=== conv3x3_pe ===
conv3x3_pe/ff_map.png
Bar = 100 um.
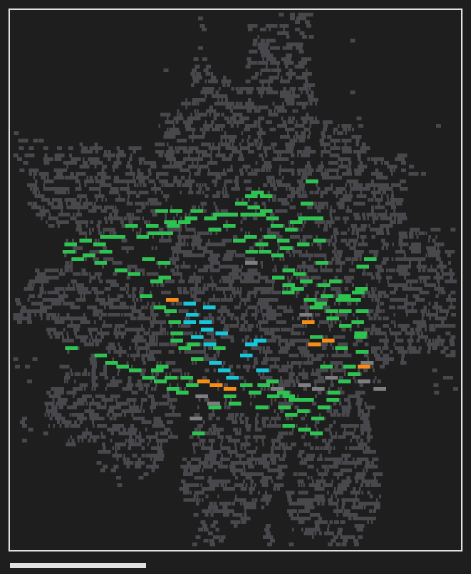

## config.mk

```make
export PLATFORM = sky130hd
export DESIGN_NAME = conv3x3_pe
export DESIGN_NICKNAME = d
export VERILOG_FILES = /design/src/rtl/conv3x3_pe.sv
export SDC_FILE = /design/constraint.sdc
export NUM_CORES = 2
export LEC_CHECK = 0
export CORE_ASPECT_RATIO = 1.2
export CORE_MARGIN = 2
export CORE_UTILIZATION = 25
export DETAILED_ROUTE_END_ITERATION = 7
export GPL_ROUTABILITY_DRIVEN = 0
export HOLD_SLACK_MARGIN = 0.03
export PLACE_DENSITY = 0.45
export SETUP_SLACK_MARGIN = 0.4
export SLEW_MARGIN = 10
export SYNTH_ARGS = -nofsm -noshare
export SYNTH_HDL_FRONTEND = slang
export SYNTH_SLANG_ARGS = --single-unit
```

## constraint.sdc

```tcl
create_clock -name clk -period 18.3 [get_ports clk]
set_input_delay 4.575 -clock clk [delete_from_list [all_inputs] [get_ports clk]]
set_output_delay 4.575 -clock clk [all_outputs]
set_load 0.005 [all_outputs]
```

## src/rtl/conv3x3_pe.sv

```systemverilog
// 3x3 convolution processing element: 9 signed MACs + bias, requantized to 8 bits, 3-stage valid/ready pipeline.
// Optional build macro CONV_PE_RELU_EN applies ReLU ahead of the output clamp.
module conv3x3_pe #(
  parameter int unsigned DATA_WIDTH = 8,
  parameter int unsigned NUM_TAPS   = 9,
  parameter int unsigned ACC_WIDTH  = 20,
  parameter int unsigned SHIFT      = 4
) (
  input  logic                                 clk,
  input  logic                                 rst,
  input  logic                                 in_valid,
  output logic                                 in_ready,
  input  logic [NUM_TAPS-1:0][DATA_WIDTH-1:0]  ifm,
  input  logic [NUM_TAPS-1:0][DATA_WIDTH-1:0]  wgt,
  input  logic signed [DATA_WIDTH-1:0]         bias,
  output logic                                 out_valid,
  input  logic                                 out_ready,
  output logic signed [DATA_WIDTH-1:0]         out_data,
  output logic                                 out_sat
);

  localparam int unsigned PROD_W = 2 * DATA_WIDTH;
  localparam logic signed [DATA_WIDTH-1:0] OUT_MAX = {1'b0, {(DATA_WIDTH-1){1'b1}}};
`ifndef CONV_PE_RELU_EN
  localparam logic signed [DATA_WIDTH-1:0] OUT_MIN = {1'b1, {(DATA_WIDTH-1){1'b0}}};
`endif

  logic                          adv;

  logic                          v1_q, v1_d;
  logic signed [PROD_W-1:0]      prod_q [NUM_TAPS];
  logic signed [PROD_W-1:0]      prod_d [NUM_TAPS];
  logic signed [DATA_WIDTH-1:0]  bias_q, bias_d;

  logic                          v2_q, v2_d;
  logic signed [ACC_WIDTH-1:0]   acc_q, acc_d;
  logic signed [ACC_WIDTH-1:0]   sum;

  logic                          v3_q, v3_d;
  logic signed [DATA_WIDTH-1:0]  data_q, data_d;
  logic                          sat_q, sat_d;
  logic signed [ACC_WIDTH-1:0]   shifted;
  logic signed [DATA_WIDTH-1:0]  quant;
  logic                          quant_sat;

  // Whole pipeline moves together; only a stalled output blocks it.
  always_comb begin
    adv      = !v3_q || out_ready;
    in_ready = adv;
  end

  // Stage 1: per-tap products, bias carried alongside.
  always_comb begin
    v1_d   = v1_q;
    bias_d = bias_q;
    for (int i = 0; i < NUM_TAPS; i++) prod_d[i] = prod_q[i];
    if (adv) begin
      v1_d   = in_valid;
      bias_d = bias;
      for (int i = 0; i < NUM_TAPS; i++)
        prod_d[i] = PROD_W'($signed(ifm[i])) * PROD_W'($signed(wgt[i]));
    end
  end

  // Stage 2: full adder tree; accumulator width covers the worst case.
  always_comb begin
    sum = ACC_WIDTH'(bias_q);
    for (int i = 0; i < NUM_TAPS; i++) sum = sum + ACC_WIDTH'(prod_q[i]);
  end

  always_comb begin
    v2_d  = v2_q;
    acc_d = acc_q;
    if (adv) begin
      v2_d  = v1_q;
      acc_d = sum;
    end
  end

  // Stage 3: floor shift then saturate into the output range.
  always_comb begin
    shifted   = acc_q >>> SHIFT;
    quant     = DATA_WIDTH'(shifted);
    quant_sat = 1'b0;
`ifdef CONV_PE_RELU_EN
    if (shifted[ACC_WIDTH-1]) begin
      quant = '0;
    end else if (shifted > ACC_WIDTH'(OUT_MAX)) begin
      quant     = OUT_MAX;
      quant_sat = 1'b1;
    end
`else
    if (shifted > ACC_WIDTH'(OUT_MAX)) begin
      quant     = OUT_MAX;
      quant_sat = 1'b1;
    end else if (shifted < ACC_WIDTH'(OUT_MIN)) begin
      quant     = OUT_MIN;
      quant_sat = 1'b1;
    end
`endif
  end

  always_comb begin
    v3_d   = v3_q;
    data_d = data_q;
    sat_d  = sat_q;
    if (adv) begin
      v3_d   = v2_q;
      data_d = quant;
      sat_d  = quant_sat;
    end
  end

  always_ff @(posedge clk or posedge rst) begin
    if (rst) begin
      v1_q   <= 1'b0;
      bias_q <= '0;
      for (int i = 0; i < NUM_TAPS; i++) prod_q[i] <= '0;
      v2_q   <= 1'b0;
      acc_q  <= '0;
      v3_q   <= 1'b0;
      data_q <= '0;
      sat_q  <= 1'b0;
    end else begin
      v1_q   <= v1_d;
      bias_q <= bias_d;
      for (int i = 0; i < NUM_TAPS; i++) prod_q[i] <= prod_d[i];
      v2_q   <= v2_d;
      acc_q  <= acc_d;
      v3_q   <= v3_d;
      data_q <= data_d;
      sat_q  <= sat_d;
    end
  end

  always_comb begin
    out_valid = v3_q;
    out_data  = data_q;
    out_sat   = sat_q;
  end

endmodule

```

=== prior_arbiter8_flat ===
==> src/rtl/prior_arbiter8_if.sv <==
// prior_arbiter8_if: request/grant bundle between the requesters and prior_arbiter8.
// master = requester side (drives req), slave = arbiter side (drives grant outputs).
interface prior_arbiter8_if;
    logic [7:0] req;
    logic [7:0] gnt;
    logic [2:0] gnt_id;
    logic       busy;
    logic       expired;

    modport master (
        output req,
        input  gnt,
        input  gnt_id,
        input  busy,
        input  expired
    );

    modport slave (
        input  req,
        output gnt,
        output gnt_id,
        output busy,
        output expired
    );
endinterface

==> src/rtl/prior_arbiter8.sv <==
// prior_arbiter8: 8-requester arbiter with grant hold, forced release after
// MAX_HOLD cycles (0 = unlimited) and a one-cycle turnaround between tenures.
// Optional macro PRIOR_ARB_ROUND_ROBIN_EN: rotating priority starting just
// below the last released index; otherwise fixed priority, highest index wins.
module prior_arbiter8 #(
    parameter int MAX_HOLD = 16
) (
    input logic              clk,
    input logic              rst_n,
    prior_arbiter8_if.slave  bus
);

    localparam logic [1:0] ST_IDLE    = 2'd0;
    localparam logic [1:0] ST_GRANT   = 2'd1;
    localparam logic [1:0] ST_RELEASE = 2'd2;

    localparam logic [7:0] HOLD_LIMIT = 8'(MAX_HOLD);
    localparam bit         HOLD_EN    = (MAX_HOLD != 0);

    logic [1:0] state;
    logic [7:0] hold_cnt;
    logic [7:0] mask;
    logic [7:0] gnt_q;
    logic [2:0] id_q;
    logic       busy_q;
    logic       expired_q;

    logic [7:0] elig;
    logic       any_elig;
    logic [2:0] win;
    logic       drop;
    logic       expire_now;
    logic [7:0] set_mask;

`ifdef PRIOR_ARB_ROUND_ROBIN_EN
    logic [2:0] last_id;

    // Rotating search: last-1, last-2, ... wrapping down to last itself.
    // Later loop iterations overwrite earlier ones, so k=1 has top priority.
    function automatic logic [2:0] pick_rotate(input logic [7:0] e, input logic [2:0] last);
        logic [2:0] w;
        logic [2:0] idx;
        w = last;
        for (int k = 8; k >= 1; k--) begin
            idx = last - 3'(k);
            if (e[idx]) w = idx;
        end
        return w;
    endfunction
`else
    // Fixed priority: the highest set index overwrites lower ones.
    function automatic logic [2:0] pick_fixed(input logic [7:0] e);
        logic [2:0] w;
        w = 3'd0;
        for (int i = 0; i < 8; i++) begin
            if (e[i]) w = 3'(i);
        end
        return w;
    endfunction
`endif

    // Winner selection and release/expiry decisions for the current cycle.
    always_comb begin
        elig     = bus.req & ~mask;
        any_elig = |elig;
`ifdef PRIOR_ARB_ROUND_ROBIN_EN
        win      = pick_rotate(elig, last_id);
`else
        win      = pick_fixed(elig);
`endif
        drop       = (state == ST_GRANT) && !bus.req[id_q];
        // A dropping request releases normally even if the limit is reached.
        expire_now = (state == ST_GRANT) && !drop && HOLD_EN && (hold_cnt == HOLD_LIMIT);
        set_mask   = expire_now ? (8'b1 << id_q) : 8'h00;
    end

    // Main arbitration state machine and registered outputs.
    always_ff @(posedge clk or negedge rst_n) begin
        if (!rst_n) begin
            state     <= ST_IDLE;
            hold_cnt  <= 8'd0;
            gnt_q     <= 8'h00;
            id_q      <= 3'd0;
            busy_q    <= 1'b0;
            expired_q <= 1'b0;
        end else begin
            expired_q <= 1'b0;
            case (state)
                ST_IDLE: begin
                    if (any_elig) begin
                        state    <= ST_GRANT;
                        gnt_q    <= 8'b1 << win;
                        id_q     <= win;
                        busy_q   <= 1'b1;
                        hold_cnt <= 8'd1;
                    end
                end
                ST_GRANT: begin
                    if (drop) begin
                        state  <= ST_RELEASE;
                        gnt_q  <= 8'h00;
                        busy_q <= 1'b0;
                    end else if (expire_now) begin
                        state     <= ST_RELEASE;
                        gnt_q     <= 8'h00;
                        busy_q    <= 1'b0;
                        expired_q <= 1'b1;
                    end else if (hold_cnt != 8'hFF) begin
                        hold_cnt <= hold_cnt + 8'd1;
                    end
                end
                ST_RELEASE: begin
                    state <= ST_IDLE;
                end
                default: begin
                    state <= ST_IDLE;
                end
            endcase
        end
    end

    // Block mask: cleared by a sampled-low request, set on forced release (set wins).
    always_ff @(posedge clk or negedge rst_n) begin
        if (!rst_n) begin
            mask <= 8'h00;
        end else begin
            mask <= (mask & bus.req) | set_mask;
        end
    end

`ifdef PRIOR_ARB_ROUND_ROBIN_EN
    // Remember the index released at the end of each tenure.
    always_ff @(posedge clk or negedge rst_n) begin
        if (!rst_n) begin
            last_id <= 3'd0;
        end else if (drop || expire_now) begin
            last_id <= id_q;
        end
    end
`endif

    assign bus.gnt     = gnt_q;
    assign bus.gnt_id  = id_q;
    assign bus.busy    = busy_q;
    assign bus.expired = expired_q;

endmodule

==> src/flat_wrapper.sv <==
// flat-port wrapper written by rule: the top's interface ports become plain ports
module prior_arbiter8_flat 
#(
    parameter int MAX_HOLD = 16
)
  (clk, rst_n, bus_req, bus_gnt, bus_gnt_id, bus_busy, bus_expired);
  prior_arbiter8_if bus_i ();
  input logic clk;
  input logic rst_n;
  input wire logic [$bits(bus_i.req)-1:0] bus_req;
  output wire logic [$bits(bus_i.gnt)-1:0] bus_gnt;
  output wire logic [$bits(bus_i.gnt_id)-1:0] bus_gnt_id;
  output wire logic [$bits(bus_i.busy)-1:0] bus_busy;
  output wire logic [$bits(bus_i.expired)-1:0] bus_expired;
  assign bus_i.req = bus_req;
  assign bus_gnt = bus_i.gnt;
  assign bus_gnt_id = bus_i.gnt_id;
  assign bus_busy = bus_i.busy;
  assign bus_expired = bus_i.expired;
  prior_arbiter8 #(.MAX_HOLD(MAX_HOLD)) u_core (.clk(clk), .rst_n(rst_n), .bus(bus_i));
endmodule
==> config.mk <==
export PLATFORM = sky130hd
export DESIGN_NAME = prior_arbiter8_flat
export DESIGN_NICKNAME = d
export VERILOG_FILES = /design/src/rtl/prior_arbiter8_if.sv /design/src/rtl/prior_arbiter8.sv /design/src/flat_wrapper.sv
export SDC_FILE = /design/constraint.sdc
export NUM_CORES = 1
export LEC_CHECK = 0
export CORE_MARGIN = 8
export CORE_UTILIZATION = 52
export DETAILED_ROUTE_END_ITERATION = 16
export PLACE_DENSITY_LB_ADDON = 0.2
export SLEW_MARGIN = 20
export SYNTH_ARGS = -nofsm -noshare
export SYNTH_HDL_FRONTEND = slang
export SYNTH_SLANG_ARGS = --single-unit
==> constraint.sdc <==
create_clock -name clk -period 2.4 [get_ports clk]
set_input_delay 0.36 -clock clk [delete_from_list [all_inputs] [get_ports clk]]
set_output_delay 0.36 -clock clk [all_outputs]
set_load 0.05 [all_outputs]
conv3x3_pe/placed.png
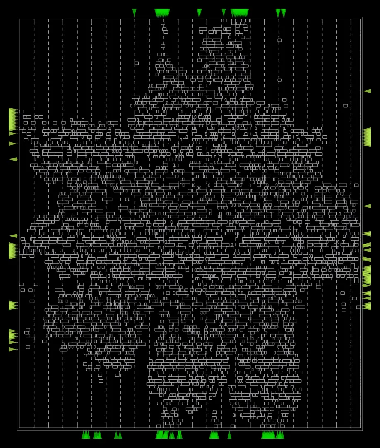
Post-Layout Cell Count: 5243
sequential cell count: 180
Fillers: 13700

Notes on conv3x3_pe/ff_map.png above:
legend:
  `acc_q`:
    colour: cyan
    flops: 16
    where: centre
  `out_data`:
    colour: orange
    flops: 8
  `prod_q`:
    colour: green
    flops: 144
not coloured: 12

==> qor.yml, conv3x3_pe <==
status: "finished, final reports clean"
layout_top_cell: "inv_1"
end_kind: "output pin"
clkCellAreaFrac_pct: 1.52
synth_cells: 3411
clock.fmax_mhz: 88.9
post_cts_buffers: 0
cp_common_cell: "clkdlybuf4s50_1"
drtIter0Drc: 805
rr_startpoint: "prod_q[105]"
hold_violations: 0
antenna_found_initial: 2
yosysTopAreaCellShare_pct: 39.1
skew_ns: 0.0110
synth.area.mux_share_pct: 0
tool_warnings: 28
conv3x3_pe: metrics by stage:
| step | util, % | instance area (um2) | hold WS [ns] | cells |
|---|---|---|---|---|
| final | 28.4 | 36300 | 0.457 | 5243 |
| after global routing | 28.4 | 36300 | 0.508 | 5243 |
| after global placement | 27.9 | 35700 | 0.442 | 5213 |
| after CTS | 28.4 | 36300 | 0.461 | 5243 |
| after floorplan | - | 32100 | 0.430 | 3411 |
| after detailed placement | 27.9 | 35700 | 0.445 | 5213 |
conv3x3_pe: tightest hold or removal path, delay by kind of cell, from the launching register on:
kind	cells	cell delay [ns]
flops	1	0.33
simple gates	2	0.10
prior_arbiter8_flat/ff_map.png
Bar = 20 um.
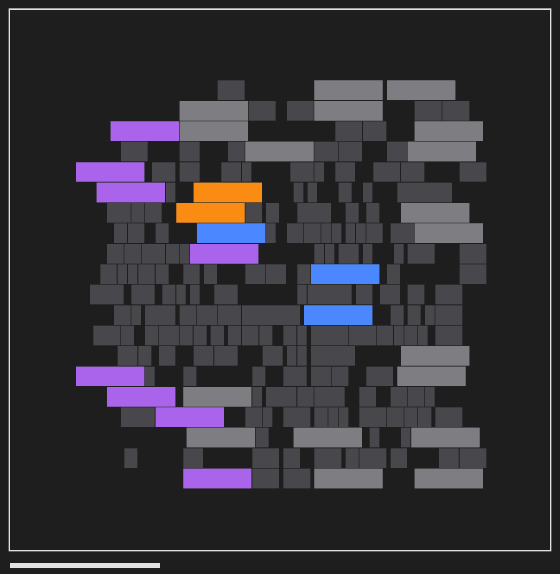
legend:
  `u_core.bus.gnt_id`:
    colour: blue
    flops: 3
  `u_core.state`:
    colour: orange
    flops: 2
  `u_core.hold_cnt`:
    colour: purple
    flops: 8
not coloured: 18

==> qor.yml, prior_arbiter8_flat <==
critPathArrivalTime_ns: 1.72
max-slew-margin-rel_pct: 57.0
ant_nets: 0
layout_top_cell: "dfrtp_1"
rsz0062_at_grt: "no"
synth_seq_share_pct: 47.8
async_flop_share_pct: 100
fin_crit_ns: 2.08
area_leaders: "dfrtp_1 48%, nand2_1 3.9%, o21ai_0 3.1%"
wl_met2_mm: 2.01
fillers: 249
die_w_um: 71.9
drc: 0
n_all_buffers: 29
root_buffer: "clkbuf_4"
initial_core_util_pct: 54.1
clkCellAreaFrac_pct: 2.86
fp.dieH_um: 71.9
grt_pass1_vias: 1408
nNonClkInverters: 7
grt_remaining_overflow: 0
drt_pass1_iterations: 4
avgRoutedWirePerCell_um: 16.3
status: "finished, final reports clean"
post-route-util_pct: 65.7
path_clk_slew_ns: 0.10
yosys.area_share.adder_pct: 1.54
gr-usage-met2_pct: 28.3
clkbuf_count: 6
taps: 33
hold_violations: 0
antenna_found_initial: 0
synth_cells: 166
ys_area_mm2: 0.00162
yosysTopAreaCellShare_pct: 47.8
clock_latency_ns: 0.33
## prior_arbiter8_flat: final timing paths
check	start	to	slack, ns	depth (start not counted)
min	rst_n	u_core.bus.gnt_id[1]	0.42	2
min reg2reg	u_core.mask[2]	u_core.mask[2]	0.49	2
min in group clk	u_core.mask[2]	u_core.mask[2]	0.49	2
max in group asynchronous	rst_n	u_core.hold_cnt[5]	1.68	2
max	u_core.bus.gnt_id[1]	bus_gnt_id[1]	0.32	1
max reg2reg	u_core.hold_cnt[0]	u_core.mask[6]	0.35	7

==> layout pictures side by side <==
Signal metal coverage by tile.
Plate I
33 x 40 tiles, from dark blue (low) to red (high), scaled to the fullest tile. Values are wire area over tile area, all layers added.
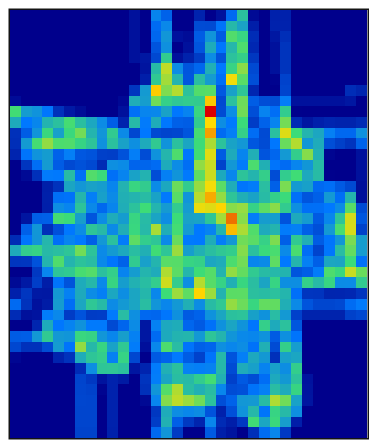
Plate II
14 x 14 tiles, from dark blue (low) to red (high), scaled to the fullest tile. Values are wire area over tile area, all layers added.
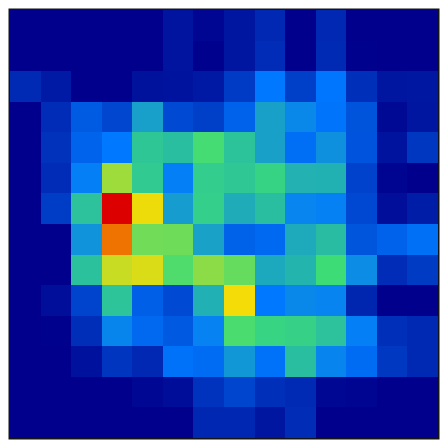
Plate I is conv3x3_pe.
Plate II is prior_arbiter8_flat.

Key to Plate II:
tiles over half the peak: 7.7%
densest ninth of the die: centre
nearly empty tiles: 30%


=== pc_fetch_sequencer ===
pc_fetch_sequencer/route_heat.png
21 x 21 tiles, from dark blue (low) to red (high), scaled to the fullest tile. Values are wire area over tile area, all layers added.
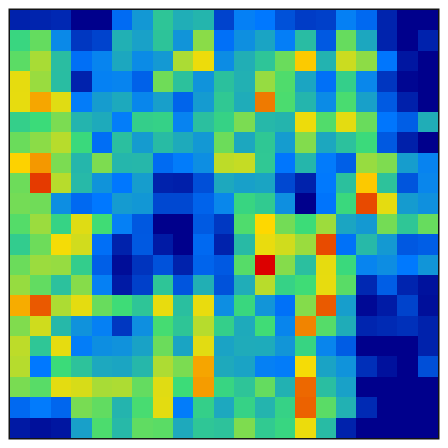

### config.mk
export PLATFORM = sky130hd
export DESIGN_NAME = pc_fetch_sequencer
export DESIGN_NICKNAME = d
export VERILOG_FILES = /design/src/rtl/pc_fetch_sequencer.sv
export SDC_FILE = /design/constraint.sdc
export NUM_CORES = 1
export LEC_CHECK = 0
export CAP_MARGIN = 5
export CORE_MARGIN = 1.5
export CORE_UTILIZATION = 44
export CTS_BUF_LIST = sky130_fd_sc_hd__clkbuf_8
export CTS_CLUSTER_SIZE = 16
export DETAILED_ROUTE_END_ITERATION = 12
export PLACE_DENSITY = 0.8
export RECOVER_POWER = 50
export SYNTH_ARGS = -nofsm -noshare
export SYNTH_HDL_FRONTEND = slang
export SYNTH_SLANG_ARGS = --single-unit
### constraint.sdc
create_clock -name CLK -period 2.8 [get_ports CLK]
set_clock_uncertainty 0.2 [all_clocks]
set_input_delay 0.56 -clock CLK [delete_from_list [all_inputs] [get_ports CLK]]
set_output_delay 0.56 -clock CLK [all_outputs]
set_load 0.01 [all_outputs]
### src/rtl/pc_fetch_sequencer.sv
// Multicycle fetch controller: owns the PC, runs the imem req/ack handshake, counts retirements.
// Optional `PCSEQ_ALIGN_CHECK_EN: fault on a misaligned NextPC instead of silently aligning it.
module pc_fetch_sequencer #(
    parameter logic [31:0] RESET_PC = 32'h0000_0000,
    parameter int unsigned TIMEOUT  = 16,
    parameter int unsigned CNT_W    = 32
) (
    input  logic             CLK,
    input  logic             Reset_L,
    input  logic [31:0]      NextPC,
    input  logic             Stall,
    input  logic             ImemAck,
    input  logic [31:0]      ImemData,
    output logic             ImemReq,
    output logic [31:0]      ImemAddr,
    output logic [31:0]      CurrentPC,
    output logic [31:0]      Instr,
    output logic             InstrValid,
    output logic [CNT_W-1:0] RetireCount,
    output logic             Fault
);

    typedef enum logic [1:0] {StBoot, StFetch, StExec, StFault} state_t;

    state_t     state;
    logic [7:0] waitCnt;

    assign ImemAddr = CurrentPC;

    always_ff @(posedge CLK or negedge Reset_L) begin
        if (!Reset_L) begin
            state       <= StBoot;
            waitCnt     <= 8'd0;
            CurrentPC   <= RESET_PC;
            Instr       <= 32'h0;
            InstrValid  <= 1'b0;
            ImemReq     <= 1'b0;
            RetireCount <= '0;
            Fault       <= 1'b0;
        end else begin
            unique case (state)
                StBoot: begin
                    state   <= StFetch;
                    ImemReq <= 1'b1;
                end
                StFetch: begin
                    // An ack in the timeout cycle still counts as a successful fetch.
                    if (ImemAck) begin
                        Instr      <= ImemData;
                        waitCnt    <= 8'd0;
                        ImemReq    <= 1'b0;
                        InstrValid <= 1'b1;
                        state      <= StExec;
                    end else if (waitCnt == 8'(TIMEOUT - 1)) begin
                        Fault   <= 1'b1;
                        ImemReq <= 1'b0;
                        state   <= StFault;
                    end else begin
                        waitCnt <= waitCnt + 8'd1;
                    end
                end
                StExec: begin
                    if (!Stall) begin
                        RetireCount <= RetireCount + CNT_W'(1);
                        InstrValid  <= 1'b0;
`ifdef PCSEQ_ALIGN_CHECK_EN
                        if (NextPC[1:0] != 2'b00) begin
                            Fault <= 1'b1;
                            state <= StFault;
                        end else begin
                            CurrentPC <= NextPC;
                            ImemReq   <= 1'b1;
                            state     <= StFetch;
                        end
`else
                        CurrentPC <= NextPC & 32'hFFFF_FFFC;
                        ImemReq   <= 1'b1;
                        state     <= StFetch;
`endif
                    end
                end
                StFault: begin
                    ImemReq    <= 1'b0;
                    InstrValid <= 1'b0;
                end
                default: state <= StFault;
            endcase
        end
    end

endmodule

=== tx_credit_sched_flat ===
$ cat config.mk
export PLATFORM = sky130hd
export DESIGN_NAME = tx_credit_sched_flat
export DESIGN_NICKNAME = d
export VERILOG_FILES = /design/src/rtl/tx_credit_sched_pkg.sv /design/src/rtl/tx_credit_sched_if.sv /design/src/rtl/tx_credit_sched_rr_pick4.sv /design/src/rtl/tx_credit_sched.sv /design/src/flat_wrapper.sv
export SDC_FILE = /design/constraint.sdc
export NUM_CORES = 1
export LEC_CHECK = 0
export CAP_MARGIN = 5
export CORE_MARGIN = 3
export CORE_UTILIZATION = 55
export DETAILED_ROUTE_END_ITERATION = 8
export DONT_BUFFER_PORTS = 1
export HOLD_SLACK_MARGIN = 0.05
export PLACE_DENSITY = 0.81
export SLEW_MARGIN = 20
export SYNTH_ARGS = -nofsm -noshare
export SYNTH_HDL_FRONTEND = slang
export SYNTH_SLANG_ARGS = --single-unit
export TNS_END_PERCENT = 1
$ cat constraint.sdc
create_clock -name clk_125 -period 3.2 [get_ports clk_125]
set_input_delay 0.64 -clock clk_125 [delete_from_list [all_inputs] [get_ports clk_125]]
set_output_delay 0.64 -clock clk_125 [all_outputs]
set_load 0.02 [all_outputs]
$ cat src/rtl/tx_credit_sched_pkg.sv
// tx_sched_pkg: shared definitions for the credit-aware TLP transmit scheduler.
//   - data path / length / requester-count constants
//   - TLP type and scheduler state encodings
//   - infinite-credit flag bit positions for header and data credit counts
//   - dw_to_credits(): payload length in DW to 16-byte data credits
package tx_sched_pkg;

    localparam int c_DATA_WIDTH = 16;
    localparam int c_LEN_W      = 10;
    localparam int c_NUM_REQ    = 4;

    typedef enum logic [1:0] {
        TLP_P    = 2'b00,
        TLP_NP   = 2'b01,
        TLP_CPL  = 2'b10,
        TLP_RSVD = 2'b11
    } tlp_type_e;

    typedef enum logic [1:0] {
        ST_IDLE = 2'd0,
        ST_ARB  = 2'd1,
        ST_REQ  = 2'd2,
        ST_XFER = 2'd3
    } sched_state_e;

    // Bit set in a credit count means "unlimited".
    localparam int HDR_INF_BIT  = 8;
    localparam int DATA_INF_BIT = 12;

    // One data credit covers 4 DW; widen to 11 bits first so 1023+3 does not wrap.
    function automatic logic [10:0] dw_to_credits(input logic [c_LEN_W-1:0] len);
        logic [10:0] sum;
        sum = {1'b0, len} + 11'd3;
        return sum >> 2;
    endfunction

endpackage

$ cat src/rtl/tx_credit_sched_if.sv
// tx_credit_sched_if: bundle of the requester bus, the core VC0 TX port and the
// advertised transmit credits.
//   slave  modport: the scheduler (consumes requests/credits, drives grants and TX data)
//   master modport: the environment (requesters + PCIe core)
interface tx_credit_sched_if;
    import tx_sched_pkg::*;

    // Requester side, packed per requester.
    logic [c_NUM_REQ-1:0]              req_i;
    logic [2*c_NUM_REQ-1:0]            type_i;
    logic [c_LEN_W*c_NUM_REQ-1:0]      len_i;
    logic [c_DATA_WIDTH*c_NUM_REQ-1:0] din_i;
    logic [c_NUM_REQ-1:0]              sop_i;
    logic [c_NUM_REQ-1:0]              eop_i;
    logic [c_NUM_REQ-1:0]              rdy_o;

    // Core TX port.
    logic                    tx_req;
    logic                    tx_rdy;
    logic [c_DATA_WIDTH-1:0] tx_data;
    logic                    tx_st;
    logic                    tx_end;

    // Advertised credits and recheck pulses.
    logic [8:0]  tx_ca_ph;
    logic [8:0]  tx_ca_nph;
    logic [8:0]  tx_ca_cplh;
    logic [12:0] tx_ca_pd;
    logic [12:0] tx_ca_npd;
    logic [12:0] tx_ca_cpld;
    logic        tx_ca_p_recheck;
    logic        tx_ca_cpl_recheck;

    logic [1:0]  gnt_id;

    modport slave (
        input  req_i, type_i, len_i, din_i, sop_i, eop_i,
        input  tx_rdy,
        input  tx_ca_ph, tx_ca_nph, tx_ca_cplh, tx_ca_pd, tx_ca_npd, tx_ca_cpld,
        input  tx_ca_p_recheck, tx_ca_cpl_recheck,
        output rdy_o, tx_req, tx_data, tx_st, tx_end, gnt_id
    );

    modport master (
        output req_i, type_i, len_i, din_i, sop_i, eop_i,
        output tx_rdy,
        output tx_ca_ph, tx_ca_nph, tx_ca_cplh, tx_ca_pd, tx_ca_npd, tx_ca_cpld,
        output tx_ca_p_recheck, tx_ca_cpl_recheck,
        input  rdy_o, tx_req, tx_data, tx_st, tx_end, gnt_id
    );

endinterface

$ cat src/rtl/tx_credit_sched_rr_pick4.sv
// rr_pick4: combinational 4-way rotating-priority picker.
//   eligible[3:0] : candidate mask
//   ptr[1:0]      : highest-priority index this round; scan goes upward, wrapping 3->0
//   valid         : at least one candidate
//   idx[1:0]      : winning index (0 when !valid)
module rr_pick4 (
    input  logic [3:0] eligible,
    input  logic [1:0] ptr,
    output logic       valid,
    output logic [1:0] idx
);

    // rot[k] is the candidate k places after the pointer.
    logic [3:0] rot;
    logic [1:0] off;

    generate
        for (genvar gi = 0; gi < 4; gi++) begin : g_rot
            assign rot[gi] = eligible[2'(ptr + 2'(gi))];
        end
    endgenerate

    always_comb begin
        off = 2'd0;
        if (rot[0])      off = 2'd0;
        else if (rot[1]) off = 2'd1;
        else if (rot[2]) off = 2'd2;
        else if (rot[3]) off = 2'd3;
    end

    assign valid = |rot;
    assign idx   = valid ? 2'(ptr + off) : 2'd0;

endmodule

$ cat src/rtl/tx_credit_sched.sv
// tx_credit_sched: credit-aware round-robin TLP transmit scheduler for the
// PCIe core VC0 TX port.
//   clk_125 : core clock
//   rstn    : asynchronous active-low reset
//   bus     : requester bus (req/type/len/din/sop/eop in, rdy_o out), core TX
//             port (tx_req/tx_data/tx_st/tx_end out, tx_rdy in), advertised
//             credits and recheck pulses, gnt_id debug output.
// A requester is only granted when its whole TLP fits the advertised credits;
// the grant is held for the full TLP, and before data starts flowing a recheck
// pulse for the granted class can withdraw it.
module tx_credit_sched
    import tx_sched_pkg::*;
(
    input  logic              clk_125,
    input  logic              rstn,
    tx_credit_sched_if.slave  bus
);

    sched_state_e state_reg;
    logic [1:0]   sel_reg;
    logic [1:0]   ptr_reg;
    logic [1:0]   gnt_id_reg;
    logic         tx_req_reg;

    // Header credit availability does not depend on the requester.
    logic hdr_p_ok, hdr_np_ok, hdr_cpl_ok;
    assign hdr_p_ok   = bus.tx_ca_ph[HDR_INF_BIT]   | (bus.tx_ca_ph[7:0]   != 8'd0);
    assign hdr_np_ok  = bus.tx_ca_nph[HDR_INF_BIT]  | (bus.tx_ca_nph[7:0]  != 8'd0);
    assign hdr_cpl_ok = bus.tx_ca_cplh[HDR_INF_BIT] | (bus.tx_ca_cplh[7:0] != 8'd0);

    logic [c_NUM_REQ-1:0] elig;

    generate
        for (genvar gi = 0; gi < c_NUM_REQ; gi++) begin : g_elig
            logic [1:0]         req_type;
            logic [c_LEN_W-1:0] req_len;
            logic [10:0]        need;
            logic               pd_ok, npd_ok, cpld_ok;

            assign req_type = bus.type_i[2*gi +: 2];
            assign req_len  = bus.len_i[c_LEN_W*gi +: c_LEN_W];
            assign need     = dw_to_credits(req_len);

            assign pd_ok   = bus.tx_ca_pd[DATA_INF_BIT]   | (bus.tx_ca_pd[11:0]   >= {1'b0, need});
            assign npd_ok  = bus.tx_ca_npd[DATA_INF_BIT]  | (bus.tx_ca_npd[11:0]  >= {1'b0, need});
            assign cpld_ok = bus.tx_ca_cpld[DATA_INF_BIT] | (bus.tx_ca_cpld[11:0] >= {1'b0, need});

            // Reserved type matches none of the terms, so it is never eligible.
            assign elig[gi] = bus.req_i[gi] & (
                  ((req_type == TLP_P)   & hdr_p_ok   & pd_ok)
                | ((req_type == TLP_NP)  & hdr_np_ok  & ((req_len == '0) | npd_ok))
                | ((req_type == TLP_CPL) & hdr_cpl_ok & cpld_ok));
        end
    endgenerate

    logic       pick_valid;
    logic [1:0] pick_idx;

    rr_pick4 u_pick (
        .eligible (elig),
        .ptr      (ptr_reg),
        .valid    (pick_valid),
        .idx      (pick_idx)
    );

    // Recheck classes: p_recheck covers posted and non-posted, cpl_recheck completions.
    logic [1:0] sel_type;
    logic       recheck_hit;
    logic       withdraw;

    assign sel_type    = bus.type_i[{sel_reg, 1'b0} +: 2];
    assign recheck_hit = (sel_type == TLP_CPL) ? bus.tx_ca_cpl_recheck : bus.tx_ca_p_recheck;
    assign withdraw    = (recheck_hit & ~elig[sel_reg]) | ~bus.req_i[sel_reg];

    always_ff @(posedge clk_125 or negedge rstn) begin
        if (!rstn) begin
            state_reg  <= ST_IDLE;
            sel_reg    <= 2'd0;
            ptr_reg    <= 2'd0;
            gnt_id_reg <= 2'd0;
            tx_req_reg <= 1'b0;
        end else begin
            case (state_reg)
                ST_IDLE: begin
                    if (|elig) state_reg <= ST_ARB;
                end
                ST_ARB: begin
                    // Credits may have changed since IDLE; fall back if nothing fits now.
                    if (pick_valid) begin
                        sel_reg    <= pick_idx;
                        gnt_id_reg <= pick_idx;
                        tx_req_reg <= 1'b1;
                        state_reg  <= ST_REQ;
                    end else begin
                        state_reg  <= ST_IDLE;
                    end
                end
                ST_REQ: begin
                    // Withdrawal leaves the pointer alone so the requester keeps its turn.
                    if (withdraw) begin
                        tx_req_reg <= 1'b0;
                        state_reg  <= ST_IDLE;
                    end else if (bus.tx_rdy) begin
                        tx_req_reg <= 1'b0;
                        state_reg  <= ST_XFER;
                    end
                end
                ST_XFER: begin
                    // Committed: recheck pulses are not looked at here.
                    if (bus.tx_rdy & bus.eop_i[sel_reg]) begin
                        ptr_reg   <= 2'(sel_reg + 2'd1);
                        state_reg <= ST_IDLE;
                    end
                end
                default: state_reg <= ST_IDLE;
            endcase
        end
    end

    // Data path is a pure mux on the registered select: no added latency, and a
    // stalled core (tx_rdy low) sees zero data and no framing.
    logic xfer_act;
    assign xfer_act = (state_reg == ST_XFER) & bus.tx_rdy;

    assign bus.rdy_o   = xfer_act ? (4'b0001 << sel_reg) : 4'b0000;
    assign bus.tx_data = xfer_act ? bus.din_i[{sel_reg, 4'b0000} +: c_DATA_WIDTH] : '0;
    assign bus.tx_st   = xfer_act & bus.sop_i[sel_reg];
    assign bus.tx_end  = xfer_act & bus.eop_i[sel_reg];
    assign bus.tx_req  = tx_req_reg;
    assign bus.gnt_id  = gnt_id_reg;

endmodule

$ cat src/flat_wrapper.sv
// flat-port wrapper written by rule: the top's interface ports become plain ports
module tx_credit_sched_flat import tx_sched_pkg::*;
  (clk_125, rstn, bus_req_i, bus_type_i, bus_len_i, bus_din_i, bus_sop_i, bus_eop_i, bus_tx_rdy, bus_tx_ca_ph, bus_tx_ca_nph, bus_tx_ca_cplh, bus_tx_ca_pd, bus_tx_ca_npd, bus_tx_ca_cpld, bus_tx_ca_p_recheck, bus_tx_ca_cpl_recheck, bus_rdy_o, bus_tx_req, bus_tx_data, bus_tx_st, bus_tx_end, bus_gnt_id);
  tx_credit_sched_if bus_i ();
  input  logic clk_125;
  input  logic rstn;
  input wire logic [$bits(bus_i.req_i)-1:0] bus_req_i;
  input wire logic [$bits(bus_i.type_i)-1:0] bus_type_i;
  input wire logic [$bits(bus_i.len_i)-1:0] bus_len_i;
  input wire logic [$bits(bus_i.din_i)-1:0] bus_din_i;
  input wire logic [$bits(bus_i.sop_i)-1:0] bus_sop_i;
  input wire logic [$bits(bus_i.eop_i)-1:0] bus_eop_i;
  input wire logic [$bits(bus_i.tx_rdy)-1:0] bus_tx_rdy;
  input wire logic [$bits(bus_i.tx_ca_ph)-1:0] bus_tx_ca_ph;
  input wire logic [$bits(bus_i.tx_ca_nph)-1:0] bus_tx_ca_nph;
  input wire logic [$bits(bus_i.tx_ca_cplh)-1:0] bus_tx_ca_cplh;
  input wire logic [$bits(bus_i.tx_ca_pd)-1:0] bus_tx_ca_pd;
  input wire logic [$bits(bus_i.tx_ca_npd)-1:0] bus_tx_ca_npd;
  input wire logic [$bits(bus_i.tx_ca_cpld)-1:0] bus_tx_ca_cpld;
  input wire logic [$bits(bus_i.tx_ca_p_recheck)-1:0] bus_tx_ca_p_recheck;
  input wire logic [$bits(bus_i.tx_ca_cpl_recheck)-1:0] bus_tx_ca_cpl_recheck;
  output wire logic [$bits(bus_i.rdy_o)-1:0] bus_rdy_o;
  output wire logic [$bits(bus_i.tx_req)-1:0] bus_tx_req;
  output wire logic [$bits(bus_i.tx_data)-1:0] bus_tx_data;
  output wire logic [$bits(bus_i.tx_st)-1:0] bus_tx_st;
  output wire logic [$bits(bus_i.tx_end)-1:0] bus_tx_end;
  output wire logic [$bits(bus_i.gnt_id)-1:0] bus_gnt_id;
  assign bus_i.req_i = bus_req_i;
  assign bus_i.type_i = bus_type_i;
  assign bus_i.len_i = bus_len_i;
  assign bus_i.din_i = bus_din_i;
  assign bus_i.sop_i = bus_sop_i;
  assign bus_i.eop_i = bus_eop_i;
  assign bus_i.tx_rdy = bus_tx_rdy;
  assign bus_i.tx_ca_ph = bus_tx_ca_ph;
  assign bus_i.tx_ca_nph = bus_tx_ca_nph;
  assign bus_i.tx_ca_cplh = bus_tx_ca_cplh;
  assign bus_i.tx_ca_pd = bus_tx_ca_pd;
  assign bus_i.tx_ca_npd = bus_tx_ca_npd;
  assign bus_i.tx_ca_cpld = bus_tx_ca_cpld;
  assign bus_i.tx_ca_p_recheck = bus_tx_ca_p_recheck;
  assign bus_i.tx_ca_cpl_recheck = bus_tx_ca_cpl_recheck;
  assign bus_rdy_o = bus_i.rdy_o;
  assign bus_tx_req = bus_i.tx_req;
  assign bus_tx_data = bus_i.tx_data;
  assign bus_tx_st = bus_i.tx_st;
  assign bus_tx_end = bus_i.tx_end;
  assign bus_gnt_id = bus_i.gnt_id;
  tx_credit_sched u_core (.clk_125(clk_125), .rstn(rstn), .bus(bus_i));
endmodule

==> layout pictures side by side <==
Cell placement.
image #1
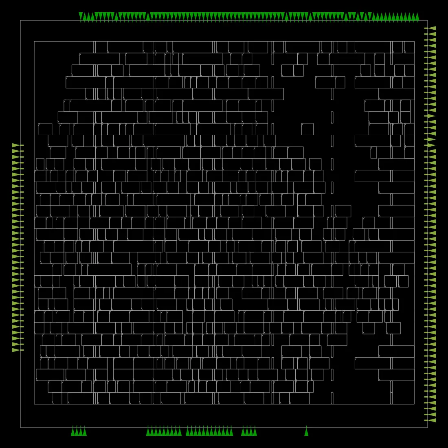
image #2
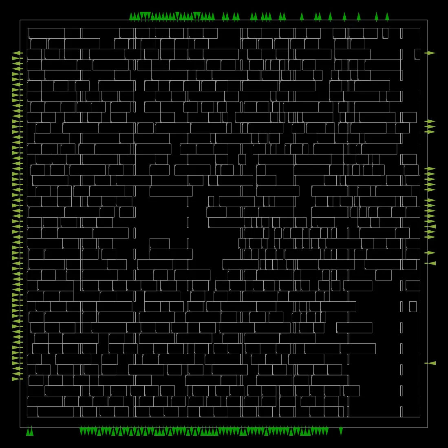
The one with the most sequential cells is image #2.
tx_credit_sched_flat is image #1.
pc_fetch_sequencer is image #2.

tx_credit_sched_flat/m3.png
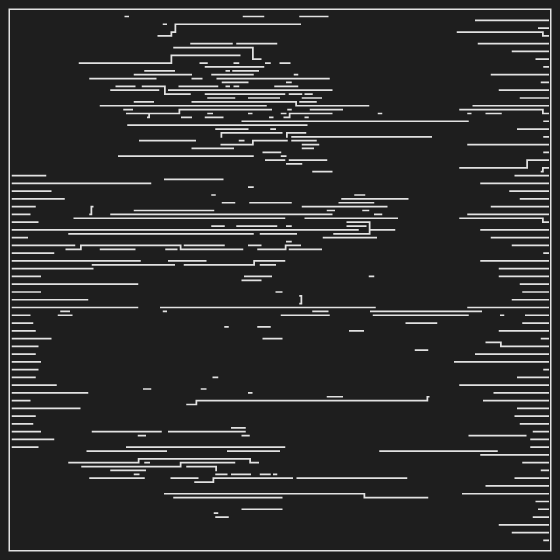
main direction: horizontal
nets with wire on the layer: 208
wire length on this layer: 2250 um

==> qor.yml, tx_credit_sched_flat <==
wl_met2_mm: 7.95
slowest_stage: "or4_1"
comb_cells: 472
portBuffers: 0
async_flop_share_pct: 100
root_buffer: "clkbuf_8"
setup_violations: 5
compound_area_share_pct: 21.9
cts.sinks: 7
status: "complete, but fails checks"
sh_comb_area_pct: 80.4
failed_checks: "setup timing"
cts_tree: "built"
synth_cell_types: 68
nNetsFinal: 868
finalWorstSetupSlack_ns: -0.808
==> tx_credit_sched_flat: power by group through the flow <==
stage	combinational (mW)	clock, mW	sequential [mW]
3_3_place_gp	1.10	0	0.289
5_1_grt	1.33	0.133	0.313
4_1_cts	1.19	0.123	0.293
6_report	1.23	0.127	0.297
3_5_place_dp	1.15	0	0.296
2_1_floorplan	0.935	0	0.198
==> tx_credit_sched_flat: what timing repair did <==
item	in CTS	in global routing
endpoints found under the setup margin	5	5
pin swaps	19	8
gates resized	18	9
gates cloned	0	0
buffers inserted	4	3
hold buffers	0	0
pc_fetch_sequencer/clock_wires.png
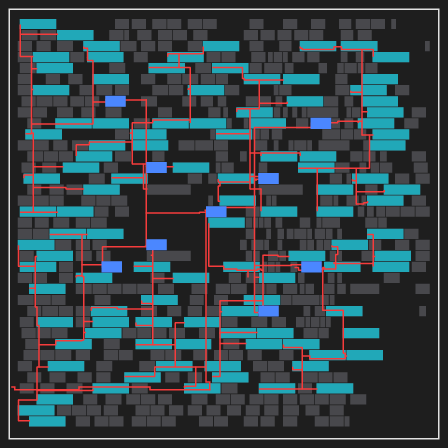
legend:
  flip-flops:
    colour: cyan
    count: 107
  clock-net drivers:
    colour: blue
    count: 9
  clock wires:
    colour: red
    length: 1200 um
routed clock nets: 10

Notes on pc_fetch_sequencer/route_heat.png above:
mean over tiles: 0.15
nearly empty tiles: 6.8%
emptiest ninth of the die: lower right
Post-Route WL: 10.4 mm
total track usage: 19.7%
vias post-DR: 3263
WL per Instance: 15.7 um

==> qor.yml, pc_fetch_sequencer <==
seq_area_mm2: 0.00268
final_cell_mix: "185 x clkdlybuf4s50_1, 107 x dfrtp_1, 63 x mux2_2"
dieArea_mm2: 0.0111
cp.depth: 6
area_leaders: "dfrtp_1 58%, mux2_2 15%, buf_4 5.5%"
sw_frac_of_total_pct: 28.3
crit_family: "simple AND/OR/NAND/NOR gates"
hp-class: "in -> async"
flops: 107
slew_violations: 0
avgSynthCellArea_um2: 13.1
synth.cellmix.simpleShare_pct: 10.4
maxPowerGroup: "registers"
status: "finished, final reports clean"
tightest_slew_ns: 1.14
seq-power_mw: 2.32
nNonClkInverters: 1
yosysTopAreaCellShare_pct: 58.0
fin_setup_tns_ns: 0
boundaryPins: 199
rr_startpoint: "state[0]"
pre_cts_ws_ns: 0.0602
async_flop_share_pct: 100
grt_pass1_vias: 3381
use_met3_pct: 6.99
==> pc_fetch_sequencer: synthesized netlist by cell type (5+ instances only) <==
cell,count
nor3_1,5
nor2_1,9
buf_4,34
nand4_1,6
clkbuf_1,5
o21ai_0,5
dfrtp_1,107
and3_1,7
mux2_2,63
nand3_1,11
xnor2_1,25
xor2_1,8
nand2_1,25
a21oi_1,7
==> pc_fetch_sequencer: logic make-up after synthesis <==
logic type	count (synthesis)
DFF	107
buffers and inverters	45
muxes	64
adders and majority gates	2
xor gates and xnor gates	33
other	1
and+or+nand+nor	80
AOI/OAI and AO/OA	21

=== trap_sequencer ===
<file path="src/rtl/trap_sequencer.sv">
// Trap entry sequencer: arbitrates exceptions/interrupts, writes EPC/CAUSE/TVAL/STATUS, then redirects fetch.
// Optional macro TRAP_VECTORED_EN enables vectored interrupt entry when tvec[1:0] = 01.
module trap_sequencer #(
  parameter int XLEN = 64
) (
  input  logic            clock_i,
  input  logic            reset_i,
  input  logic            exc_valid_i,
  input  logic [5:0]      exc_cause_i,
  input  logic [XLEN-1:0] exc_pc_i,
  input  logic [XLEN-1:0] exc_tval_i,
  input  logic [11:0]     irq_pending_i,
  input  logic [11:0]     irq_enable_i,
  input  logic [1:0]      priv_i,
  input  logic [XLEN-1:0] status_i,
  input  logic [15:0]     medeleg_i,
  input  logic [11:0]     mideleg_i,
  input  logic [XLEN-1:0] mtvec_i,
  input  logic [XLEN-1:0] stvec_i,
  output logic            csr_we_o,
  output logic [11:0]     csr_addr_o,
  output logic [XLEN-1:0] csr_wdata_o,
  input  logic            csr_ready_i,
  output logic            trap_ack_o,
  output logic            redirect_valid_o,
  output logic [XLEN-1:0] redirect_pc_o,
  output logic [1:0]      redirect_priv_o,
  output logic            busy_o
);

  typedef enum logic [2:0] {
    S_IDLE, S_W_EPC, S_W_CAUSE, S_W_TVAL, S_W_STATUS, S_REDIRECT
  } state_t;

  // Interrupt bits in descending priority; rank 0 wins.
  localparam int IRQ_PRIO [6] = '{11, 3, 7, 9, 1, 5};

  state_t          state_q, state_d;
  logic [XLEN-1:0] epc_q, epc_d;
  logic [XLEN-1:0] cause_q, cause_d;
  logic [XLEN-1:0] tval_q, tval_d;
  logic [XLEN-1:0] status_q, status_d;
  logic [XLEN-1:0] pc_q, pc_d;
  logic            target_s_q, target_s_d;

  logic [11:0]     irq_active;
  logic [5:0]      irq_elig;
  logic [5:0]      irq_sdel;
  logic            m_ok, s_ok;
  logic            irq_hit, irq_to_s;
  logic [5:0]      irq_code;
  logic            exc_to_s;
  logic            cap_to_s;
  logic [5:0]      cap_code;
  logic [XLEN-1:0] cap_tvec, cap_base, cap_cause, cap_status, cap_pc;
  logic            unused_irq_bits;

  assign irq_active = irq_pending_i & irq_enable_i;
  assign m_ok = (priv_i != 2'd3) || status_i[3];
  assign s_ok = (priv_i == 2'd0) || ((priv_i == 2'd1) && status_i[1]);

  generate
    for (genvar gi = 0; gi < 6; gi++) begin : g_irq
      assign irq_sdel[gi] = mideleg_i[IRQ_PRIO[gi]];
      assign irq_elig[gi] = irq_active[IRQ_PRIO[gi]] && (irq_sdel[gi] ? s_ok : m_ok);
    end
  endgenerate

  assign unused_irq_bits = ^{irq_active[10], irq_active[8], irq_active[6], irq_active[4],
                             irq_active[2], irq_active[0], mideleg_i[10], mideleg_i[8],
                             mideleg_i[6], mideleg_i[4], mideleg_i[2], mideleg_i[0]};

  always_comb begin
    irq_hit  = 1'b0;
    irq_to_s = 1'b0;
    irq_code = 6'd0;
    for (int i = 5; i >= 0; i--) begin
      if (irq_elig[i]) begin
        irq_hit  = 1'b1;
        irq_to_s = irq_sdel[i];
        irq_code = 6'(IRQ_PRIO[i]);
      end
    end
  end

  // medeleg only covers causes 0..15; higher causes always go to M.
  assign exc_to_s = (priv_i != 2'd3) && (exc_cause_i[5:4] == 2'b00) && medeleg_i[exc_cause_i[3:0]];

  always_comb begin
    cap_to_s   = exc_valid_i ? exc_to_s : irq_to_s;
    cap_code   = exc_valid_i ? exc_cause_i : irq_code;
    cap_tvec   = cap_to_s ? stvec_i : mtvec_i;
    cap_base   = {cap_tvec[XLEN-1:2], 2'b00};
    cap_cause  = '0;
    cap_cause[5:0]      = cap_code;
    cap_cause[XLEN-1]   = !exc_valid_i;
    cap_status = status_i;
    if (cap_to_s) begin
      cap_status[5] = status_i[1];
      cap_status[1] = 1'b0;
      cap_status[8] = priv_i[0];
    end else begin
      cap_status[7]     = status_i[3];
      cap_status[3]     = 1'b0;
      cap_status[12:11] = priv_i;
    end
    cap_pc = cap_base;
`ifdef TRAP_VECTORED_EN
    if (!exc_valid_i && (cap_tvec[1:0] == 2'b01)) begin
      cap_pc = cap_base + {{(XLEN-8){1'b0}}, cap_code, 2'b00};
    end
`endif
  end

`ifndef TRAP_VECTORED_EN
  logic unused_tvec_mode;
  assign unused_tvec_mode = ^cap_tvec[1:0];
`endif

  always_comb begin
    state_d    = state_q;
    epc_d      = epc_q;
    cause_d    = cause_q;
    tval_d     = tval_q;
    status_d   = status_q;
    pc_d       = pc_q;
    target_s_d = target_s_q;
    case (state_q)
      S_IDLE: begin
        if (exc_valid_i || irq_hit) begin
          state_d    = S_W_EPC;
          epc_d      = exc_pc_i;
          cause_d    = cap_cause;
          tval_d     = exc_valid_i ? exc_tval_i : '0;
          status_d   = cap_status;
          pc_d       = cap_pc;
          target_s_d = cap_to_s;
        end
      end
      S_W_EPC:    if (csr_ready_i) state_d = S_W_CAUSE;
      S_W_CAUSE:  if (csr_ready_i) state_d = S_W_TVAL;
      S_W_TVAL:   if (csr_ready_i) state_d = S_W_STATUS;
      S_W_STATUS: if (csr_ready_i) state_d = S_REDIRECT;
      S_REDIRECT: state_d = S_IDLE;
      default:    state_d = S_IDLE;
    endcase
  end

  always_ff @(posedge clock_i) begin
    if (reset_i) begin
      state_q    <= S_IDLE;
      epc_q      <= '0;
      cause_q    <= '0;
      tval_q     <= '0;
      status_q   <= '0;
      pc_q       <= '0;
      target_s_q <= 1'b0;
    end else begin
      state_q    <= state_d;
      epc_q      <= epc_d;
      cause_q    <= cause_d;
      tval_q     <= tval_d;
      status_q   <= status_d;
      pc_q       <= pc_d;
      target_s_q <= target_s_d;
    end
  end

  // S-mode CSR addresses sit 0x200 below their M-mode counterparts.
  always_comb begin
    csr_we_o    = 1'b0;
    csr_addr_o  = 12'h000;
    csr_wdata_o = '0;
    case (state_q)
      S_W_EPC: begin
        csr_we_o    = 1'b1;
        csr_addr_o  = target_s_q ? 12'h141 : 12'h341;
        csr_wdata_o = epc_q;
      end
      S_W_CAUSE: begin
        csr_we_o    = 1'b1;
        csr_addr_o  = target_s_q ? 12'h142 : 12'h342;
        csr_wdata_o = cause_q;
      end
      S_W_TVAL: begin
        csr_we_o    = 1'b1;
        csr_addr_o  = target_s_q ? 12'h143 : 12'h343;
        csr_wdata_o = tval_q;
      end
      S_W_STATUS: begin
        csr_we_o    = 1'b1;
        csr_addr_o  = target_s_q ? 12'h100 : 12'h300;
        csr_wdata_o = status_q;
      end
      default: ;
    endcase
  end

  assign redirect_valid_o = (state_q == S_REDIRECT);
  assign trap_ack_o       = (state_q == S_REDIRECT);
  assign redirect_pc_o    = pc_q;
  assign redirect_priv_o  = target_s_q ? 2'd1 : 2'd3;
  assign busy_o           = (state_q != S_IDLE);

endmodule

</file>
<file path="config.mk">
export PLATFORM = sky130hd
export DESIGN_NAME = trap_sequencer
export DESIGN_NICKNAME = d
export VERILOG_FILES = /design/src/rtl/trap_sequencer.sv
export SDC_FILE = /design/constraint.sdc
export NUM_CORES = 1
export LEC_CHECK = 0
export CAP_MARGIN = 25
export CORE_AREA = 2 2 205 207
export CTS_BUF_LIST = sky130_fd_sc_hd__clkbuf_8
export CTS_CLUSTER_DIAMETER = 100
export DETAILED_ROUTE_END_ITERATION = 8
export DIE_AREA = 0 0 207 209
export PLACE_DENSITY = 0.58
export SYNTH_ARGS = -nofsm -noshare
export SYNTH_HDL_FRONTEND = slang
export SYNTH_SLANG_ARGS = --single-unit
</file>
<file path="constraint.sdc">
create_clock -name clock_i -period 4.3 [get_ports clock_i]
set_input_delay 0.43 -clock clock_i [delete_from_list [all_inputs] [get_ports clock_i]]
set_output_delay 0.43 -clock clock_i [all_outputs]
set_load 0.02 [all_outputs]
</file>
=== int_ctrl18 ===
## config.mk

```make
export PLATFORM = sky130hd
export DESIGN_NAME = int_ctrl18
export DESIGN_NICKNAME = d
export VERILOG_FILES = /design/src/rtl/int_ctrl18_pkg.sv /design/src/rtl/int_ctrl18_irq_sync.sv /design/src/rtl/int_ctrl18.sv
export SDC_FILE = /design/constraint.sdc
export NUM_CORES = 1
export LEC_CHECK = 0
export CAP_MARGIN = 15
export CORE_ASPECT_RATIO = 2
export CORE_MARGIN = 3
export CORE_UTILIZATION = 60
export CTS_BUF_LIST = sky130_fd_sc_hd__clkbuf_2 sky130_fd_sc_hd__clkbuf_4 sky130_fd_sc_hd__clkbuf_8
export CTS_CLUSTER_SIZE = 25
export DETAILED_ROUTE_END_ITERATION = 8
export DONT_BUFFER_PORTS = 1
export HOLD_SLACK_MARGIN = 0.08
export PLACE_DENSITY = 0.86
export SLEW_MARGIN = 20
export SYNTH_ARGS = -nofsm -noshare
export SYNTH_HDL_FRONTEND = slang
export SYNTH_HIERARCHICAL = 1
export SYNTH_SLANG_ARGS = --single-unit
```

## constraint.sdc

```tcl
create_clock -name CLK -period 3.8 [get_ports CLK]
set_input_delay 0.38 -clock CLK [delete_from_list [all_inputs] [get_ports CLK]]
set_output_delay 0.38 -clock CLK [all_outputs]
set_load 0.02 [all_outputs]
```

## src/rtl/int_ctrl18_pkg.sv

```systemverilog
// Shared constants and types for the Core18 interrupt controller.
package int_ctrl18_pkg;
  localparam int DATA_W     = 18;
  localparam int NUM_LEVELS = 15;

  localparam logic [1:0] OFS_ENABLE  = 2'd0;
  localparam logic [1:0] OFS_PENDING = 2'd1;
  localparam logic [1:0] OFS_EDGE    = 2'd2;
  localparam logic [1:0] OFS_SOFT    = 2'd3;

  typedef logic [3:0]            vector_t;
  typedef logic [NUM_LEVELS:1]   level_t;

  // Places a level vector on the port bus; bits 17:16 and 0 are always zero.
  function automatic logic [DATA_W-1:0] to_word(input level_t v);
    return {2'b00, v, 1'b0};
  endfunction
endpackage

```

## src/rtl/int_ctrl18_irq_sync.sv

```systemverilog
// Multi-flop synchronizer for asynchronous request lines with rising-edge detect.
module irq_sync #(
  parameter int WIDTH       = 15,
  parameter int SYNC_STAGES = 2
) (
  input  logic             clk,
  input  logic             rst,
  input  logic [WIDTH-1:0] irq,
  output logic [WIDTH-1:0] sync,
  output logic [WIDTH-1:0] rise
);
  logic [WIDTH-1:0] chain [SYNC_STAGES];
  logic [WIDTH-1:0] prev;

  always_ff @(posedge clk) begin
    if (rst) begin
      for (int s = 0; s < SYNC_STAGES; s++) chain[s] <= '0;
      prev <= '0;
    end else begin
      chain[0] <= irq;
      for (int s = 1; s < SYNC_STAGES; s++) chain[s] <= chain[s-1];
      prev <= chain[SYNC_STAGES-1];
    end
  end

  assign sync = chain[SYNC_STAGES-1];
  assign rise = sync & ~prev;
endmodule

```

## src/rtl/int_ctrl18.sv

```systemverilog
// Core18 interrupt controller: latches 15 prioritized requests and presents the
// highest pending enabled level on VECTOR; programmed over the core port bus.
module int_ctrl18
  import int_ctrl18_pkg::*;
#(
  parameter logic [17:0] BASE_ADRS   = 18'o000100,
  parameter int          SYNC_STAGES = 2
) (
  input  logic        CLK,
  input  logic        RESET,
  input  logic [14:0] IRQ,
  input  logic        PORT_WR,
  input  logic        PORT_RD,
  input  logic [17:0] ADRS,
  input  logic [17:0] WDATA,
  output logic [17:0] RDATA,
  output logic [3:0]  VECTOR
);
  logic [DATA_W-1:0] ofs;
  logic              in_range;
  logic              wr_en;
  level_t            enable, edge_mode, latch, pending_p0;
  level_t            sync, rise, clr, softset, latch_d, pending_d, req;
  vector_t           vec_d, vector_p1;
  logic              unused_wdata;

  assign ofs          = ADRS - BASE_ADRS;
  assign in_range     = ~|ofs[DATA_W-1:2];
  assign wr_en        = PORT_WR & in_range;
  assign unused_wdata = ^{WDATA[17:16], WDATA[0]};

  irq_sync #(
    .WIDTH       (NUM_LEVELS),
    .SYNC_STAGES (SYNC_STAGES)
  ) u_sync (
    .clk  (CLK),
    .rst  (RESET),
    .irq  (IRQ),
    .sync (sync),
    .rise (rise)
  );

  assign clr     = (wr_en && ofs[1:0] == OFS_PENDING) ? WDATA[15:1] : '0;
  assign softset = (wr_en && ofs[1:0] == OFS_SOFT)    ? WDATA[15:1] : '0;

  // Set terms are ORed after the clear so a same-cycle rise or soft set survives W1C.
  // Level-mode bits keep only soft requests in the latch; the live line is ORed in.
  assign latch_d   = (latch & ~clr) | (rise & edge_mode) | softset;
  assign pending_d = latch_d | (sync & ~edge_mode);
  assign req       = pending_p0 & enable;

  always_comb begin
    vec_d = '0;
    for (int i = 1; i <= NUM_LEVELS; i++)
      if (req[i]) vec_d = vector_t'(i);
  end

  // Stage p0: register file, latches and PENDING; stage p1: encoded VECTOR.
  always_ff @(posedge CLK) begin
    if (RESET) begin
      enable     <= '0;
      edge_mode  <= '0;
      latch      <= '0;
      pending_p0 <= '0;
      vector_p1  <= '0;
    end else begin
      if (wr_en && ofs[1:0] == OFS_ENABLE) enable    <= WDATA[15:1];
      if (wr_en && ofs[1:0] == OFS_EDGE)   edge_mode <= WDATA[15:1];
      latch      <= latch_d;
      pending_p0 <= pending_d;
      vector_p1  <= vec_d;
    end
  end

  assign VECTOR = vector_p1;

  always_comb begin
    RDATA = '0;
    if (PORT_RD && in_range) begin
      case (ofs[1:0])
        OFS_ENABLE:  RDATA = to_word(enable);
        OFS_PENDING: RDATA = to_word(pending_p0);
        OFS_EDGE:    RDATA = to_word(edge_mode);
        default:     RDATA = '0;
      endcase
    end
  end
endmodule

```

int_ctrl18/sizing.png
Bar = 20 um.
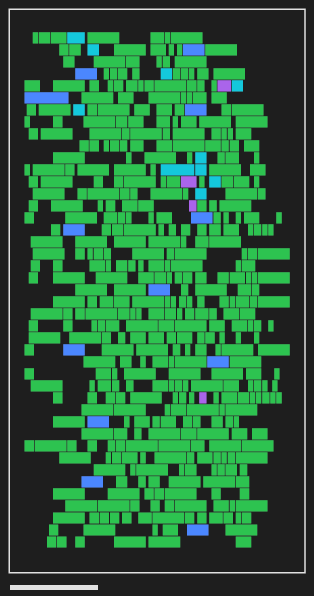
legend:
  x3 and x4:
    colour: cyan
    cells: 10
    share: 2.2%
  x2:
    colour: purple
    cells: 4
    share: 0.89%
  x1 and smaller:
    colour: green
    cells: 424
    share: 94%
  x6 and larger:
    colour: blue
    cells: 12
    share: 2.7%

==> qor.yml, int_ctrl18 <==
cap_violations: 0
post_cts_buffers: 0
syn2layout_area_growth_pct: 2.97
rows: 43
fp.dieH_um: 127
ys_cells: 469
grt_pass1_wl_mm: 15.4
switching_power_mw: 0.400
skew_ns: 0.00568
clk-power_mw: 0.625
buf_share_pct: 1.98
crit_path_max_incr_delay_ns: 0.52
dieArea_mm2: 0.00849
slew_violations: 0
sw_frac_of_total_pct: 21.5
grt_max_degree: 105
cts_resized: 0
grt_util_met1_pct: 27.1
r2r_cells: 5
comb_cells: 317
final_cell_mix: "109 x dfxtp_1, 76 x nor2_1, 61 x nor2b_1"
synth_cell_types: 35
fillers: 587
yosys.area_share.adder_pct: 0
seq-cell-share_pct: 48.0
critPathArrivalTime_ns: 2.30
dpl_cell_area_mm2: 0.00434
fin_setup_tns_ns: 0
synth_cells: 469
path_max_fanout: 15
critPathLaunch: "ADRS[13]"
num_vias: 3222
tightest_slew_ns: 0.511
logic_area_mm2: 0.00199
async_flop_share_pct: 0
area_leaders: "dfxtp_1 49%, mux2i_1 10%, nor2b_1 8.8%"
core_area_mm2: 0.00705
synth_seq_share_pct: 49.4
synth_flops: 109
route.met3.wl_um: 625
status: "finished, final reports clean"
clkPwrFrac_pct: 33.5
[int_ctrl18: how the worst max path moves through the flow]
stage	endpoint	cells past startpoint
2_1_floorplan	enable[10]	7
3_3_place_gp	enable[9]	7
4_1_cts	RDATA[1]	4
6_report	RDATA[1]	4
3_5_place_dp	enable[7]	7
5_1_grt	RDATA[1]	4
[int_ctrl18: sequential cells by signal, summed over array words and instances (netlist names)]
signal	count
VECTOR	4
pending_p0	15
edge_mode	15
u_sync/chain	30
enable	15
latch	15
u_sync/prev	15
trap_sequencer/clock_wires.png
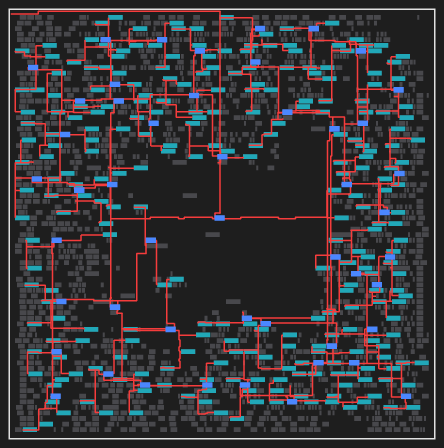
legend:
  clock-net drivers:
    colour: blue
    count: 49
  flip-flops:
    colour: cyan
    count: 265
  clock wires:
    colour: red
    length: 4530 um
flops lie: all over the die
routed clock nets: 50
Clock Skews: 0.0331 ns
Power Clock: 2.62 mW
Worst-Skew Late Latency: 0.62 ns

==> qor.yml, trap_sequencer <==
rsz0062_at_grt: "no"
dp_cells: 2406
yosysTopAreaCellShare_pct: 44.7
grt_max_degree: 135
instances_no_fill: 2493
slowest_stage: "clkdlybuf4s50_1"
boundaryPins: 530
status: "finished, final reports clean"
buf_share_pct: 28.9
synth_cells: 1478
hold_violations: 0
fp.dieH_um: 209
maxPowerGroup: "registers"
flop_cell: "dfxtp_1"
hpwl_mm: 31.7
drt_wl_total_mm: 45.9
routed.top_layer: "met5"
setup_violations: 0
drive_gt1_share_pct: 6.15
rows: 75
grt_util_met1_pct: 24.8
taps: 539
async_flop_share_pct: 0
ys_cells: 1478
r2r_slack_ns: 1.49
synth-edff-count: 0
[trap_sequencer: kinds of logic (layout without fill, tap and decap cells)]
kind of cell           after synthesis  in the layout  share of synthesized area (%)
AND/OR/NAND/NOR                    556            556                           18.9
AND-OR/OR-AND                      370            370                           18.1
flip-flops                         265            265                           44.7
buffers and inverters              146            612                           6.25
multiplexers                       136            136                           11.8
XOR/XNOR                             3              3                          0.221
other                                2             12                         0.0632

==> screenshots <==
Register map, names as in the netlist.
picture 1
Bar = 50 um.
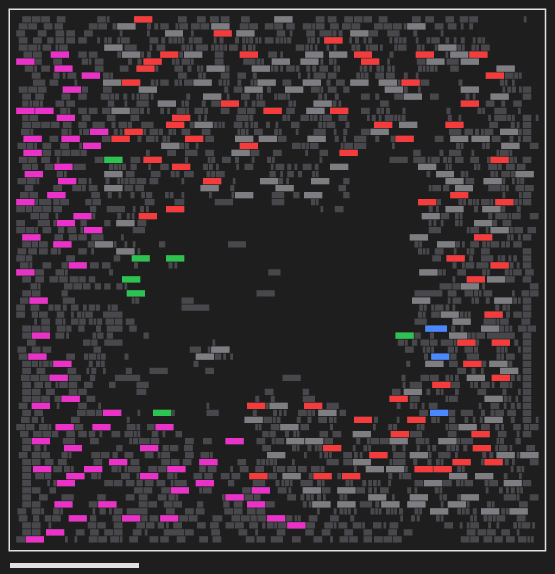
picture 2
Bar = 20 um.
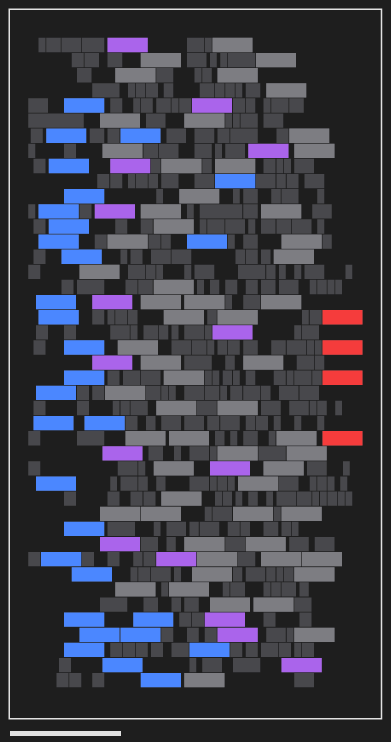
Picture 1 is trap_sequencer.
Picture 2 is int_ctrl18.
- largest die: picture 1
- most sequential cells: picture 1


=== vc32_rcache_flat ===
vc32_rcache_flat/clock_wires.png
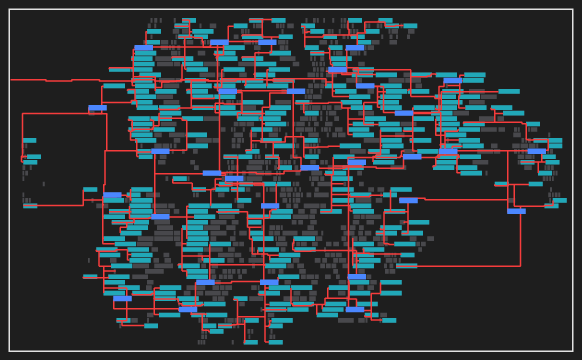

==> src/rtl/vc32_rcache_pkg.sv <==
// Shared definitions for the vc32 read cache: word width, FSM states and
// the index/tag width helpers derived from the line count.
package vc32_rcache_pkg;

  localparam int RV_W = 16;
  localparam int AW   = 15;

  typedef enum logic [1:0] {
    S_IDLE  = 2'd0,
    S_MISS  = 2'd1,
    S_WRITE = 2'd2,
    S_DONE  = 2'd3
  } state_e;

  function automatic int idx_w(input int lines);
    return $clog2(lines);
  endfunction

  function automatic int tag_w(input int lines);
    return AW - $clog2(lines);
  endfunction

endpackage

==> src/rtl/vc32_rcache_if.sv <==
// Word-addressed split read/write request port; the CPU side and the
// downstream byte-serial sequencer side share this protocol.
interface vc32_rcache_if;

  logic [15:1]                         raddr;
  logic [1:0]                          rreq;
  logic [vc32_rcache_pkg::RV_W-1:0]    rdata;
  logic                                rdone;
  logic [15:1]                         waddr;
  logic [1:0]                          wmask;
  logic [vc32_rcache_pkg::RV_W-1:0]    wdata;
  logic                                wdone;

  modport master (
    output raddr, rreq, waddr, wmask, wdata,
    input  rdata, rdone, wdone
  );

  modport slave (
    input  raddr, rreq, waddr, wmask, wdata,
    output rdata, rdone, wdone
  );

endinterface

==> src/rtl/vc32_rcache_store.sv <==
// Direct-mapped one-word line storage: combinational read lookup, fill port
// and byte-masked write-through update that only touches a hitting line.
module vc32_rcache_store
  import vc32_rcache_pkg::*;
#(
  parameter int DW    = RV_W,
  parameter int LINES = 8
) (
  input  logic          clk,
  input  logic          reset_in,
  input  logic          inv_i,
  input  logic [15:1]   rd_addr_i,
  output logic          rd_hit_o,
  output logic [DW-1:0] rd_data_o,
  input  logic          fill_en_i,
  input  logic          fill_valid_i,
  input  logic [15:1]   fill_addr_i,
  input  logic [DW-1:0] fill_data_i,
  input  logic          wr_en_i,
  input  logic [15:1]   wr_addr_i,
  input  logic [1:0]    wr_mask_i,
  input  logic [DW-1:0] wr_data_i
);

  localparam int IW = idx_w(LINES);
  localparam int TW = tag_w(LINES);

  logic [LINES-1:0] valid_q;
  logic [TW-1:0]    tag_q  [LINES];
  logic [DW-1:0]    data_q [LINES];

  logic [IW-1:0] rd_idx, fill_idx, wr_idx;
  logic          wr_hit;

  assign rd_idx   = rd_addr_i[IW:1];
  assign fill_idx = fill_addr_i[IW:1];
  assign wr_idx   = wr_addr_i[IW:1];

  assign rd_hit_o  = valid_q[rd_idx] && (tag_q[rd_idx] == rd_addr_i[15:IW+1]);
  assign rd_data_o = data_q[rd_idx];
  assign wr_hit    = valid_q[wr_idx] && (tag_q[wr_idx] == wr_addr_i[15:IW+1]);

  always_ff @(posedge clk) begin
    if (reset_in || inv_i) begin
      valid_q <= '0;
    end else if (fill_en_i && fill_valid_i) begin
      valid_q[fill_idx] <= 1'b1;
    end
  end

  // NOTE: tag/data arrays carry no reset; valid_q alone decides whether they are used.
  always_ff @(posedge clk) begin
    if (fill_en_i) begin
      tag_q[fill_idx]  <= fill_addr_i[15:IW+1];
      data_q[fill_idx] <= fill_data_i;
    end else if (wr_en_i && wr_hit) begin
      for (int b = 0; b < 2; b++) begin
        if (wr_mask_i[b]) data_q[wr_idx][8*b +: 8] <= wr_data_i[8*b +: 8];
      end
    end
  end

endmodule

==> src/rtl/vc32_rcache.sv <==
// vc32 read cache: write-through/no-allocate, direct-mapped, one word per line.
// Owns the request FSM and every registered port output.
module vc32_rcache
  import vc32_rcache_pkg::*;
#(
  parameter int RV    = 16,
  parameter int LINES = 8
) (
  input  logic          clk,
  input  logic          reset_in,
  input  logic          inv,
  vc32_rcache_if.slave  cpu,
  vc32_rcache_if.master mem
);

  state_e         state_q;
  logic [RV-1:0]  rdata_q;
  logic           rdone_q, wdone_q, inv_seen_q;
  logic [15:1]    m_raddr_q, m_waddr_q;
  logic [1:0]     m_rreq_q, m_wmask_q;
  logic [RV-1:0]  m_wdata_q;

  logic           hit;
  logic [RV-1:0]  hit_data;
  logic           fill_en_d, fill_valid_d, wr_en_d;

  // An invalidate seen at any point of a miss keeps the refilled line invalid.
  assign fill_en_d    = (state_q == S_MISS) && mem.rdone && !reset_in;
  assign fill_valid_d = !(inv || inv_seen_q);
  assign wr_en_d      = (state_q == S_WRITE) && mem.wdone && !reset_in;

  vc32_rcache_store #(.DW(RV), .LINES(LINES)) u_store (
    .clk          (clk),
    .reset_in     (reset_in),
    .inv_i        (inv),
    .rd_addr_i    (cpu.raddr),
    .rd_hit_o     (hit),
    .rd_data_o    (hit_data),
    .fill_en_i    (fill_en_d),
    .fill_valid_i (fill_valid_d),
    .fill_addr_i  (m_raddr_q),
    .fill_data_i  (mem.rdata),
    .wr_en_i      (wr_en_d),
    .wr_addr_i    (m_waddr_q),
    .wr_mask_i    (m_wmask_q),
    .wr_data_i    (m_wdata_q)
  );

  always_ff @(posedge clk) begin
    if (reset_in) begin
      state_q    <= S_IDLE;
      rdata_q    <= '0;
      rdone_q    <= 1'b0;
      wdone_q    <= 1'b0;
      inv_seen_q <= 1'b0;
      m_raddr_q  <= '0;
      m_rreq_q   <= 2'b00;
      m_waddr_q  <= '0;
      m_wmask_q  <= 2'b00;
      m_wdata_q  <= '0;
    end else begin
      // NOTE: non-blocking only; these pulse defaults are overridden by later assignments below.
      rdone_q <= 1'b0;
      wdone_q <= 1'b0;
      unique case (state_q)
        S_IDLE: begin
          if (cpu.wmask != 2'b00) begin
            m_waddr_q <= cpu.waddr;
            m_wmask_q <= cpu.wmask;
            m_wdata_q <= cpu.wdata;
            state_q   <= S_WRITE;
          end else if (cpu.rreq != 2'b00) begin
            if (hit) begin
              rdata_q <= hit_data;
              rdone_q <= 1'b1;
              state_q <= S_DONE;
            end else begin
              m_raddr_q  <= cpu.raddr;
              m_rreq_q   <= 2'b11;
              inv_seen_q <= 1'b0;
              state_q    <= S_MISS;
            end
          end
        end
        S_MISS: begin
          if (inv) inv_seen_q <= 1'b1;
          if (mem.rdone) begin
            m_rreq_q <= 2'b00;
            rdata_q  <= mem.rdata;
            rdone_q  <= 1'b1;
            state_q  <= S_DONE;
          end
        end
        S_WRITE: begin
          if (mem.wdone) begin
            m_wmask_q <= 2'b00;
            wdone_q   <= 1'b1;
            state_q   <= S_DONE;
          end
        end
        S_DONE:  state_q <= S_IDLE;
        default: state_q <= S_IDLE;
      endcase
    end
  end

  assign cpu.rdata = rdata_q;
  assign cpu.rdone = rdone_q;
  assign cpu.wdone = wdone_q;
  assign mem.raddr = m_raddr_q;
  assign mem.rreq  = m_rreq_q;
  assign mem.waddr = m_waddr_q;
  assign mem.wmask = m_wmask_q;
  assign mem.wdata = m_wdata_q;

endmodule

==> src/flat_wrapper.sv <==
// flat-port wrapper written by rule: the top's interface ports become plain ports
module vc32_rcache_flat import vc32_rcache_pkg::*;
#(
  parameter int RV    = 16,
  parameter int LINES = 8
)
  (clk, reset_in, inv, cpu_raddr, cpu_rreq, cpu_waddr, cpu_wmask, cpu_wdata, cpu_rdata, cpu_rdone, cpu_wdone, mem_raddr, mem_rreq, mem_waddr, mem_wmask, mem_wdata, mem_rdata, mem_rdone, mem_wdone);
  vc32_rcache_if cpu_i ();
  vc32_rcache_if mem_i ();
  input  logic clk;
  input  logic reset_in;
  input  logic inv;
  input wire logic [$bits(cpu_i.raddr)-1:0] cpu_raddr;
  input wire logic [$bits(cpu_i.rreq)-1:0] cpu_rreq;
  input wire logic [$bits(cpu_i.waddr)-1:0] cpu_waddr;
  input wire logic [$bits(cpu_i.wmask)-1:0] cpu_wmask;
  input wire logic [$bits(cpu_i.wdata)-1:0] cpu_wdata;
  output wire logic [$bits(cpu_i.rdata)-1:0] cpu_rdata;
  output wire logic [$bits(cpu_i.rdone)-1:0] cpu_rdone;
  output wire logic [$bits(cpu_i.wdone)-1:0] cpu_wdone;
  output wire logic [$bits(mem_i.raddr)-1:0] mem_raddr;
  output wire logic [$bits(mem_i.rreq)-1:0] mem_rreq;
  output wire logic [$bits(mem_i.waddr)-1:0] mem_waddr;
  output wire logic [$bits(mem_i.wmask)-1:0] mem_wmask;
  output wire logic [$bits(mem_i.wdata)-1:0] mem_wdata;
  input wire logic [$bits(mem_i.rdata)-1:0] mem_rdata;
  input wire logic [$bits(mem_i.rdone)-1:0] mem_rdone;
  input wire logic [$bits(mem_i.wdone)-1:0] mem_wdone;
  assign cpu_i.raddr = cpu_raddr;
  assign cpu_i.rreq = cpu_rreq;
  assign cpu_i.waddr = cpu_waddr;
  assign cpu_i.wmask = cpu_wmask;
  assign cpu_i.wdata = cpu_wdata;
  assign cpu_rdata = cpu_i.rdata;
  assign cpu_rdone = cpu_i.rdone;
  assign cpu_wdone = cpu_i.wdone;
  assign mem_raddr = mem_i.raddr;
  assign mem_rreq = mem_i.rreq;
  assign mem_waddr = mem_i.waddr;
  assign mem_wmask = mem_i.wmask;
  assign mem_wdata = mem_i.wdata;
  assign mem_i.rdata = mem_rdata;
  assign mem_i.rdone = mem_rdone;
  assign mem_i.wdone = mem_wdone;
  vc32_rcache #(.RV(RV), .LINES(LINES)) u_core (.clk(clk), .reset_in(reset_in), .inv(inv), .cpu(cpu_i), .mem(mem_i));
endmodule
==> config.mk <==
export PLATFORM = sky130hd
export DESIGN_NAME = vc32_rcache_flat
export DESIGN_NICKNAME = d
export VERILOG_FILES = /design/src/rtl/vc32_rcache_pkg.sv /design/src/rtl/vc32_rcache_if.sv /design/src/rtl/vc32_rcache_store.sv /design/src/rtl/vc32_rcache.sv /design/src/flat_wrapper.sv
export SDC_FILE = /design/constraint.sdc
export NUM_CORES = 1
export LEC_CHECK = 0
export CAP_MARGIN = 5
export CORE_ASPECT_RATIO = 0.6
export CORE_MARGIN = 2
export CORE_UTILIZATION = 29
export DETAILED_ROUTE_END_ITERATION = 7
export DONT_BUFFER_PORTS = 1
export GPL_TIMING_DRIVEN = 1
export HOLD_SLACK_MARGIN = 0.02
export MAX_ROUTING_LAYER = met4
export SYNTH_ARGS = -nofsm -noshare
export SYNTH_HDL_FRONTEND = slang
export SYNTH_SLANG_ARGS = --single-unit
==> constraint.sdc <==
create_clock -name clk -period 3.3 [get_ports clk]
set_input_delay 0.66 -clock clk [delete_from_list [all_inputs] [get_ports clk]]
set_output_delay 0.66 -clock clk [all_outputs]
set_load 0.02 [all_outputs]
=== mem_port_arbiter ===
### config.mk
export PLATFORM = sky130hd
export DESIGN_NAME = mem_port_arbiter
export DESIGN_NICKNAME = d
export VERILOG_FILES = /design/src/rtl/mem_port_arbiter.sv
export SDC_FILE = /design/constraint.sdc
export NUM_CORES = 1
export LEC_CHECK = 0
export CAP_MARGIN = 20
export CORE_MARGIN = 8
export CORE_UTILIZATION = 39
export DETAILED_ROUTE_END_ITERATION = 7
export PLACE_DENSITY_LB_ADDON = 0.12
export REMOVE_ABC_BUFFERS = 1
export SLEW_MARGIN = 25
export SYNTH_ARGS = -nofsm -noshare
export SYNTH_HDL_FRONTEND = slang
export SYNTH_SLANG_ARGS = --single-unit
### constraint.sdc
create_clock -name clk -period 2.1 [get_ports clk]
set_input_delay 0.315 -clock clk [delete_from_list [all_inputs] [get_ports clk]]
set_output_delay 0.315 -clock clk [all_outputs]
set_load 0.1 [all_outputs]
### src/rtl/mem_port_arbiter.sv
`default_nettype none
// ============================================================================
// Module   : mem_port_arbiter
// Purpose  : Two-port round-robin arbiter/sequencer in front of a stalling
//            data memory system, with read-data return and stall watchdog.
// Revision : 1.0 - initial release
// ============================================================================
module mem_port_arbiter #(
  parameter int ADDR_W      = 10,
  parameter int DATA_W      = 32,
  parameter int STALL_LIMIT = 255
) (
  input  logic              clk,
  input  logic              reset,
  input  logic              p0_req,
  input  logic              p0_we,
  input  logic [ADDR_W-1:0] p0_addr,
  input  logic [DATA_W-1:0] p0_wdata,
  output logic              p0_ack,
  output logic [DATA_W-1:0] p0_rdata,
  input  logic              p1_req,
  input  logic              p1_we,
  input  logic [ADDR_W-1:0] p1_addr,
  input  logic [DATA_W-1:0] p1_wdata,
  output logic              p1_ack,
  output logic [DATA_W-1:0] p1_rdata,
  output logic              mem_read,
  output logic              mem_write,
  output logic [ADDR_W-1:0] mem_addr,
  output logic [DATA_W-1:0] mem_wdata,
  input  logic [DATA_W-1:0] mem_rdata,
  input  logic              mem_stall,
  output logic              err_timeout,
  output logic              busy
);

  typedef enum logic [1:0] {
    S_IDLE  = 2'd0,
    S_ISSUE = 2'd1,
    S_RESP  = 2'd2
  } state_t;

  localparam logic [15:0] c_stall_limit = 16'(STALL_LIMIT);

  state_t            r_state, w_state;
  logic              r_rr_last, w_rr_last;
  logic              r_gnt, w_gnt;
  logic              r_we, w_we;
  logic [ADDR_W-1:0] r_addr, w_addr;
  logic [DATA_W-1:0] r_wdata, w_wdata;
  logic [DATA_W-1:0] r_p0_rdata, w_p0_rdata;
  logic [DATA_W-1:0] r_p1_rdata, w_p1_rdata;
  logic              r_p0_ack, w_p0_ack;
  logic              r_p1_ack, w_p1_ack;
  logic              r_mem_read, w_mem_read;
  logic              r_mem_write, w_mem_write;
  logic [15:0]       r_wd_cnt;
  logic [15:0]       w_wd_inc;
  logic              r_err;
  logic              w_sel;

  always_comb begin
    w_state     = r_state;
    w_rr_last   = r_rr_last;
    w_gnt       = r_gnt;
    w_we        = r_we;
    w_addr      = r_addr;
    w_wdata     = r_wdata;
    w_p0_rdata  = r_p0_rdata;
    w_p1_rdata  = r_p1_rdata;
    w_p0_ack    = 1'b0;
    w_p1_ack    = 1'b0;
    w_mem_read  = 1'b0;
    w_mem_write = 1'b0;
    w_sel       = 1'b0;
    case (r_state)
      S_IDLE: begin
        if (p0_req || p1_req) begin
          // On a tie the port that did not win last time gets the grant
          w_sel       = (p0_req && p1_req) ? ~r_rr_last : p1_req;
          w_gnt       = w_sel;
          w_we        = w_sel ? p1_we    : p0_we;
          w_addr      = w_sel ? p1_addr  : p0_addr;
          w_wdata     = w_sel ? p1_wdata : p0_wdata;
          w_mem_read  = ~w_we;
          w_mem_write = w_we;
          w_state     = S_ISSUE;
        end
      end
      S_ISSUE: begin
        if (mem_stall) begin
          w_mem_read  = r_mem_read;
          w_mem_write = r_mem_write;
        end else begin
          w_state   = S_RESP;
          w_rr_last = r_gnt;
          if (r_gnt) w_p1_ack = 1'b1;
          else       w_p0_ack = 1'b1;
          if (!r_we) begin
            if (r_gnt) w_p1_rdata = mem_rdata;
            else       w_p0_rdata = mem_rdata;
          end
        end
      end
      S_RESP:  w_state = S_IDLE;
      default: w_state = S_IDLE;
    endcase
  end

  assign w_wd_inc = (r_wd_cnt == 16'hFFFF) ? r_wd_cnt : r_wd_cnt + 16'd1;

  always_ff @(posedge clk or negedge reset) begin
    if (!reset) begin
      r_state     <= S_IDLE;
      r_rr_last   <= 1'b1;
      r_gnt       <= 1'b0;
      r_we        <= 1'b0;
      r_addr      <= '0;
      r_wdata     <= '0;
      r_p0_rdata  <= '0;
      r_p1_rdata  <= '0;
      r_p0_ack    <= 1'b0;
      r_p1_ack    <= 1'b0;
      r_mem_read  <= 1'b0;
      r_mem_write <= 1'b0;
      r_wd_cnt    <= '0;
      r_err       <= 1'b0;
    end else begin
      r_state     <= w_state;
      r_rr_last   <= w_rr_last;
      r_gnt       <= w_gnt;
      r_we        <= w_we;
      r_addr      <= w_addr;
      r_wdata     <= w_wdata;
      r_p0_rdata  <= w_p0_rdata;
      r_p1_rdata  <= w_p1_rdata;
      r_p0_ack    <= w_p0_ack;
      r_p1_ack    <= w_p1_ack;
      r_mem_read  <= w_mem_read;
      r_mem_write <= w_mem_write;
      // Flag is raised on the same edge the counter reaches the limit
      if (r_state == S_IDLE && w_state == S_ISSUE) begin
        r_wd_cnt <= '0;
      end else if (r_state == S_ISSUE && mem_stall) begin
        r_wd_cnt <= w_wd_inc;
        if (w_wd_inc >= c_stall_limit) r_err <= 1'b1;
      end
    end
  end

  assign p0_ack      = r_p0_ack;
  assign p1_ack      = r_p1_ack;
  assign p0_rdata    = r_p0_rdata;
  assign p1_rdata    = r_p1_rdata;
  assign mem_read    = r_mem_read;
  assign mem_write   = r_mem_write;
  assign mem_addr    = r_addr;
  assign mem_wdata   = r_wdata;
  assign err_timeout = r_err;
  assign busy        = (r_state != S_IDLE);

endmodule
`default_nettype wire

=== drive_mode_sequencer ===
File: src/rtl/drive_pkg.sv
// Shared encodings for the drive mode sequencer: run/moving states, modes,
// power FSM states and source-mux indices.
package drive_pkg;

    localparam logic [1:0] ST_NSTART = 2'b00;
    localparam logic [1:0] ST_START  = 2'b01;
    localparam logic [1:0] ST_MOVING = 2'b10;

    localparam logic [3:0] MV_NONE  = 4'b0000;
    localparam logic [3:0] MV_FWD   = 4'b0001;
    localparam logic [3:0] MV_BACK  = 4'b0010;
    localparam logic [3:0] MV_LEFT  = 4'b0100;
    localparam logic [3:0] MV_RIGHT = 4'b1000;

    // Mode encodings double as the source-mux index; MODE_KEEP selects manual.
    localparam logic [1:0] MODE_MANUAL = 2'b00;
    localparam logic [1:0] MODE_SEMI   = 2'b01;
    localparam logic [1:0] MODE_AUTO   = 2'b10;
    localparam logic [1:0] MODE_KEEP   = 2'b11;

    typedef enum logic {
        P_OFF = 1'b0,
        P_ON  = 1'b1
    } pwr_state_e;

endpackage

File: src/rtl/turn_light_blinker.sv
// Turn-light blinker: phase toggles every BLINK_HALF_CYC cycles while either
// raw light is on; both off restarts the pattern in the lit phase.
module turn_light_blinker #(
    parameter int BLINK_HALF_CYC = 50_000_000
) (
    input  logic clk,
    input  logic rst_n,
    input  logic raw_l,
    input  logic raw_r,
    output logic l,
    output logic r
);
    localparam int CW = $clog2(BLINK_HALF_CYC + 1);
    localparam logic [CW-1:0] CNT_LAST = CW'(BLINK_HALF_CYC - 1);

    logic [CW-1:0] cnt_q, cnt_d;
    logic          phase_q, phase_d;

    always_comb begin
        cnt_d   = '0;
        phase_d = 1'b0;
        if (raw_l | raw_r) begin
            if (cnt_q >= CNT_LAST) begin
                cnt_d   = '0;
                phase_d = ~phase_q;
            end else begin
                cnt_d   = cnt_q + 1'b1;
                phase_d = phase_q;
            end
        end
    end

    always_ff @(posedge clk or negedge rst_n) begin
        if (!rst_n) begin
            cnt_q   <= '0;
            phase_q <= 1'b0;
        end else begin
            cnt_q   <= cnt_d;
            phase_q <= phase_d;
        end
    end

    assign l = raw_l & ~phase_q;
    assign r = raw_r & ~phase_q;

endmodule

File: src/rtl/drive_mode_sequencer.sv
// Registered owner of car power/mode/run state; muxes the manual/semi/auto next-state
// blocks by mode. Optional mileage counter is built when MILEAGE_EN is defined.
module drive_mode_sequencer
    import drive_pkg::*;
#(
    parameter int PWR_HOLD_CYC   = 100_000_000,
    parameter int IDLE_OFF_CYC   = 1_000_000_000,
    parameter int BLINK_HALF_CYC = 50_000_000,
    parameter int MILE_TICK_CYC  = 10_000_000
) (
    input  logic        clk,
    input  logic        rst_n,
    input  logic        power_btn,
    input  logic [1:0]  mode_sel,
    input  logic [1:0]  m_next_state,
    input  logic [3:0]  m_next_move,
    input  logic        m_power,
    input  logic        m_tl,
    input  logic        m_tr,
    input  logic [1:0]  s_next_state,
    input  logic [3:0]  s_next_move,
    input  logic        s_power,
    input  logic        s_tl,
    input  logic        s_tr,
    input  logic [1:0]  a_next_state,
    input  logic [3:0]  a_next_move,
    input  logic        a_power,
    input  logic        a_tl,
    input  logic        a_tr,
    output logic        power,
    output logic [1:0]  global_state,
    output logic [1:0]  state,
    output logic [3:0]  moving_state,
    output logic        turn_left_light,
    output logic        turn_right_light,
    output logic        mode_locked,
    output logic [15:0] mileage
);
    localparam int HW = $clog2(PWR_HOLD_CYC + 1);
    localparam int IW = $clog2(IDLE_OFF_CYC + 1);
    localparam logic [HW-1:0] HOLD_LAST = HW'(PWR_HOLD_CYC - 1);
    localparam logic [HW-1:0] HOLD_MAX  = HW'(PWR_HOLD_CYC);
    localparam logic [IW-1:0] IDLE_LAST = IW'(IDLE_OFF_CYC - 1);
    localparam logic [IW-1:0] IDLE_MAX  = IW'(IDLE_OFF_CYC);

    logic          btn_s1_q, btn_s2_q, btn_prev_q;
    pwr_state_e    pwr_q, pwr_d;
    logic [1:0]    gstate_q, gstate_d;
    logic [1:0]    state_q, state_d;
    logic [3:0]    move_q, move_d;
    logic          armed_q, armed_d;
    logic [HW-1:0] hold_q, hold_d;
    logic [IW-1:0] idle_q, idle_d;

    logic [1:0] sel_state;
    logic [3:0] sel_move;
    logic       sel_power, sel_tl, sel_tr;
    logic       btn_rise, is_idle, held, off_cause, mode_req, commit;

    always_comb begin
        case (gstate_q)
            MODE_SEMI: {sel_state, sel_move, sel_power, sel_tl, sel_tr} =
                       {s_next_state, s_next_move, s_power, s_tl, s_tr};
            MODE_AUTO: {sel_state, sel_move, sel_power, sel_tl, sel_tr} =
                       {a_next_state, a_next_move, a_power, a_tl, a_tr};
            default:   {sel_state, sel_move, sel_power, sel_tl, sel_tr} =
                       {m_next_state, m_next_move, m_power, m_tl, m_tr};
        endcase
    end

    always_comb begin
        btn_rise  = btn_s2_q & ~btn_prev_q;
        is_idle   = (pwr_q == P_ON) && (state_q == ST_NSTART) && (move_q == MV_NONE);
        // The power-on press only counts toward hold-off after one release.
        held      = (pwr_q == P_ON) && armed_q && btn_s2_q;
        off_cause = (pwr_q == P_ON) &&
                    ((held && hold_q >= HOLD_LAST) || !sel_power ||
                     (is_idle && idle_q >= IDLE_LAST));
        mode_req  = (mode_sel != MODE_KEEP) && (mode_sel != gstate_q);
        commit    = mode_req && is_idle && !off_cause;

        pwr_d    = pwr_q;
        gstate_d = gstate_q;
        state_d  = ST_NSTART;
        move_d   = MV_NONE;
        armed_d  = 1'b0;
        hold_d   = '0;
        idle_d   = '0;

        if (pwr_q == P_OFF) begin
            if (btn_rise) pwr_d = P_ON;
        end else if (off_cause) begin
            pwr_d = P_OFF;
        end else begin
            armed_d = armed_q | ~btn_s2_q;
            if (held) hold_d = (hold_q == HOLD_MAX) ? hold_q : hold_q + 1'b1;
            if (commit) begin
                gstate_d = mode_sel;
            end else begin
                state_d = sel_state;
                move_d  = sel_move;
                if (is_idle) idle_d = (idle_q == IDLE_MAX) ? idle_q : idle_q + 1'b1;
            end
        end
    end

    always_ff @(posedge clk or negedge rst_n) begin
        if (!rst_n) begin
            btn_s1_q   <= 1'b0;
            btn_s2_q   <= 1'b0;
            btn_prev_q <= 1'b0;
            pwr_q      <= P_OFF;
            gstate_q   <= MODE_MANUAL;
            state_q    <= ST_NSTART;
            move_q     <= MV_NONE;
            armed_q    <= 1'b0;
            hold_q     <= '0;
            idle_q     <= '0;
        end else begin
            btn_s1_q   <= power_btn;
            btn_s2_q   <= btn_s1_q;
            btn_prev_q <= btn_s2_q;
            pwr_q      <= pwr_d;
            gstate_q   <= gstate_d;
            state_q    <= state_d;
            move_q     <= move_d;
            armed_q    <= armed_d;
            hold_q     <= hold_d;
            idle_q     <= idle_d;
        end
    end

    turn_light_blinker #(.BLINK_HALF_CYC(BLINK_HALF_CYC)) u_blink (
        .clk   (clk),
        .rst_n (rst_n),
        .raw_l (sel_tl & (pwr_q == P_ON)),
        .raw_r (sel_tr & (pwr_q == P_ON)),
        .l     (turn_left_light),
        .r     (turn_right_light)
    );

`ifdef MILEAGE_EN
    localparam int TW = $clog2(MILE_TICK_CYC + 1);
    localparam logic [TW-1:0] TICK_LAST = TW'(MILE_TICK_CYC - 1);

    logic [TW-1:0] tick_q, tick_d;
    logic [15:0]   mile_q, mile_d;

    always_comb begin
        tick_d = tick_q;
        mile_d = mile_q;
        if (pwr_q == P_OFF && btn_rise) begin
            tick_d = '0;
            mile_d = '0;
        end else if (pwr_q == P_ON && move_q != MV_NONE) begin
            if (tick_q >= TICK_LAST) begin
                tick_d = '0;
                mile_d = (mile_q == 16'hFFFF) ? mile_q : mile_q + 16'd1;
            end else begin
                tick_d = tick_q + 1'b1;
            end
        end
    end

    always_ff @(posedge clk or negedge rst_n) begin
        if (!rst_n) begin
            tick_q <= '0;
            mile_q <= '0;
        end else begin
            tick_q <= tick_d;
            mile_q <= mile_d;
        end
    end

    assign mileage = mile_q;
`else
    assign mileage = 16'h0;
`endif

    assign power        = (pwr_q == P_ON);
    assign global_state = gstate_q;
    assign state        = state_q;
    assign moving_state = move_q;
    // Reset gating keeps the refusal flag low while the block is held in reset.
    assign mode_locked  = rst_n & mode_req & ~commit;

endmodule

File: config.mk
export PLATFORM = sky130hd
export DESIGN_NAME = drive_mode_sequencer
export DESIGN_NICKNAME = d
export VERILOG_FILES = /design/src/rtl/drive_pkg.sv /design/src/rtl/turn_light_blinker.sv /design/src/rtl/drive_mode_sequencer.sv
export SDC_FILE = /design/constraint.sdc
export NUM_CORES = 1
export LEC_CHECK = 0
export CORE_ASPECT_RATIO = 1.75
export CORE_UTILIZATION = 61
export DETAILED_ROUTE_END_ITERATION = 7
export HOLD_SLACK_MARGIN = 0.03
export PLACE_DENSITY = 0.86
export SLEW_MARGIN = 10
export SYNTH_ARGS = -nofsm -noshare
export SYNTH_HDL_FRONTEND = slang
export SYNTH_SLANG_ARGS = --single-unit
File: constraint.sdc
create_clock -name clk -period 5.1 [get_ports clk]
set_clock_uncertainty 0.15 [all_clocks]
set_input_delay 0.765 -clock clk [delete_from_list [all_inputs] [get_ports clk]]
set_output_delay 0.765 -clock clk [all_outputs]
set_load 0.05 [all_outputs]
vc32_rcache_flat/route_heat.png
28 x 17 tiles, from dark blue (low) to red (high), scaled to the fullest tile. Values are wire area over tile area, all layers added.
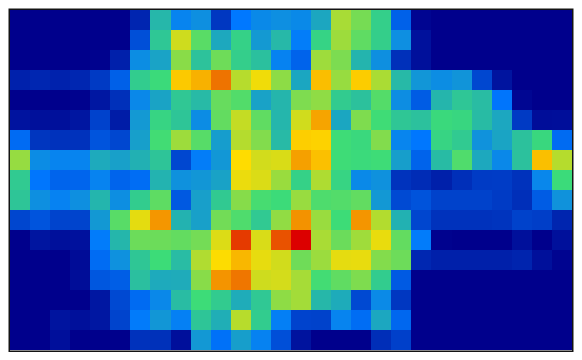
densest ninth of the die: centre
nearly empty tiles: 23%
emptiest ninth of the die: lower right
fullest tile: 0.42
mean over tiles: 0.12
tiles over half the peak: 24%
vias post-DR: 7789
Post-Route WL: 36.7 mm

## Picture notes: vc32_rcache_flat/clock_wires.png
legend:
  clock-net drivers:
    colour: blue
    count: 30
  flip-flops:
    colour: cyan
    count: 305
  clock wires:
    colour: red
    length: 4010 um
routed clock nets: 31

==> qor.yml, vc32_rcache_flat <==
status: "finished, final reports clean"
largest_reg_flops: 128
clock.fmax_mhz: 310
drt_pass1_iterations: 5
logic_area_mm2: 0.00467
path_max_fanout: 24
instances_no_fill: 1551
final_cell_mix: "224 x edfxtp_1, 95 x mux2i_1, 92 x nand2_1"
cts_tree: "built"
dieArea_mm2: 0.0476
numCtsBuffers: 30
wl_met1_mm: 17.1
syn2layout_area_growth_pct: 14.4
synth.cellmix.simpleShare_pct: 7.49
fillers: 4273
routed.top_layer: "met4"
fin_area_mm2: 0.0152
seq_area_mm2: 0.00835
use_met3_pct: 4.38
synth.net_count: 978
place_congestion: 0.822
ys_cells: 904
rsz0062_at_grt: "yes"
hpwl_mm: 25.2
yosysWarnings: 0
ys_sh_xor_pct: 1.25
## vc32_rcache_flat: synth_stat cells (12+ instances only)
cell type,count
edfxtp_1,224
mux2i_1,98
nand2_1,92
dfxtp_1,81
nor2_1,77
mux4_2,57
a21oi_1,45
mux2_2,27
clkbuf_1,26
o21ai_0,22
nor2b_1,13
buf_2,12
xor2_1,12
## vc32_rcache_flat: cell type report
cell class	instances	share of cell area, %
sequential	305	55.0
multi-input combinational	538	30.8
clock buffer	39	5.23
tap	589	4.85
timing repair buffer	55	3.27
clock inverter	17	0.749
inverter	8	0.198
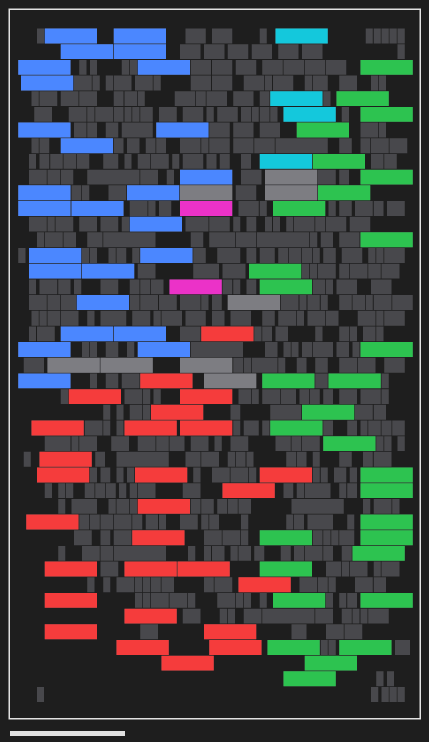
drive_mode_sequencer/ff_map.png
Bar = 20 um.
legend:
  `moving_state`:
    colour: cyan
    flops: 4
  `global_state`:
    colour: magenta
    flops: 2
  `u_blink.cnt_q`:
    colour: blue
    flops: 26
  `hold_q`:
    colour: red
    flops: 27
  `idle_q`:
    colour: green
    flops: 30
    where: a vertical strip on the right
not coloured: 8
Reg area: 0.00243 mm2
flop share of the area: 42.0%

drive_mode_sequencer/placed.png
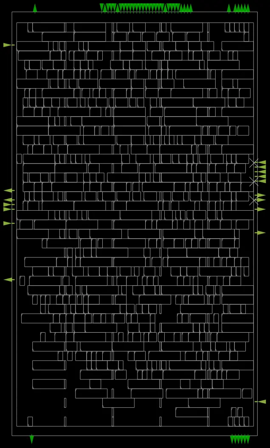
fin util: 72.0%
Core ar.: 0.00802 mm2
sequential cell count: 97
FP Rows: 43
Post-Layout Cell Count: 674

==> qor.yml, drive_mode_sequencer <==
failed_checks: "DRC"
clock.fmax_mhz: 246
ys_area_mm2: 0.00509
compound_area_share_pct: 6.76
cp.required_ns: 4.18
drc: 3
rr_startpoint: "global_state[0]"
synth.area.mux_share_pct: 0.861
portBuffers: 43
area_leaders: "dfrtp_1 48%, nor2_1 7.7%, xor2_1 6.9%"
status: "complete, but fails checks"
fp.dieH_um: 123
cts_tree: "built"
top_area_cell: "dfrtp_1"
drive_gt1_share_pct: 4.97
cp_num_buf_inv: 3
hp-class: "in -> async"
rsz0062_at_grt: "no"
yosysWarnings: 0
==> drive_mode_sequencer: sequential cells by signal (all words and copies together) (netlist names), 2 cells and up <==
name and flops:
state 2, moving_state 4, global_state 2, u_blink.cnt_q 26, hold_q 27, idle_q 30
==> drive_mode_sequencer: per-layer routing <==
layer | vias up | track usage [%] | share of wire [%]
li1 | 1924 | - | -
met1 | 1983 | 28.4 | 38
met2 | 81 | 49.0 | 54
met3 | 33 | 5.58 | 3.8
met4 | 0 | 13.4 | 3.5
met5 | - | 0 | 0
mem_port_arbiter/route_heat.png
28 x 28 tiles, from dark blue (low) to red (high), scaled to the fullest tile. Values are wire area over tile area, all layers added.
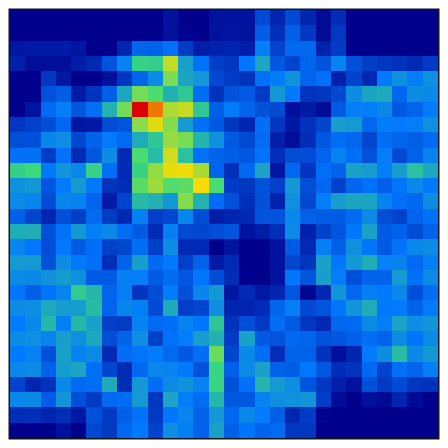
tiles over half the peak: 3.6%
nearly empty tiles: 11%
fullest tile: 0.71

==> qor.yml, mem_port_arbiter <==
async_flop_share_pct: 100
top_cell: "dfrtp_1"
logic_area_mm2: 0.00242
fin_area_mm2: 0.00901
cts_tree: "built"
cts.sinks: 132
pre_cts_ws_ns: -0.0952
rr_startpoint: "r_wd_cnt[9]"
slowest_stage: "dfrtp_1"
synth.cellmix.simpleShare_pct: 10.7
grt_max_degree: 62
status: "finished, final reports clean"
cp.required_ns: 2.39
gr-max-usage-layer: "met2"
crit_path_max_incr_delay_ns: 0.53
n_all_buffers: 271
seq_area_mm2: 0.00330
drc: 0
path_class: "reg -> reg"
r2r_cells: 5
hold_ws_ns: 0.446
route.met3.wl_mm: 1.61
cts_buffer_depth: 2
clock_latency_ns: 0.41
crit_family: "flip-flops"
fin_setup_tns_ns: 0
drt_pass1_iterations: 5
core_area_mm2: 0.0150
hold_violations: 0
critPathArrivalTime_ns: 2.22
end_kind: "flop"
==> mem_port_arbiter: registers in the layout, summed over array words and instances, names as in the netlist <==
name and flops:
r_wd_cnt 16, r_we 1, err_timeout 1, r_rr_last 1, mem_write 1, p0_rdata 32
r_gnt 1, p0_ack 1, p1_rdata 32, mem_wdata 32, p1_ack 1, r_state 2
mem_read 1, mem_addr 10

==> screenshots <==
Cell sizes after repair.
panel A
Bar = 100 um.
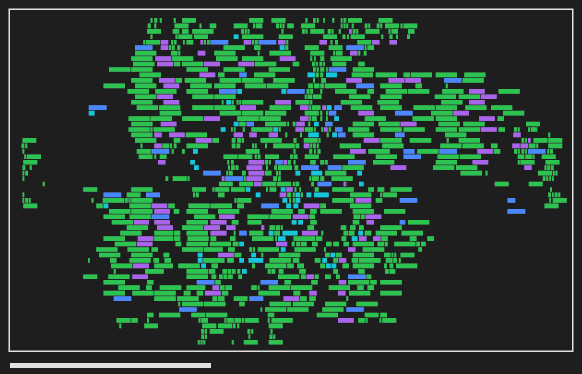
panel B
Bar = 50 um.
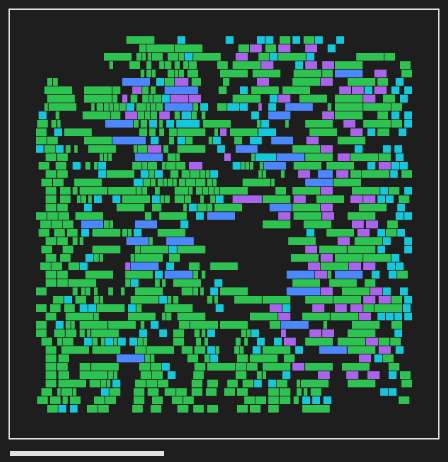
panel C
Bar = 20 um.
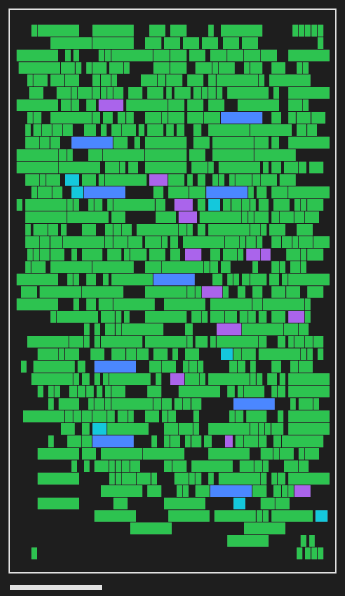
For mem_port_arbiter, see panel B.
For vc32_rcache_flat, see panel A.
For drive_mode_sequencer, see panel C.

Key to panel A:
legend:
  x6 and larger:
    colour: blue
    cells: 47
    share: 4.9%
  x1 and smaller:
    colour: green
    cells: 755
    share: 78%
  x2:
    colour: purple
    cells: 106
    share: 11%
  x3 and x4:
    colour: cyan
    cells: 54
    share: 5.6%


=== reg_access_ctrl ===
reg_access_ctrl/clock_wires.png
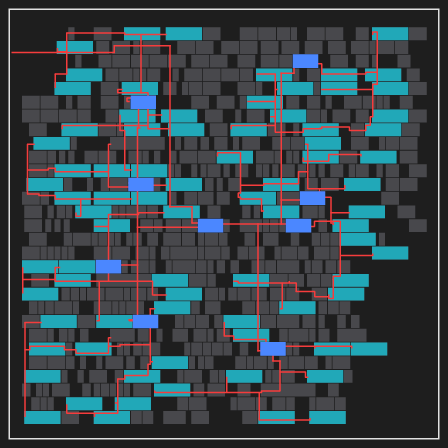

<file path="config.mk">
export PLATFORM = sky130hd
export DESIGN_NAME = reg_access_ctrl
export DESIGN_NICKNAME = d
export VERILOG_FILES = /design/src/rtl/reg_access_pkg.sv /design/src/rtl/reg_access_timeout.sv /design/src/rtl/reg_access_ctrl.sv
export SDC_FILE = /design/constraint.sdc
export NUM_CORES = 1
export LEC_CHECK = 0
export CORE_MARGIN = 2
export CORE_UTILIZATION = 55
export DETAILED_ROUTE_END_ITERATION = 8
export GPL_TIMING_DRIVEN = 0
export PLACE_DENSITY = 0.85
export SETUP_SLACK_MARGIN = 0.05
export SYNTH_ARGS = -nofsm -noshare
export SYNTH_HDL_FRONTEND = slang
export SYNTH_SLANG_ARGS = --single-unit
</file>
<file path="constraint.sdc">
create_clock -name clk -period 3.9 [get_ports clk]
set_input_delay 0.585 -clock clk [delete_from_list [all_inputs] [get_ports clk]]
set_output_delay 0.585 -clock clk [all_outputs]
set_load 0.1 [all_outputs]
</file>
<file path="src/rtl/reg_access_pkg.sv">
// Shared types and command-byte layout for the register access sequencer.
package reg_access_pkg;

    typedef enum logic [2:0] {
        IDLE,
        WR_DATA,
        WR_DONE,
        RD_LOAD,
        RD_SEND,
        RD_ACK
    } state_t;

    localparam int CMD_WRITE_BIT = 7;
    localparam int CMD_ADDR_W    = 7;

endpackage

</file>
<file path="src/rtl/reg_access_timeout.sv">
// Watchdog for write frames: reloads on i_load, counts down while enabled,
// flags expiry once TIMEOUT_CYCLES-1 idle cycles have elapsed.
module reg_access_timeout #(
    parameter int TIMEOUT_CYCLES = 1000000
) (
    input  logic clk,
    input  logic reset,
    input  logic i_load,
    input  logic i_en,
    output logic o_expire
);

    localparam int              CW       = $clog2(TIMEOUT_CYCLES + 1);
    localparam logic [CW-1:0]   LOAD_VAL = CW'(TIMEOUT_CYCLES - 1);

    logic [CW-1:0] r_count;

    always_ff @(posedge clk) begin
        if (reset) begin
            r_count <= '0;
        end else if (i_load) begin
            r_count <= LOAD_VAL;
        end else if (i_en && (r_count != '0)) begin
            r_count <= r_count - 1'b1;
        end
    end

    // A byte arriving on the expiry cycle wins over the timeout.
    assign o_expire = i_en && !i_load && (r_count == '0);

endmodule

</file>
<file path="src/rtl/reg_access_ctrl.sv">
// Byte-serial command sequencer: decodes UART command bytes into register
// bank byte writes, and streams register snapshots back to the transmitter.
module reg_access_ctrl
    import reg_access_pkg::*;
#(
    parameter int DATA_BYTES     = 4,
    parameter int NUM_REGS       = 16,
    parameter int ADDR_W         = 7,
    parameter int TIMEOUT_CYCLES = 1000000
) (
    input  logic                          clk,
    input  logic                          reset,
    input  logic                          rx_valid,
    input  logic [7:0]                    rx_data,
    input  logic                          tx_ready,
    output logic                          tx_valid,
    output logic [7:0]                    tx_data,
    output logic [ADDR_W-1:0]             reg_addr,
    output logic                          reg_write,
    output logic [7:0]                    reg_wdata,
    output logic [$clog2(DATA_BYTES)-1:0] reg_write_byte,
    output logic                          reg_write_done,
    output logic                          reg_read_ack,
    input  logic [8*DATA_BYTES-1:0]       reg_rdata,
    output logic                          busy,
    output logic                          err
);

    localparam int               CNT_W    = $clog2(DATA_BYTES);
    localparam logic [CNT_W-1:0] LAST_IDX = CNT_W'(DATA_BYTES - 1);

    state_t                  r_state;
    state_t                  w_next;
    logic [CNT_W-1:0]        r_cnt;
    logic                    r_addr_ok;
    logic [ADDR_W-1:0]       r_addr;
    logic [8*DATA_BYTES-1:0] r_snap;
    logic                    r_write;
    logic [7:0]              r_wdata;
    logic [CNT_W-1:0]        r_wbyte;
    logic                    r_write_done;
    logic                    r_read_ack;
    logic                    r_err;

    logic w_cmd_write;
    logic w_cmd_addr_ok;
    logic w_tx_fire;
    logic w_last;
    logic w_wd_load;
    logic w_wd_expire;

    assign w_cmd_write   = rx_data[CMD_WRITE_BIT];
    assign w_cmd_addr_ok = int'(rx_data[CMD_ADDR_W-1:0]) < NUM_REGS;
    assign w_tx_fire     = (r_state == RD_SEND) && tx_ready;
    assign w_last        = (r_cnt == LAST_IDX);
    assign w_wd_load     = rx_valid || (r_state != WR_DATA);

    reg_access_timeout #(
        .TIMEOUT_CYCLES (TIMEOUT_CYCLES)
    ) u_timeout (
        .clk      (clk),
        .reset    (reset),
        .i_load   (w_wd_load),
        .i_en     (r_state == WR_DATA),
        .o_expire (w_wd_expire)
    );

    always_ff @(posedge clk) begin
        if (reset) begin
            r_state <= IDLE;
        end else begin
            r_state <= w_next;
        end
    end

    always_comb begin
        w_next = r_state;
        case (r_state)
            IDLE: begin
                if (rx_valid) begin
                    if (w_cmd_write) begin
                        w_next = WR_DATA;
                    end else if (w_cmd_addr_ok) begin
                        w_next = RD_LOAD;
                    end
                end
            end
            WR_DATA: begin
                if (rx_valid && w_last) begin
                    w_next = WR_DONE;
                end else if (w_wd_expire) begin
                    w_next = IDLE;
                end
            end
            WR_DONE: w_next = IDLE;
            RD_LOAD: w_next = RD_SEND;
            RD_SEND: begin
                if (w_tx_fire && w_last) begin
                    w_next = RD_ACK;
                end
            end
            RD_ACK:  w_next = IDLE;
            default: w_next = IDLE;
        endcase
    end

    // Pulses default low each cycle; bytes outside a frame raise err.
    always_ff @(posedge clk) begin
        if (reset) begin
            r_cnt        <= '0;
            r_addr_ok    <= 1'b0;
            r_addr       <= '0;
            r_snap       <= '0;
            r_write      <= 1'b0;
            r_wdata      <= '0;
            r_wbyte      <= '0;
            r_write_done <= 1'b0;
            r_read_ack   <= 1'b0;
            r_err        <= 1'b0;
        end else begin
            r_write      <= 1'b0;
            r_write_done <= 1'b0;
            r_read_ack   <= 1'b0;
            r_err        <= 1'b0;
            case (r_state)
                IDLE: begin
                    if (rx_valid) begin
                        r_addr    <= ADDR_W'(rx_data[CMD_ADDR_W-1:0]);
                        r_addr_ok <= w_cmd_addr_ok;
                        r_cnt     <= '0;
                        r_err     <= !w_cmd_write && !w_cmd_addr_ok;
                    end
                end
                WR_DATA: begin
                    if (rx_valid) begin
                        r_write <= r_addr_ok;
                        r_wdata <= rx_data;
                        r_wbyte <= r_cnt;
                        r_cnt   <= w_last ? '0 : r_cnt + 1'b1;
                    end else if (w_wd_expire) begin
                        r_err <= 1'b1;
                        r_cnt <= '0;
                    end
                end
                WR_DONE: begin
                    r_write_done <= r_addr_ok;
                    r_err        <= !r_addr_ok || rx_valid;
                end
                RD_LOAD: begin
                    r_snap <= reg_rdata;
                    r_err  <= rx_valid;
                end
                RD_SEND: begin
                    r_err <= rx_valid;
                    if (w_tx_fire) begin
                        r_snap     <= r_snap >> 8;
                        r_cnt      <= w_last ? '0 : r_cnt + 1'b1;
                        r_read_ack <= w_last;
                    end
                end
                RD_ACK: begin
                    r_err <= rx_valid;
                end
                default: ;
            endcase
        end
    end

    assign tx_valid       = (r_state == RD_SEND);
    assign tx_data        = r_snap[7:0];
    assign reg_addr       = r_addr;
    assign reg_write      = r_write;
    assign reg_wdata      = r_wdata;
    assign reg_write_byte = r_wbyte;
    assign reg_write_done = r_write_done;
    assign reg_read_ack   = r_read_ack;
    assign busy           = (r_state != IDLE);
    assign err            = r_err;

endmodule

</file>
=== fetch_prefetch_unit ===
### src/rtl/core_pkg.sv
// Shared definitions for the RV32IF instruction-fetch front end.
// Latency: n/a (types and constants only).
// Backpressure: n/a.
// Contents: XLEN, reset/NOP defaults, fetch FSM state enum, queue entry type.
package core_pkg;

   localparam int XLEN = 32;

   // addi x0,x0,0 -- presented to decode whenever the fetch output is empty
   localparam logic [XLEN-1:0] NOP_INSTR_DEFAULT = 32'h0000_0013;
   localparam logic [XLEN-1:0] RESET_PC_DEFAULT  = 32'h0000_0000;

   typedef enum logic [1:0] {
      IDLE  = 2'd0,
      FETCH = 2'd1,
      DRAIN = 2'd2
   } fetch_state_t;

   typedef struct packed {
      logic [XLEN-1:0] pc;
      logic [XLEN-1:0] instr;
   } fetch_entry_t;

endpackage

### src/rtl/fetch_queue.sv
// In-order prefetch queue of DEPTH {pc,instr} entries.
// Latency: push visible at head the cycle after the write; head is combinational.
// Backpressure: push ignored when full (no pop); caller throttles by credit.
// Ports: clk/rst (sync active-low), flush empties the queue, push/push_data,
//        pop, head (oldest entry), count/full/empty status.
module fetch_queue
   import core_pkg::*;
#(
   parameter int DEPTH = 4
)(
   input  logic                     clk,
   input  logic                     rst,
   input  logic                     flush,
   input  logic                     push,
   input  fetch_entry_t             push_data,
   input  logic                     pop,
   output fetch_entry_t             head,
   output logic [$clog2(DEPTH):0]   count,
   output logic                     full,
   output logic                     empty
);

   localparam int AW = $clog2(DEPTH);

   fetch_entry_t   mem [DEPTH];
   logic [AW-1:0]  wr_ptr;
   logic [AW-1:0]  rd_ptr;
   logic           do_push;
   logic           do_pop;

   assign empty   = (count == '0);
   assign full    = (count == ($clog2(DEPTH)+1)'(DEPTH));
   assign do_pop  = pop && !empty;
   assign do_push = push && (!full || do_pop);
   assign head    = mem[rd_ptr];

   // Pointers are AW bits wide, so DEPTH being a power of two lets them wrap for free
   always_ff @(posedge clk) begin
      if (!rst || flush) begin
         wr_ptr <= '0;
         rd_ptr <= '0;
         count  <= '0;
      end else begin
         if (do_push) wr_ptr <= wr_ptr + 1'b1;
         if (do_pop)  rd_ptr <= rd_ptr + 1'b1;
         if (do_push && !do_pop)      count <= count + 1'b1;
         else if (do_pop && !do_push) count <= count - 1'b1;
      end
   end

   always_ff @(posedge clk) begin
      if (do_push) mem[wr_ptr] <= push_data;
   end

endmodule

### src/rtl/fetch_prefetch_unit.sv
// Instruction-fetch front end: issues word fetches, buffers responses, feeds decode.
// Latency: rvalid to instr_valid is one cycle when the queue is empty (bypass).
// Backpressure: id_stall holds the output; requests stop once queued+in-flight reach DEPTH.
// Ports: imem_req/addr/gnt request channel, imem_rvalid/rdata in-order responses,
//        redirect_en/pc flush+restart, id_stall from decode, pc_out/instr_out/instr_valid
//        to decode, fetch_misalign pulses on an unaligned redirect target.
module fetch_prefetch_unit
   import core_pkg::*;
#(
   parameter logic [XLEN-1:0] RESET_PC  = RESET_PC_DEFAULT,
   parameter int              DEPTH     = 4,
   parameter logic [XLEN-1:0] NOP_INSTR = NOP_INSTR_DEFAULT
)(
   input  logic            clk,
   input  logic            rst,
   output logic            imem_req,
   output logic [XLEN-1:0] imem_addr,
   input  logic            imem_gnt,
   input  logic            imem_rvalid,
   input  logic [XLEN-1:0] imem_rdata,
   input  logic            redirect_en,
   input  logic [XLEN-1:0] redirect_pc,
   input  logic            id_stall,
   output logic [XLEN-1:0] pc_out,
   output logic [XLEN-1:0] instr_out,
   output logic            instr_valid,
   output logic            fetch_misalign
);

   localparam int CW = $clog2(DEPTH) + 1;

   fetch_state_t    state, state_nxt;
   logic [XLEN-1:0] fetch_pc;
   logic [XLEN-1:0] rsp_pc;
   logic [XLEN-1:0] target_pc;
   logic [CW-1:0]   outstanding, outstanding_nxt;
   logic [CW-1:0]   discard, discard_nxt;
   logic [CW-1:0]   q_count;
   logic [CW:0]     credit_used;
   logic            handshake, rsp, drop, accept, can_load;
   logic            q_push, q_pop, q_full, q_empty;
   fetch_entry_t    q_head, rsp_entry;

   assign target_pc   = {redirect_pc[XLEN-1:2], 2'b00};
   assign credit_used = {1'b0, q_count} + {1'b0, outstanding};
   assign handshake   = imem_req && imem_gnt;
   // A response with nothing outstanding belongs to a request from before reset
   assign rsp         = imem_rvalid && (outstanding != '0);
   assign drop        = rsp && (redirect_en || (discard != '0));
   assign accept      = rsp && !drop;
   assign can_load    = !id_stall || !instr_valid;
   assign q_pop       = can_load && !q_empty && !redirect_en;
   // Queue is bypassed when it is empty and the output register is free
   assign q_push      = accept && !(q_empty && can_load);
   assign outstanding_nxt = outstanding + CW'(handshake) - CW'(rsp);
   // Responses return in order and a new stream starts only after every older
   // response has drained, so the PC of each kept word is the previous kept PC + 4.
   assign rsp_entry   = '{pc: rsp_pc, instr: imem_rdata};
   assign imem_addr   = fetch_pc;

   always_comb begin
      discard_nxt = discard;
      if (redirect_en)                   discard_nxt = outstanding_nxt;
      else if (rsp && (discard != '0))   discard_nxt = discard - 1'b1;
   end

   // FSM: state register
   always_ff @(posedge clk) begin
      if (!rst) state <= IDLE;
      else      state <= state_nxt;
   end

   // FSM: next state
   always_comb begin
      state_nxt = state;
      case (state)
         IDLE:    state_nxt = FETCH;
         FETCH:   if (redirect_en && (outstanding_nxt != '0)) state_nxt = DRAIN;
         DRAIN:   state_nxt = (discard_nxt == '0) ? FETCH : DRAIN;
         default: state_nxt = IDLE;
      endcase
   end

   // FSM: outputs
   always_comb begin
      imem_req = (state == FETCH) && !redirect_en && (credit_used < (CW+1)'(DEPTH));
   end

   always_ff @(posedge clk) begin
      if (!rst) begin
         fetch_pc       <= RESET_PC;
         rsp_pc         <= RESET_PC;
         outstanding    <= '0;
         discard        <= '0;
         pc_out         <= '0;
         instr_out      <= NOP_INSTR;
         instr_valid    <= 1'b0;
         fetch_misalign <= 1'b0;
      end else begin
         outstanding    <= outstanding_nxt;
         discard        <= discard_nxt;
         fetch_misalign <= redirect_en && (redirect_pc[1:0] != 2'b00);
         if (redirect_en) begin
            fetch_pc    <= target_pc;
            rsp_pc      <= target_pc;
            instr_valid <= 1'b0;
            instr_out   <= NOP_INSTR;
         end else begin
            if (handshake) fetch_pc <= fetch_pc + 32'd4;
            if (accept)    rsp_pc   <= rsp_pc + 32'd4;
            if (can_load) begin
               if (!q_empty) begin
                  pc_out      <= q_head.pc;
                  instr_out   <= q_head.instr;
                  instr_valid <= 1'b1;
               end else if (accept) begin
                  pc_out      <= rsp_entry.pc;
                  instr_out   <= rsp_entry.instr;
                  instr_valid <= 1'b1;
               end else begin
                  instr_valid <= 1'b0;
                  instr_out   <= NOP_INSTR;
               end
            end
         end
      end
   end

   fetch_queue #(.DEPTH(DEPTH)) u_queue (
      .clk       (clk),
      .rst       (rst),
      .flush     (redirect_en),
      .push      (q_push),
      .push_data (rsp_entry),
      .pop       (q_pop),
      .head      (q_head),
      .count     (q_count),
      .full      (q_full),
      .empty     (q_empty)
   );

   // The credit check on imem_req makes a push into a full queue unreachable
   a_no_overflow: assert property (@(posedge clk) disable iff (!rst) !(q_push && q_full));

endmodule

### config.mk
export PLATFORM = sky130hd
export DESIGN_NAME = fetch_prefetch_unit
export DESIGN_NICKNAME = d
export VERILOG_FILES = /design/src/rtl/core_pkg.sv /design/src/rtl/fetch_queue.sv /design/src/rtl/fetch_prefetch_unit.sv
export SDC_FILE = /design/constraint.sdc
export NUM_CORES = 1
export LEC_CHECK = 0
export ABC_CLOCK_PERIOD_IN_PS = 4100
export CAP_MARGIN = 20
export CORE_ASPECT_RATIO = 0.6
export CORE_UTILIZATION = 50
export DETAILED_ROUTE_END_ITERATION = 8
export HOLD_SLACK_MARGIN = 0.1
export PLACE_DENSITY = 0.86
export SLEW_MARGIN = 25
export SYNTH_ARGS = -nofsm -noshare
export SYNTH_HDL_FRONTEND = slang
export SYNTH_SLANG_ARGS = --single-unit
### constraint.sdc
create_clock -name clk -period 4.1 [get_ports clk]
set_input_delay 1.23 -clock clk [delete_from_list [all_inputs] [get_ports clk]]
set_output_delay 1.23 -clock clk [all_outputs]
set_load 0.02 [all_outputs]

==> layout pictures side by side <==
Signal metal coverage by tile.
shot_01.png
17 x 17 tiles, from dark blue (low) to red (high), scaled to the fullest tile. Values are wire area over tile area, all layers added.
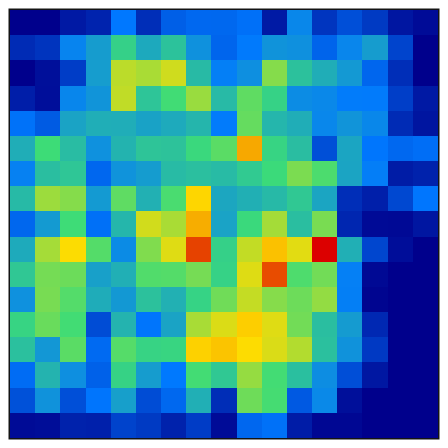
shot_02.png
23 x 14 tiles, from dark blue (low) to red (high), scaled to the fullest tile. Values are wire area over tile area, all layers added.
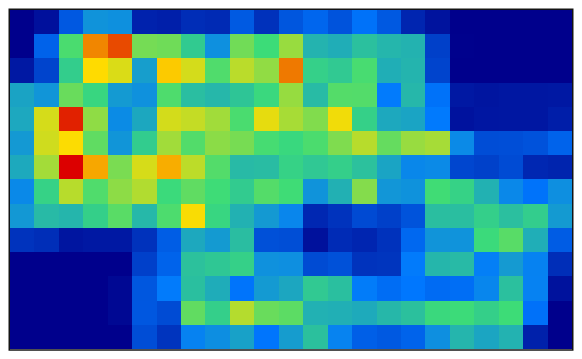
- fetch_prefetch_unit = shot_02.png
- reg_access_ctrl = shot_01.png

Key to shot_01.png:
nearly empty tiles: 9.3%
fullest tile: 0.63
densest ninth of the die: centre
mean over tiles: 0.21
emptiest ninth of the die: lower right
tiles over half the peak: 24%

fetch_prefetch_unit/clock_wires.png
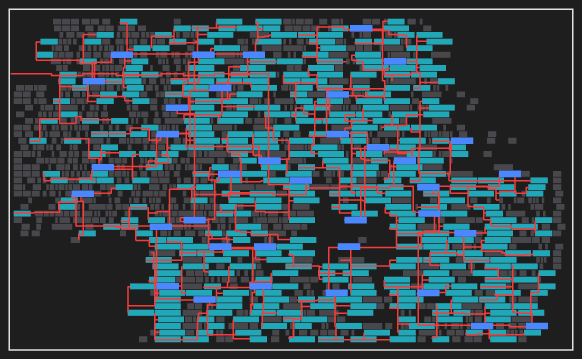
legend:
  flip-flops:
    colour: cyan
    count: 389
  clock-net drivers:
    colour: blue
    count: 36
  clock wires:
    colour: red
    length: 4180 um
routed clock nets: 37
Power Clock: 3.46 mW
Worst-Skew Late Latency: 0.52 ns
Clock Skews: 0.0159 ns
Clk pwr share: 37.7%

fetch_prefetch_unit/placed.png
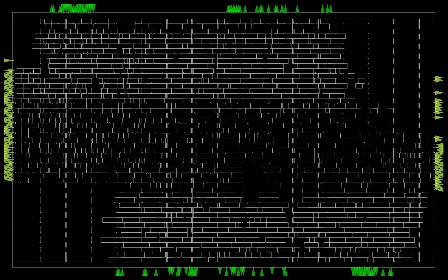
Core ar.: 0.0305 mm2
fin util: 63.0%
n_taps: 408

==> qor.yml, fetch_prefetch_unit <==
setup_violations: 0
status: "finished, final reports clean"
dieArea_mm2: 0.0322
logic_area_mm2: 0.00510
slew_violations: 0
area_leaders: "edfxtp_1 47%, dfxtp_1 18%, mux4_2 8.9%"
r2r_end: "state[1]"
grt_usage_pct: 23.3
power_frac_comb_pct: 13.2
leakage_nw: 6.21
hold_ws_ns: 0.490
layout_top_cell: "edfxtp_1"
path_max_fanout: 3
seq_area_mm2: 0.0103
ys_sh_xor_pct: 3.00
top_register: "u_queue.mem"
comb_cells: 653
num_vias: 10600
async_flop_share_pct: 0
fillers: 2158
ys_area_mm2: 0.0157
max-slew-margin-rel_pct: 40.6
antenna_found_initial: 0
routed.top_layer: "met4"
reg_top3: "u_queue.mem x248, instr_out x32"
ys_cells: 1136
drtIter0Drc: 1136
switching_power_mw: 2.25
grt_util_met1_pct: 35.4
seqPwrFrac_pct: 49.1
dp_cells: 1669
critPathLaunch: "redirect_en"
drive_gt1_share_pct: 13.5
fin_area_mm2: 0.0192
flop_cell: "edfxtp_1"
cap_violations: 0
avgRoutedWirePerCell_um: 21.8
synth_cell_types: 63
path_clk_slew_ns: 0.06
seq-cell-share_pct: 53.6
gr-usage-met2_pct: 34.5
dpl_cell_area_mm2: 0.0180
start_kind: "input pin"
largest_reg_flops: 248
cts_resized: 0
-- fetch_prefetch_unit: critical path, stage by stage --
cell	delay [ns]
clkdlybuf4s50_1	0.46
nor4b_4	0.32
and3_1	0.21
clkdlybuf4s50_1	0.60
-- fetch_prefetch_unit: stage by stage --
stage	worst slack, ns	setup TNS (ns)
floorplan	0.0176	0
global placement	0.0402	0
detailed placement	-0.0833	-0.148
CTS	0.0552	0
global route	0.0257	0
finish	0.0469	0
reg_access_ctrl/placed.png
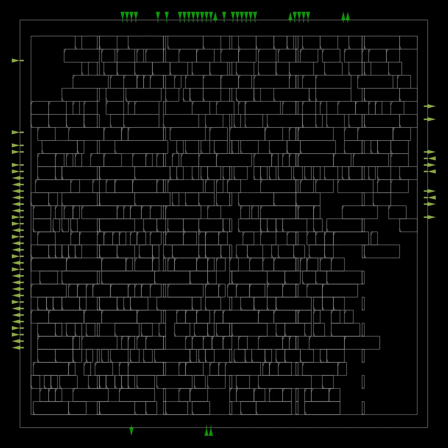
Fillers: 465
FP Rows: 29
n_taps: 77

Notes on reg_access_ctrl/clock_wires.png above:
legend:
  clock wires:
    colour: red
    length: 932 um
  clock-net drivers:
    colour: blue
    count: 9
  flip-flops:
    colour: cyan
    count: 79
flops lie: all over the die

==> qor.yml, reg_access_ctrl <==
die_w_um: 85.0
dpl_cell_area_mm2: 0.00445
power_frac_comb_pct: 16.1
top_register: "r_snap"
top_cell: "dfxtp_1"
logic_area_mm2: 0.00184
cts_buffer_depth: 2
slew_violations: 0
largestClassByArea: "combinational gates"
routed.top_layer: "met4"
flops: 79
clkPwrFrac_pct: 39.2
start_kind: "flop"
finalWorstSetupSlack_ns: 0.327
crit_chain: "nor3b_1, clkbuf_1, clkdlybuf4s50_1"
largest_reg_flops: 32
cts_tree: "built"
flop_cell: "dfxtp_1"
area_leaders: "dfxtp_1 44%, mux2i_1 8.6%, a211oi_1 5.4%"
yosysTopAreaCellShare_pct: 43.9
rr_startpoint: "u_timeout.r_count[0]"
r2r_slack_ns: 1.39
path_max_fanout: 10
p_per_area_mw_per_mm2: 407
status: "finished, final reports clean"
post_cts_buffers: 0
dieArea_mm2: 0.00722
drc: 0
holdCritStartpoint: "reg_wdata[3]"
dp_cells: 566
setup_violations: 0
sw_frac_of_total_pct: 27.3
avgSynthCellArea_um2: 8.69
comb_cells: 294
seq-power_mw: 0.854
r2r_cells: 4
cp.required_ns: 3.31
cp_num_buf_inv: 2
gr-usage-met2_pct: 41.6
post-route-util_pct: 73.9
core_area_mm2: 0.00635
yosysWarnings: 0
grt_util_met1_pct: 34.2
grt_remaining_overflow: 0
[reg_access_ctrl: how the worst max path moves through the flow]
| stage | startpoint | end | slack, ns | cells past startpoint |
|---|---|---|---|---|
| 2_1_floorplan | r_state[2] | tx_valid | 1.49 | 2 |
| 3_3_place_gp | rx_valid | err | 0.66 | 5 |
| 3_5_place_dp | r_state[2] | tx_valid | 0.73 | 3 |
| 5_1_grt | r_state[2] | tx_valid | 0.23 | 3 |
| 4_1_cts | r_state[2] | tx_valid | 0.35 | 3 |
| 6_report | r_state[2] | tx_valid | 0.33 | 3 |


## Gallery

Cell sizes after repair.
(a)
Bar = 20 um.
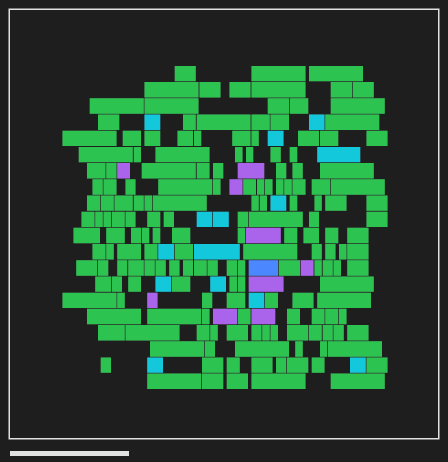
(b)
Bar = 50 um.
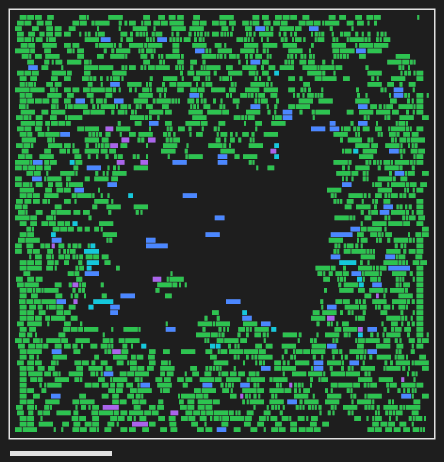
(c)
Bar = 20 um.
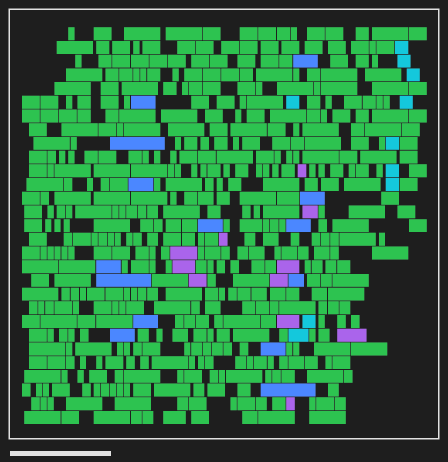
(d)
Bar = 50 um.
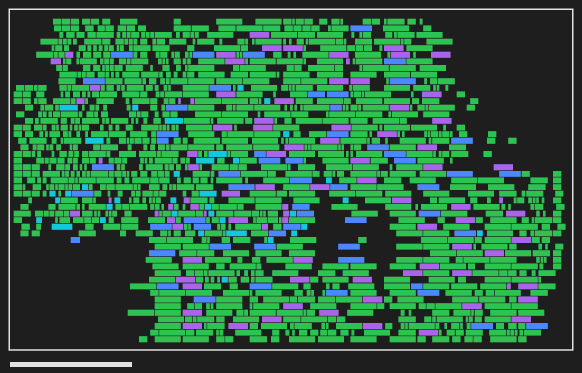
(e)
Bar = 20 um.
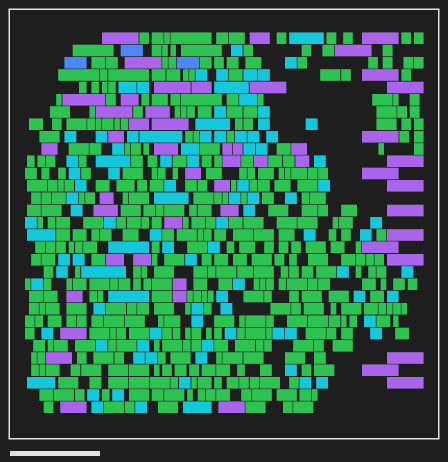
(f)
Bar = 20 um.
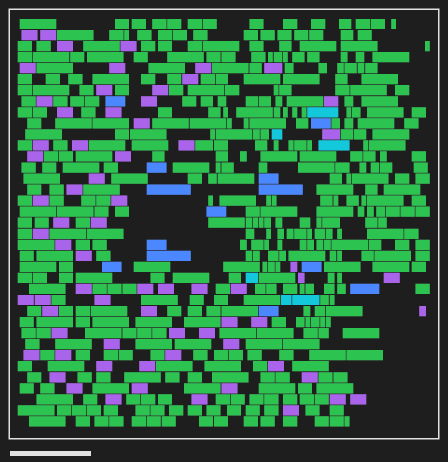
For fetch_prefetch_unit, see (d).
For trap_sequencer, see (b).
For reg_access_ctrl, see (c).
For pc_fetch_sequencer, see (f).
For tx_credit_sched_flat, see (e).
For prior_arbiter8_flat, see (a).
The one with the most cells is (b).


==> gallery <==
Signal metal coverage by tile.
(a)
19 x 19 tiles, from dark blue (low) to red (high), scaled to the fullest tile. Values are wire area over tile area, all layers added.
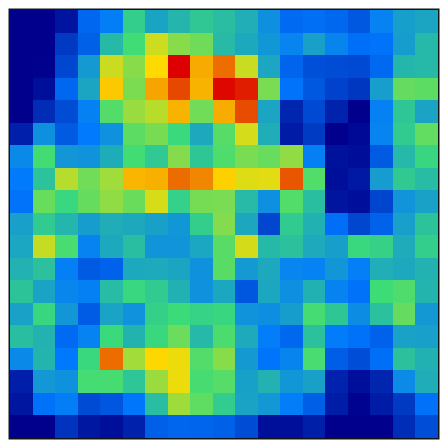
(b)
21 x 21 tiles, from dark blue (low) to red (high), scaled to the fullest tile. Values are wire area over tile area, all layers added.
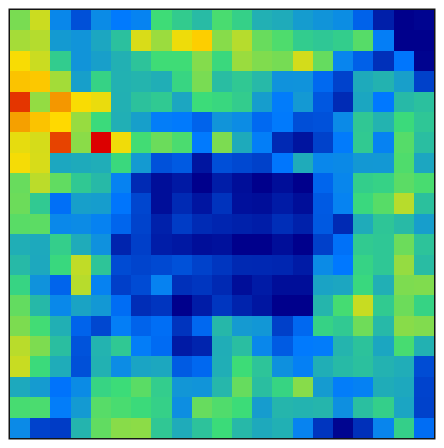
(c)
13 x 25 tiles, from dark blue (low) to red (high), scaled to the fullest tile. Values are wire area over tile area, all layers added.
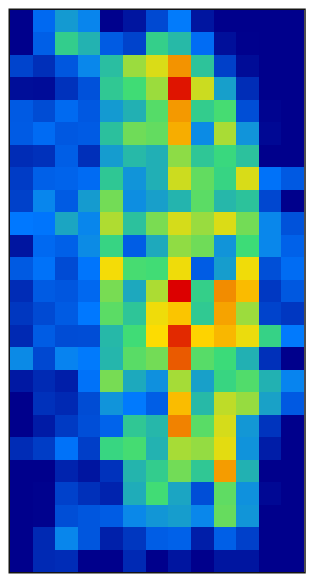
(d)
14 x 25 tiles, from dark blue (low) to red (high), scaled to the fullest tile. Values are wire area over tile area, all layers added.
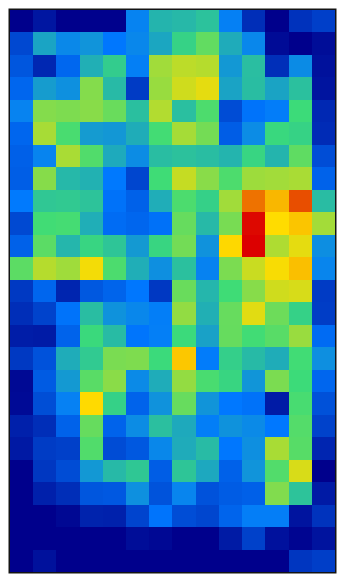
drive_mode_sequencer: (d)
trap_sequencer: (b)
int_ctrl18: (c)
tx_credit_sched_flat: (a)

Power is estimated from default activity; no workload was simulated.
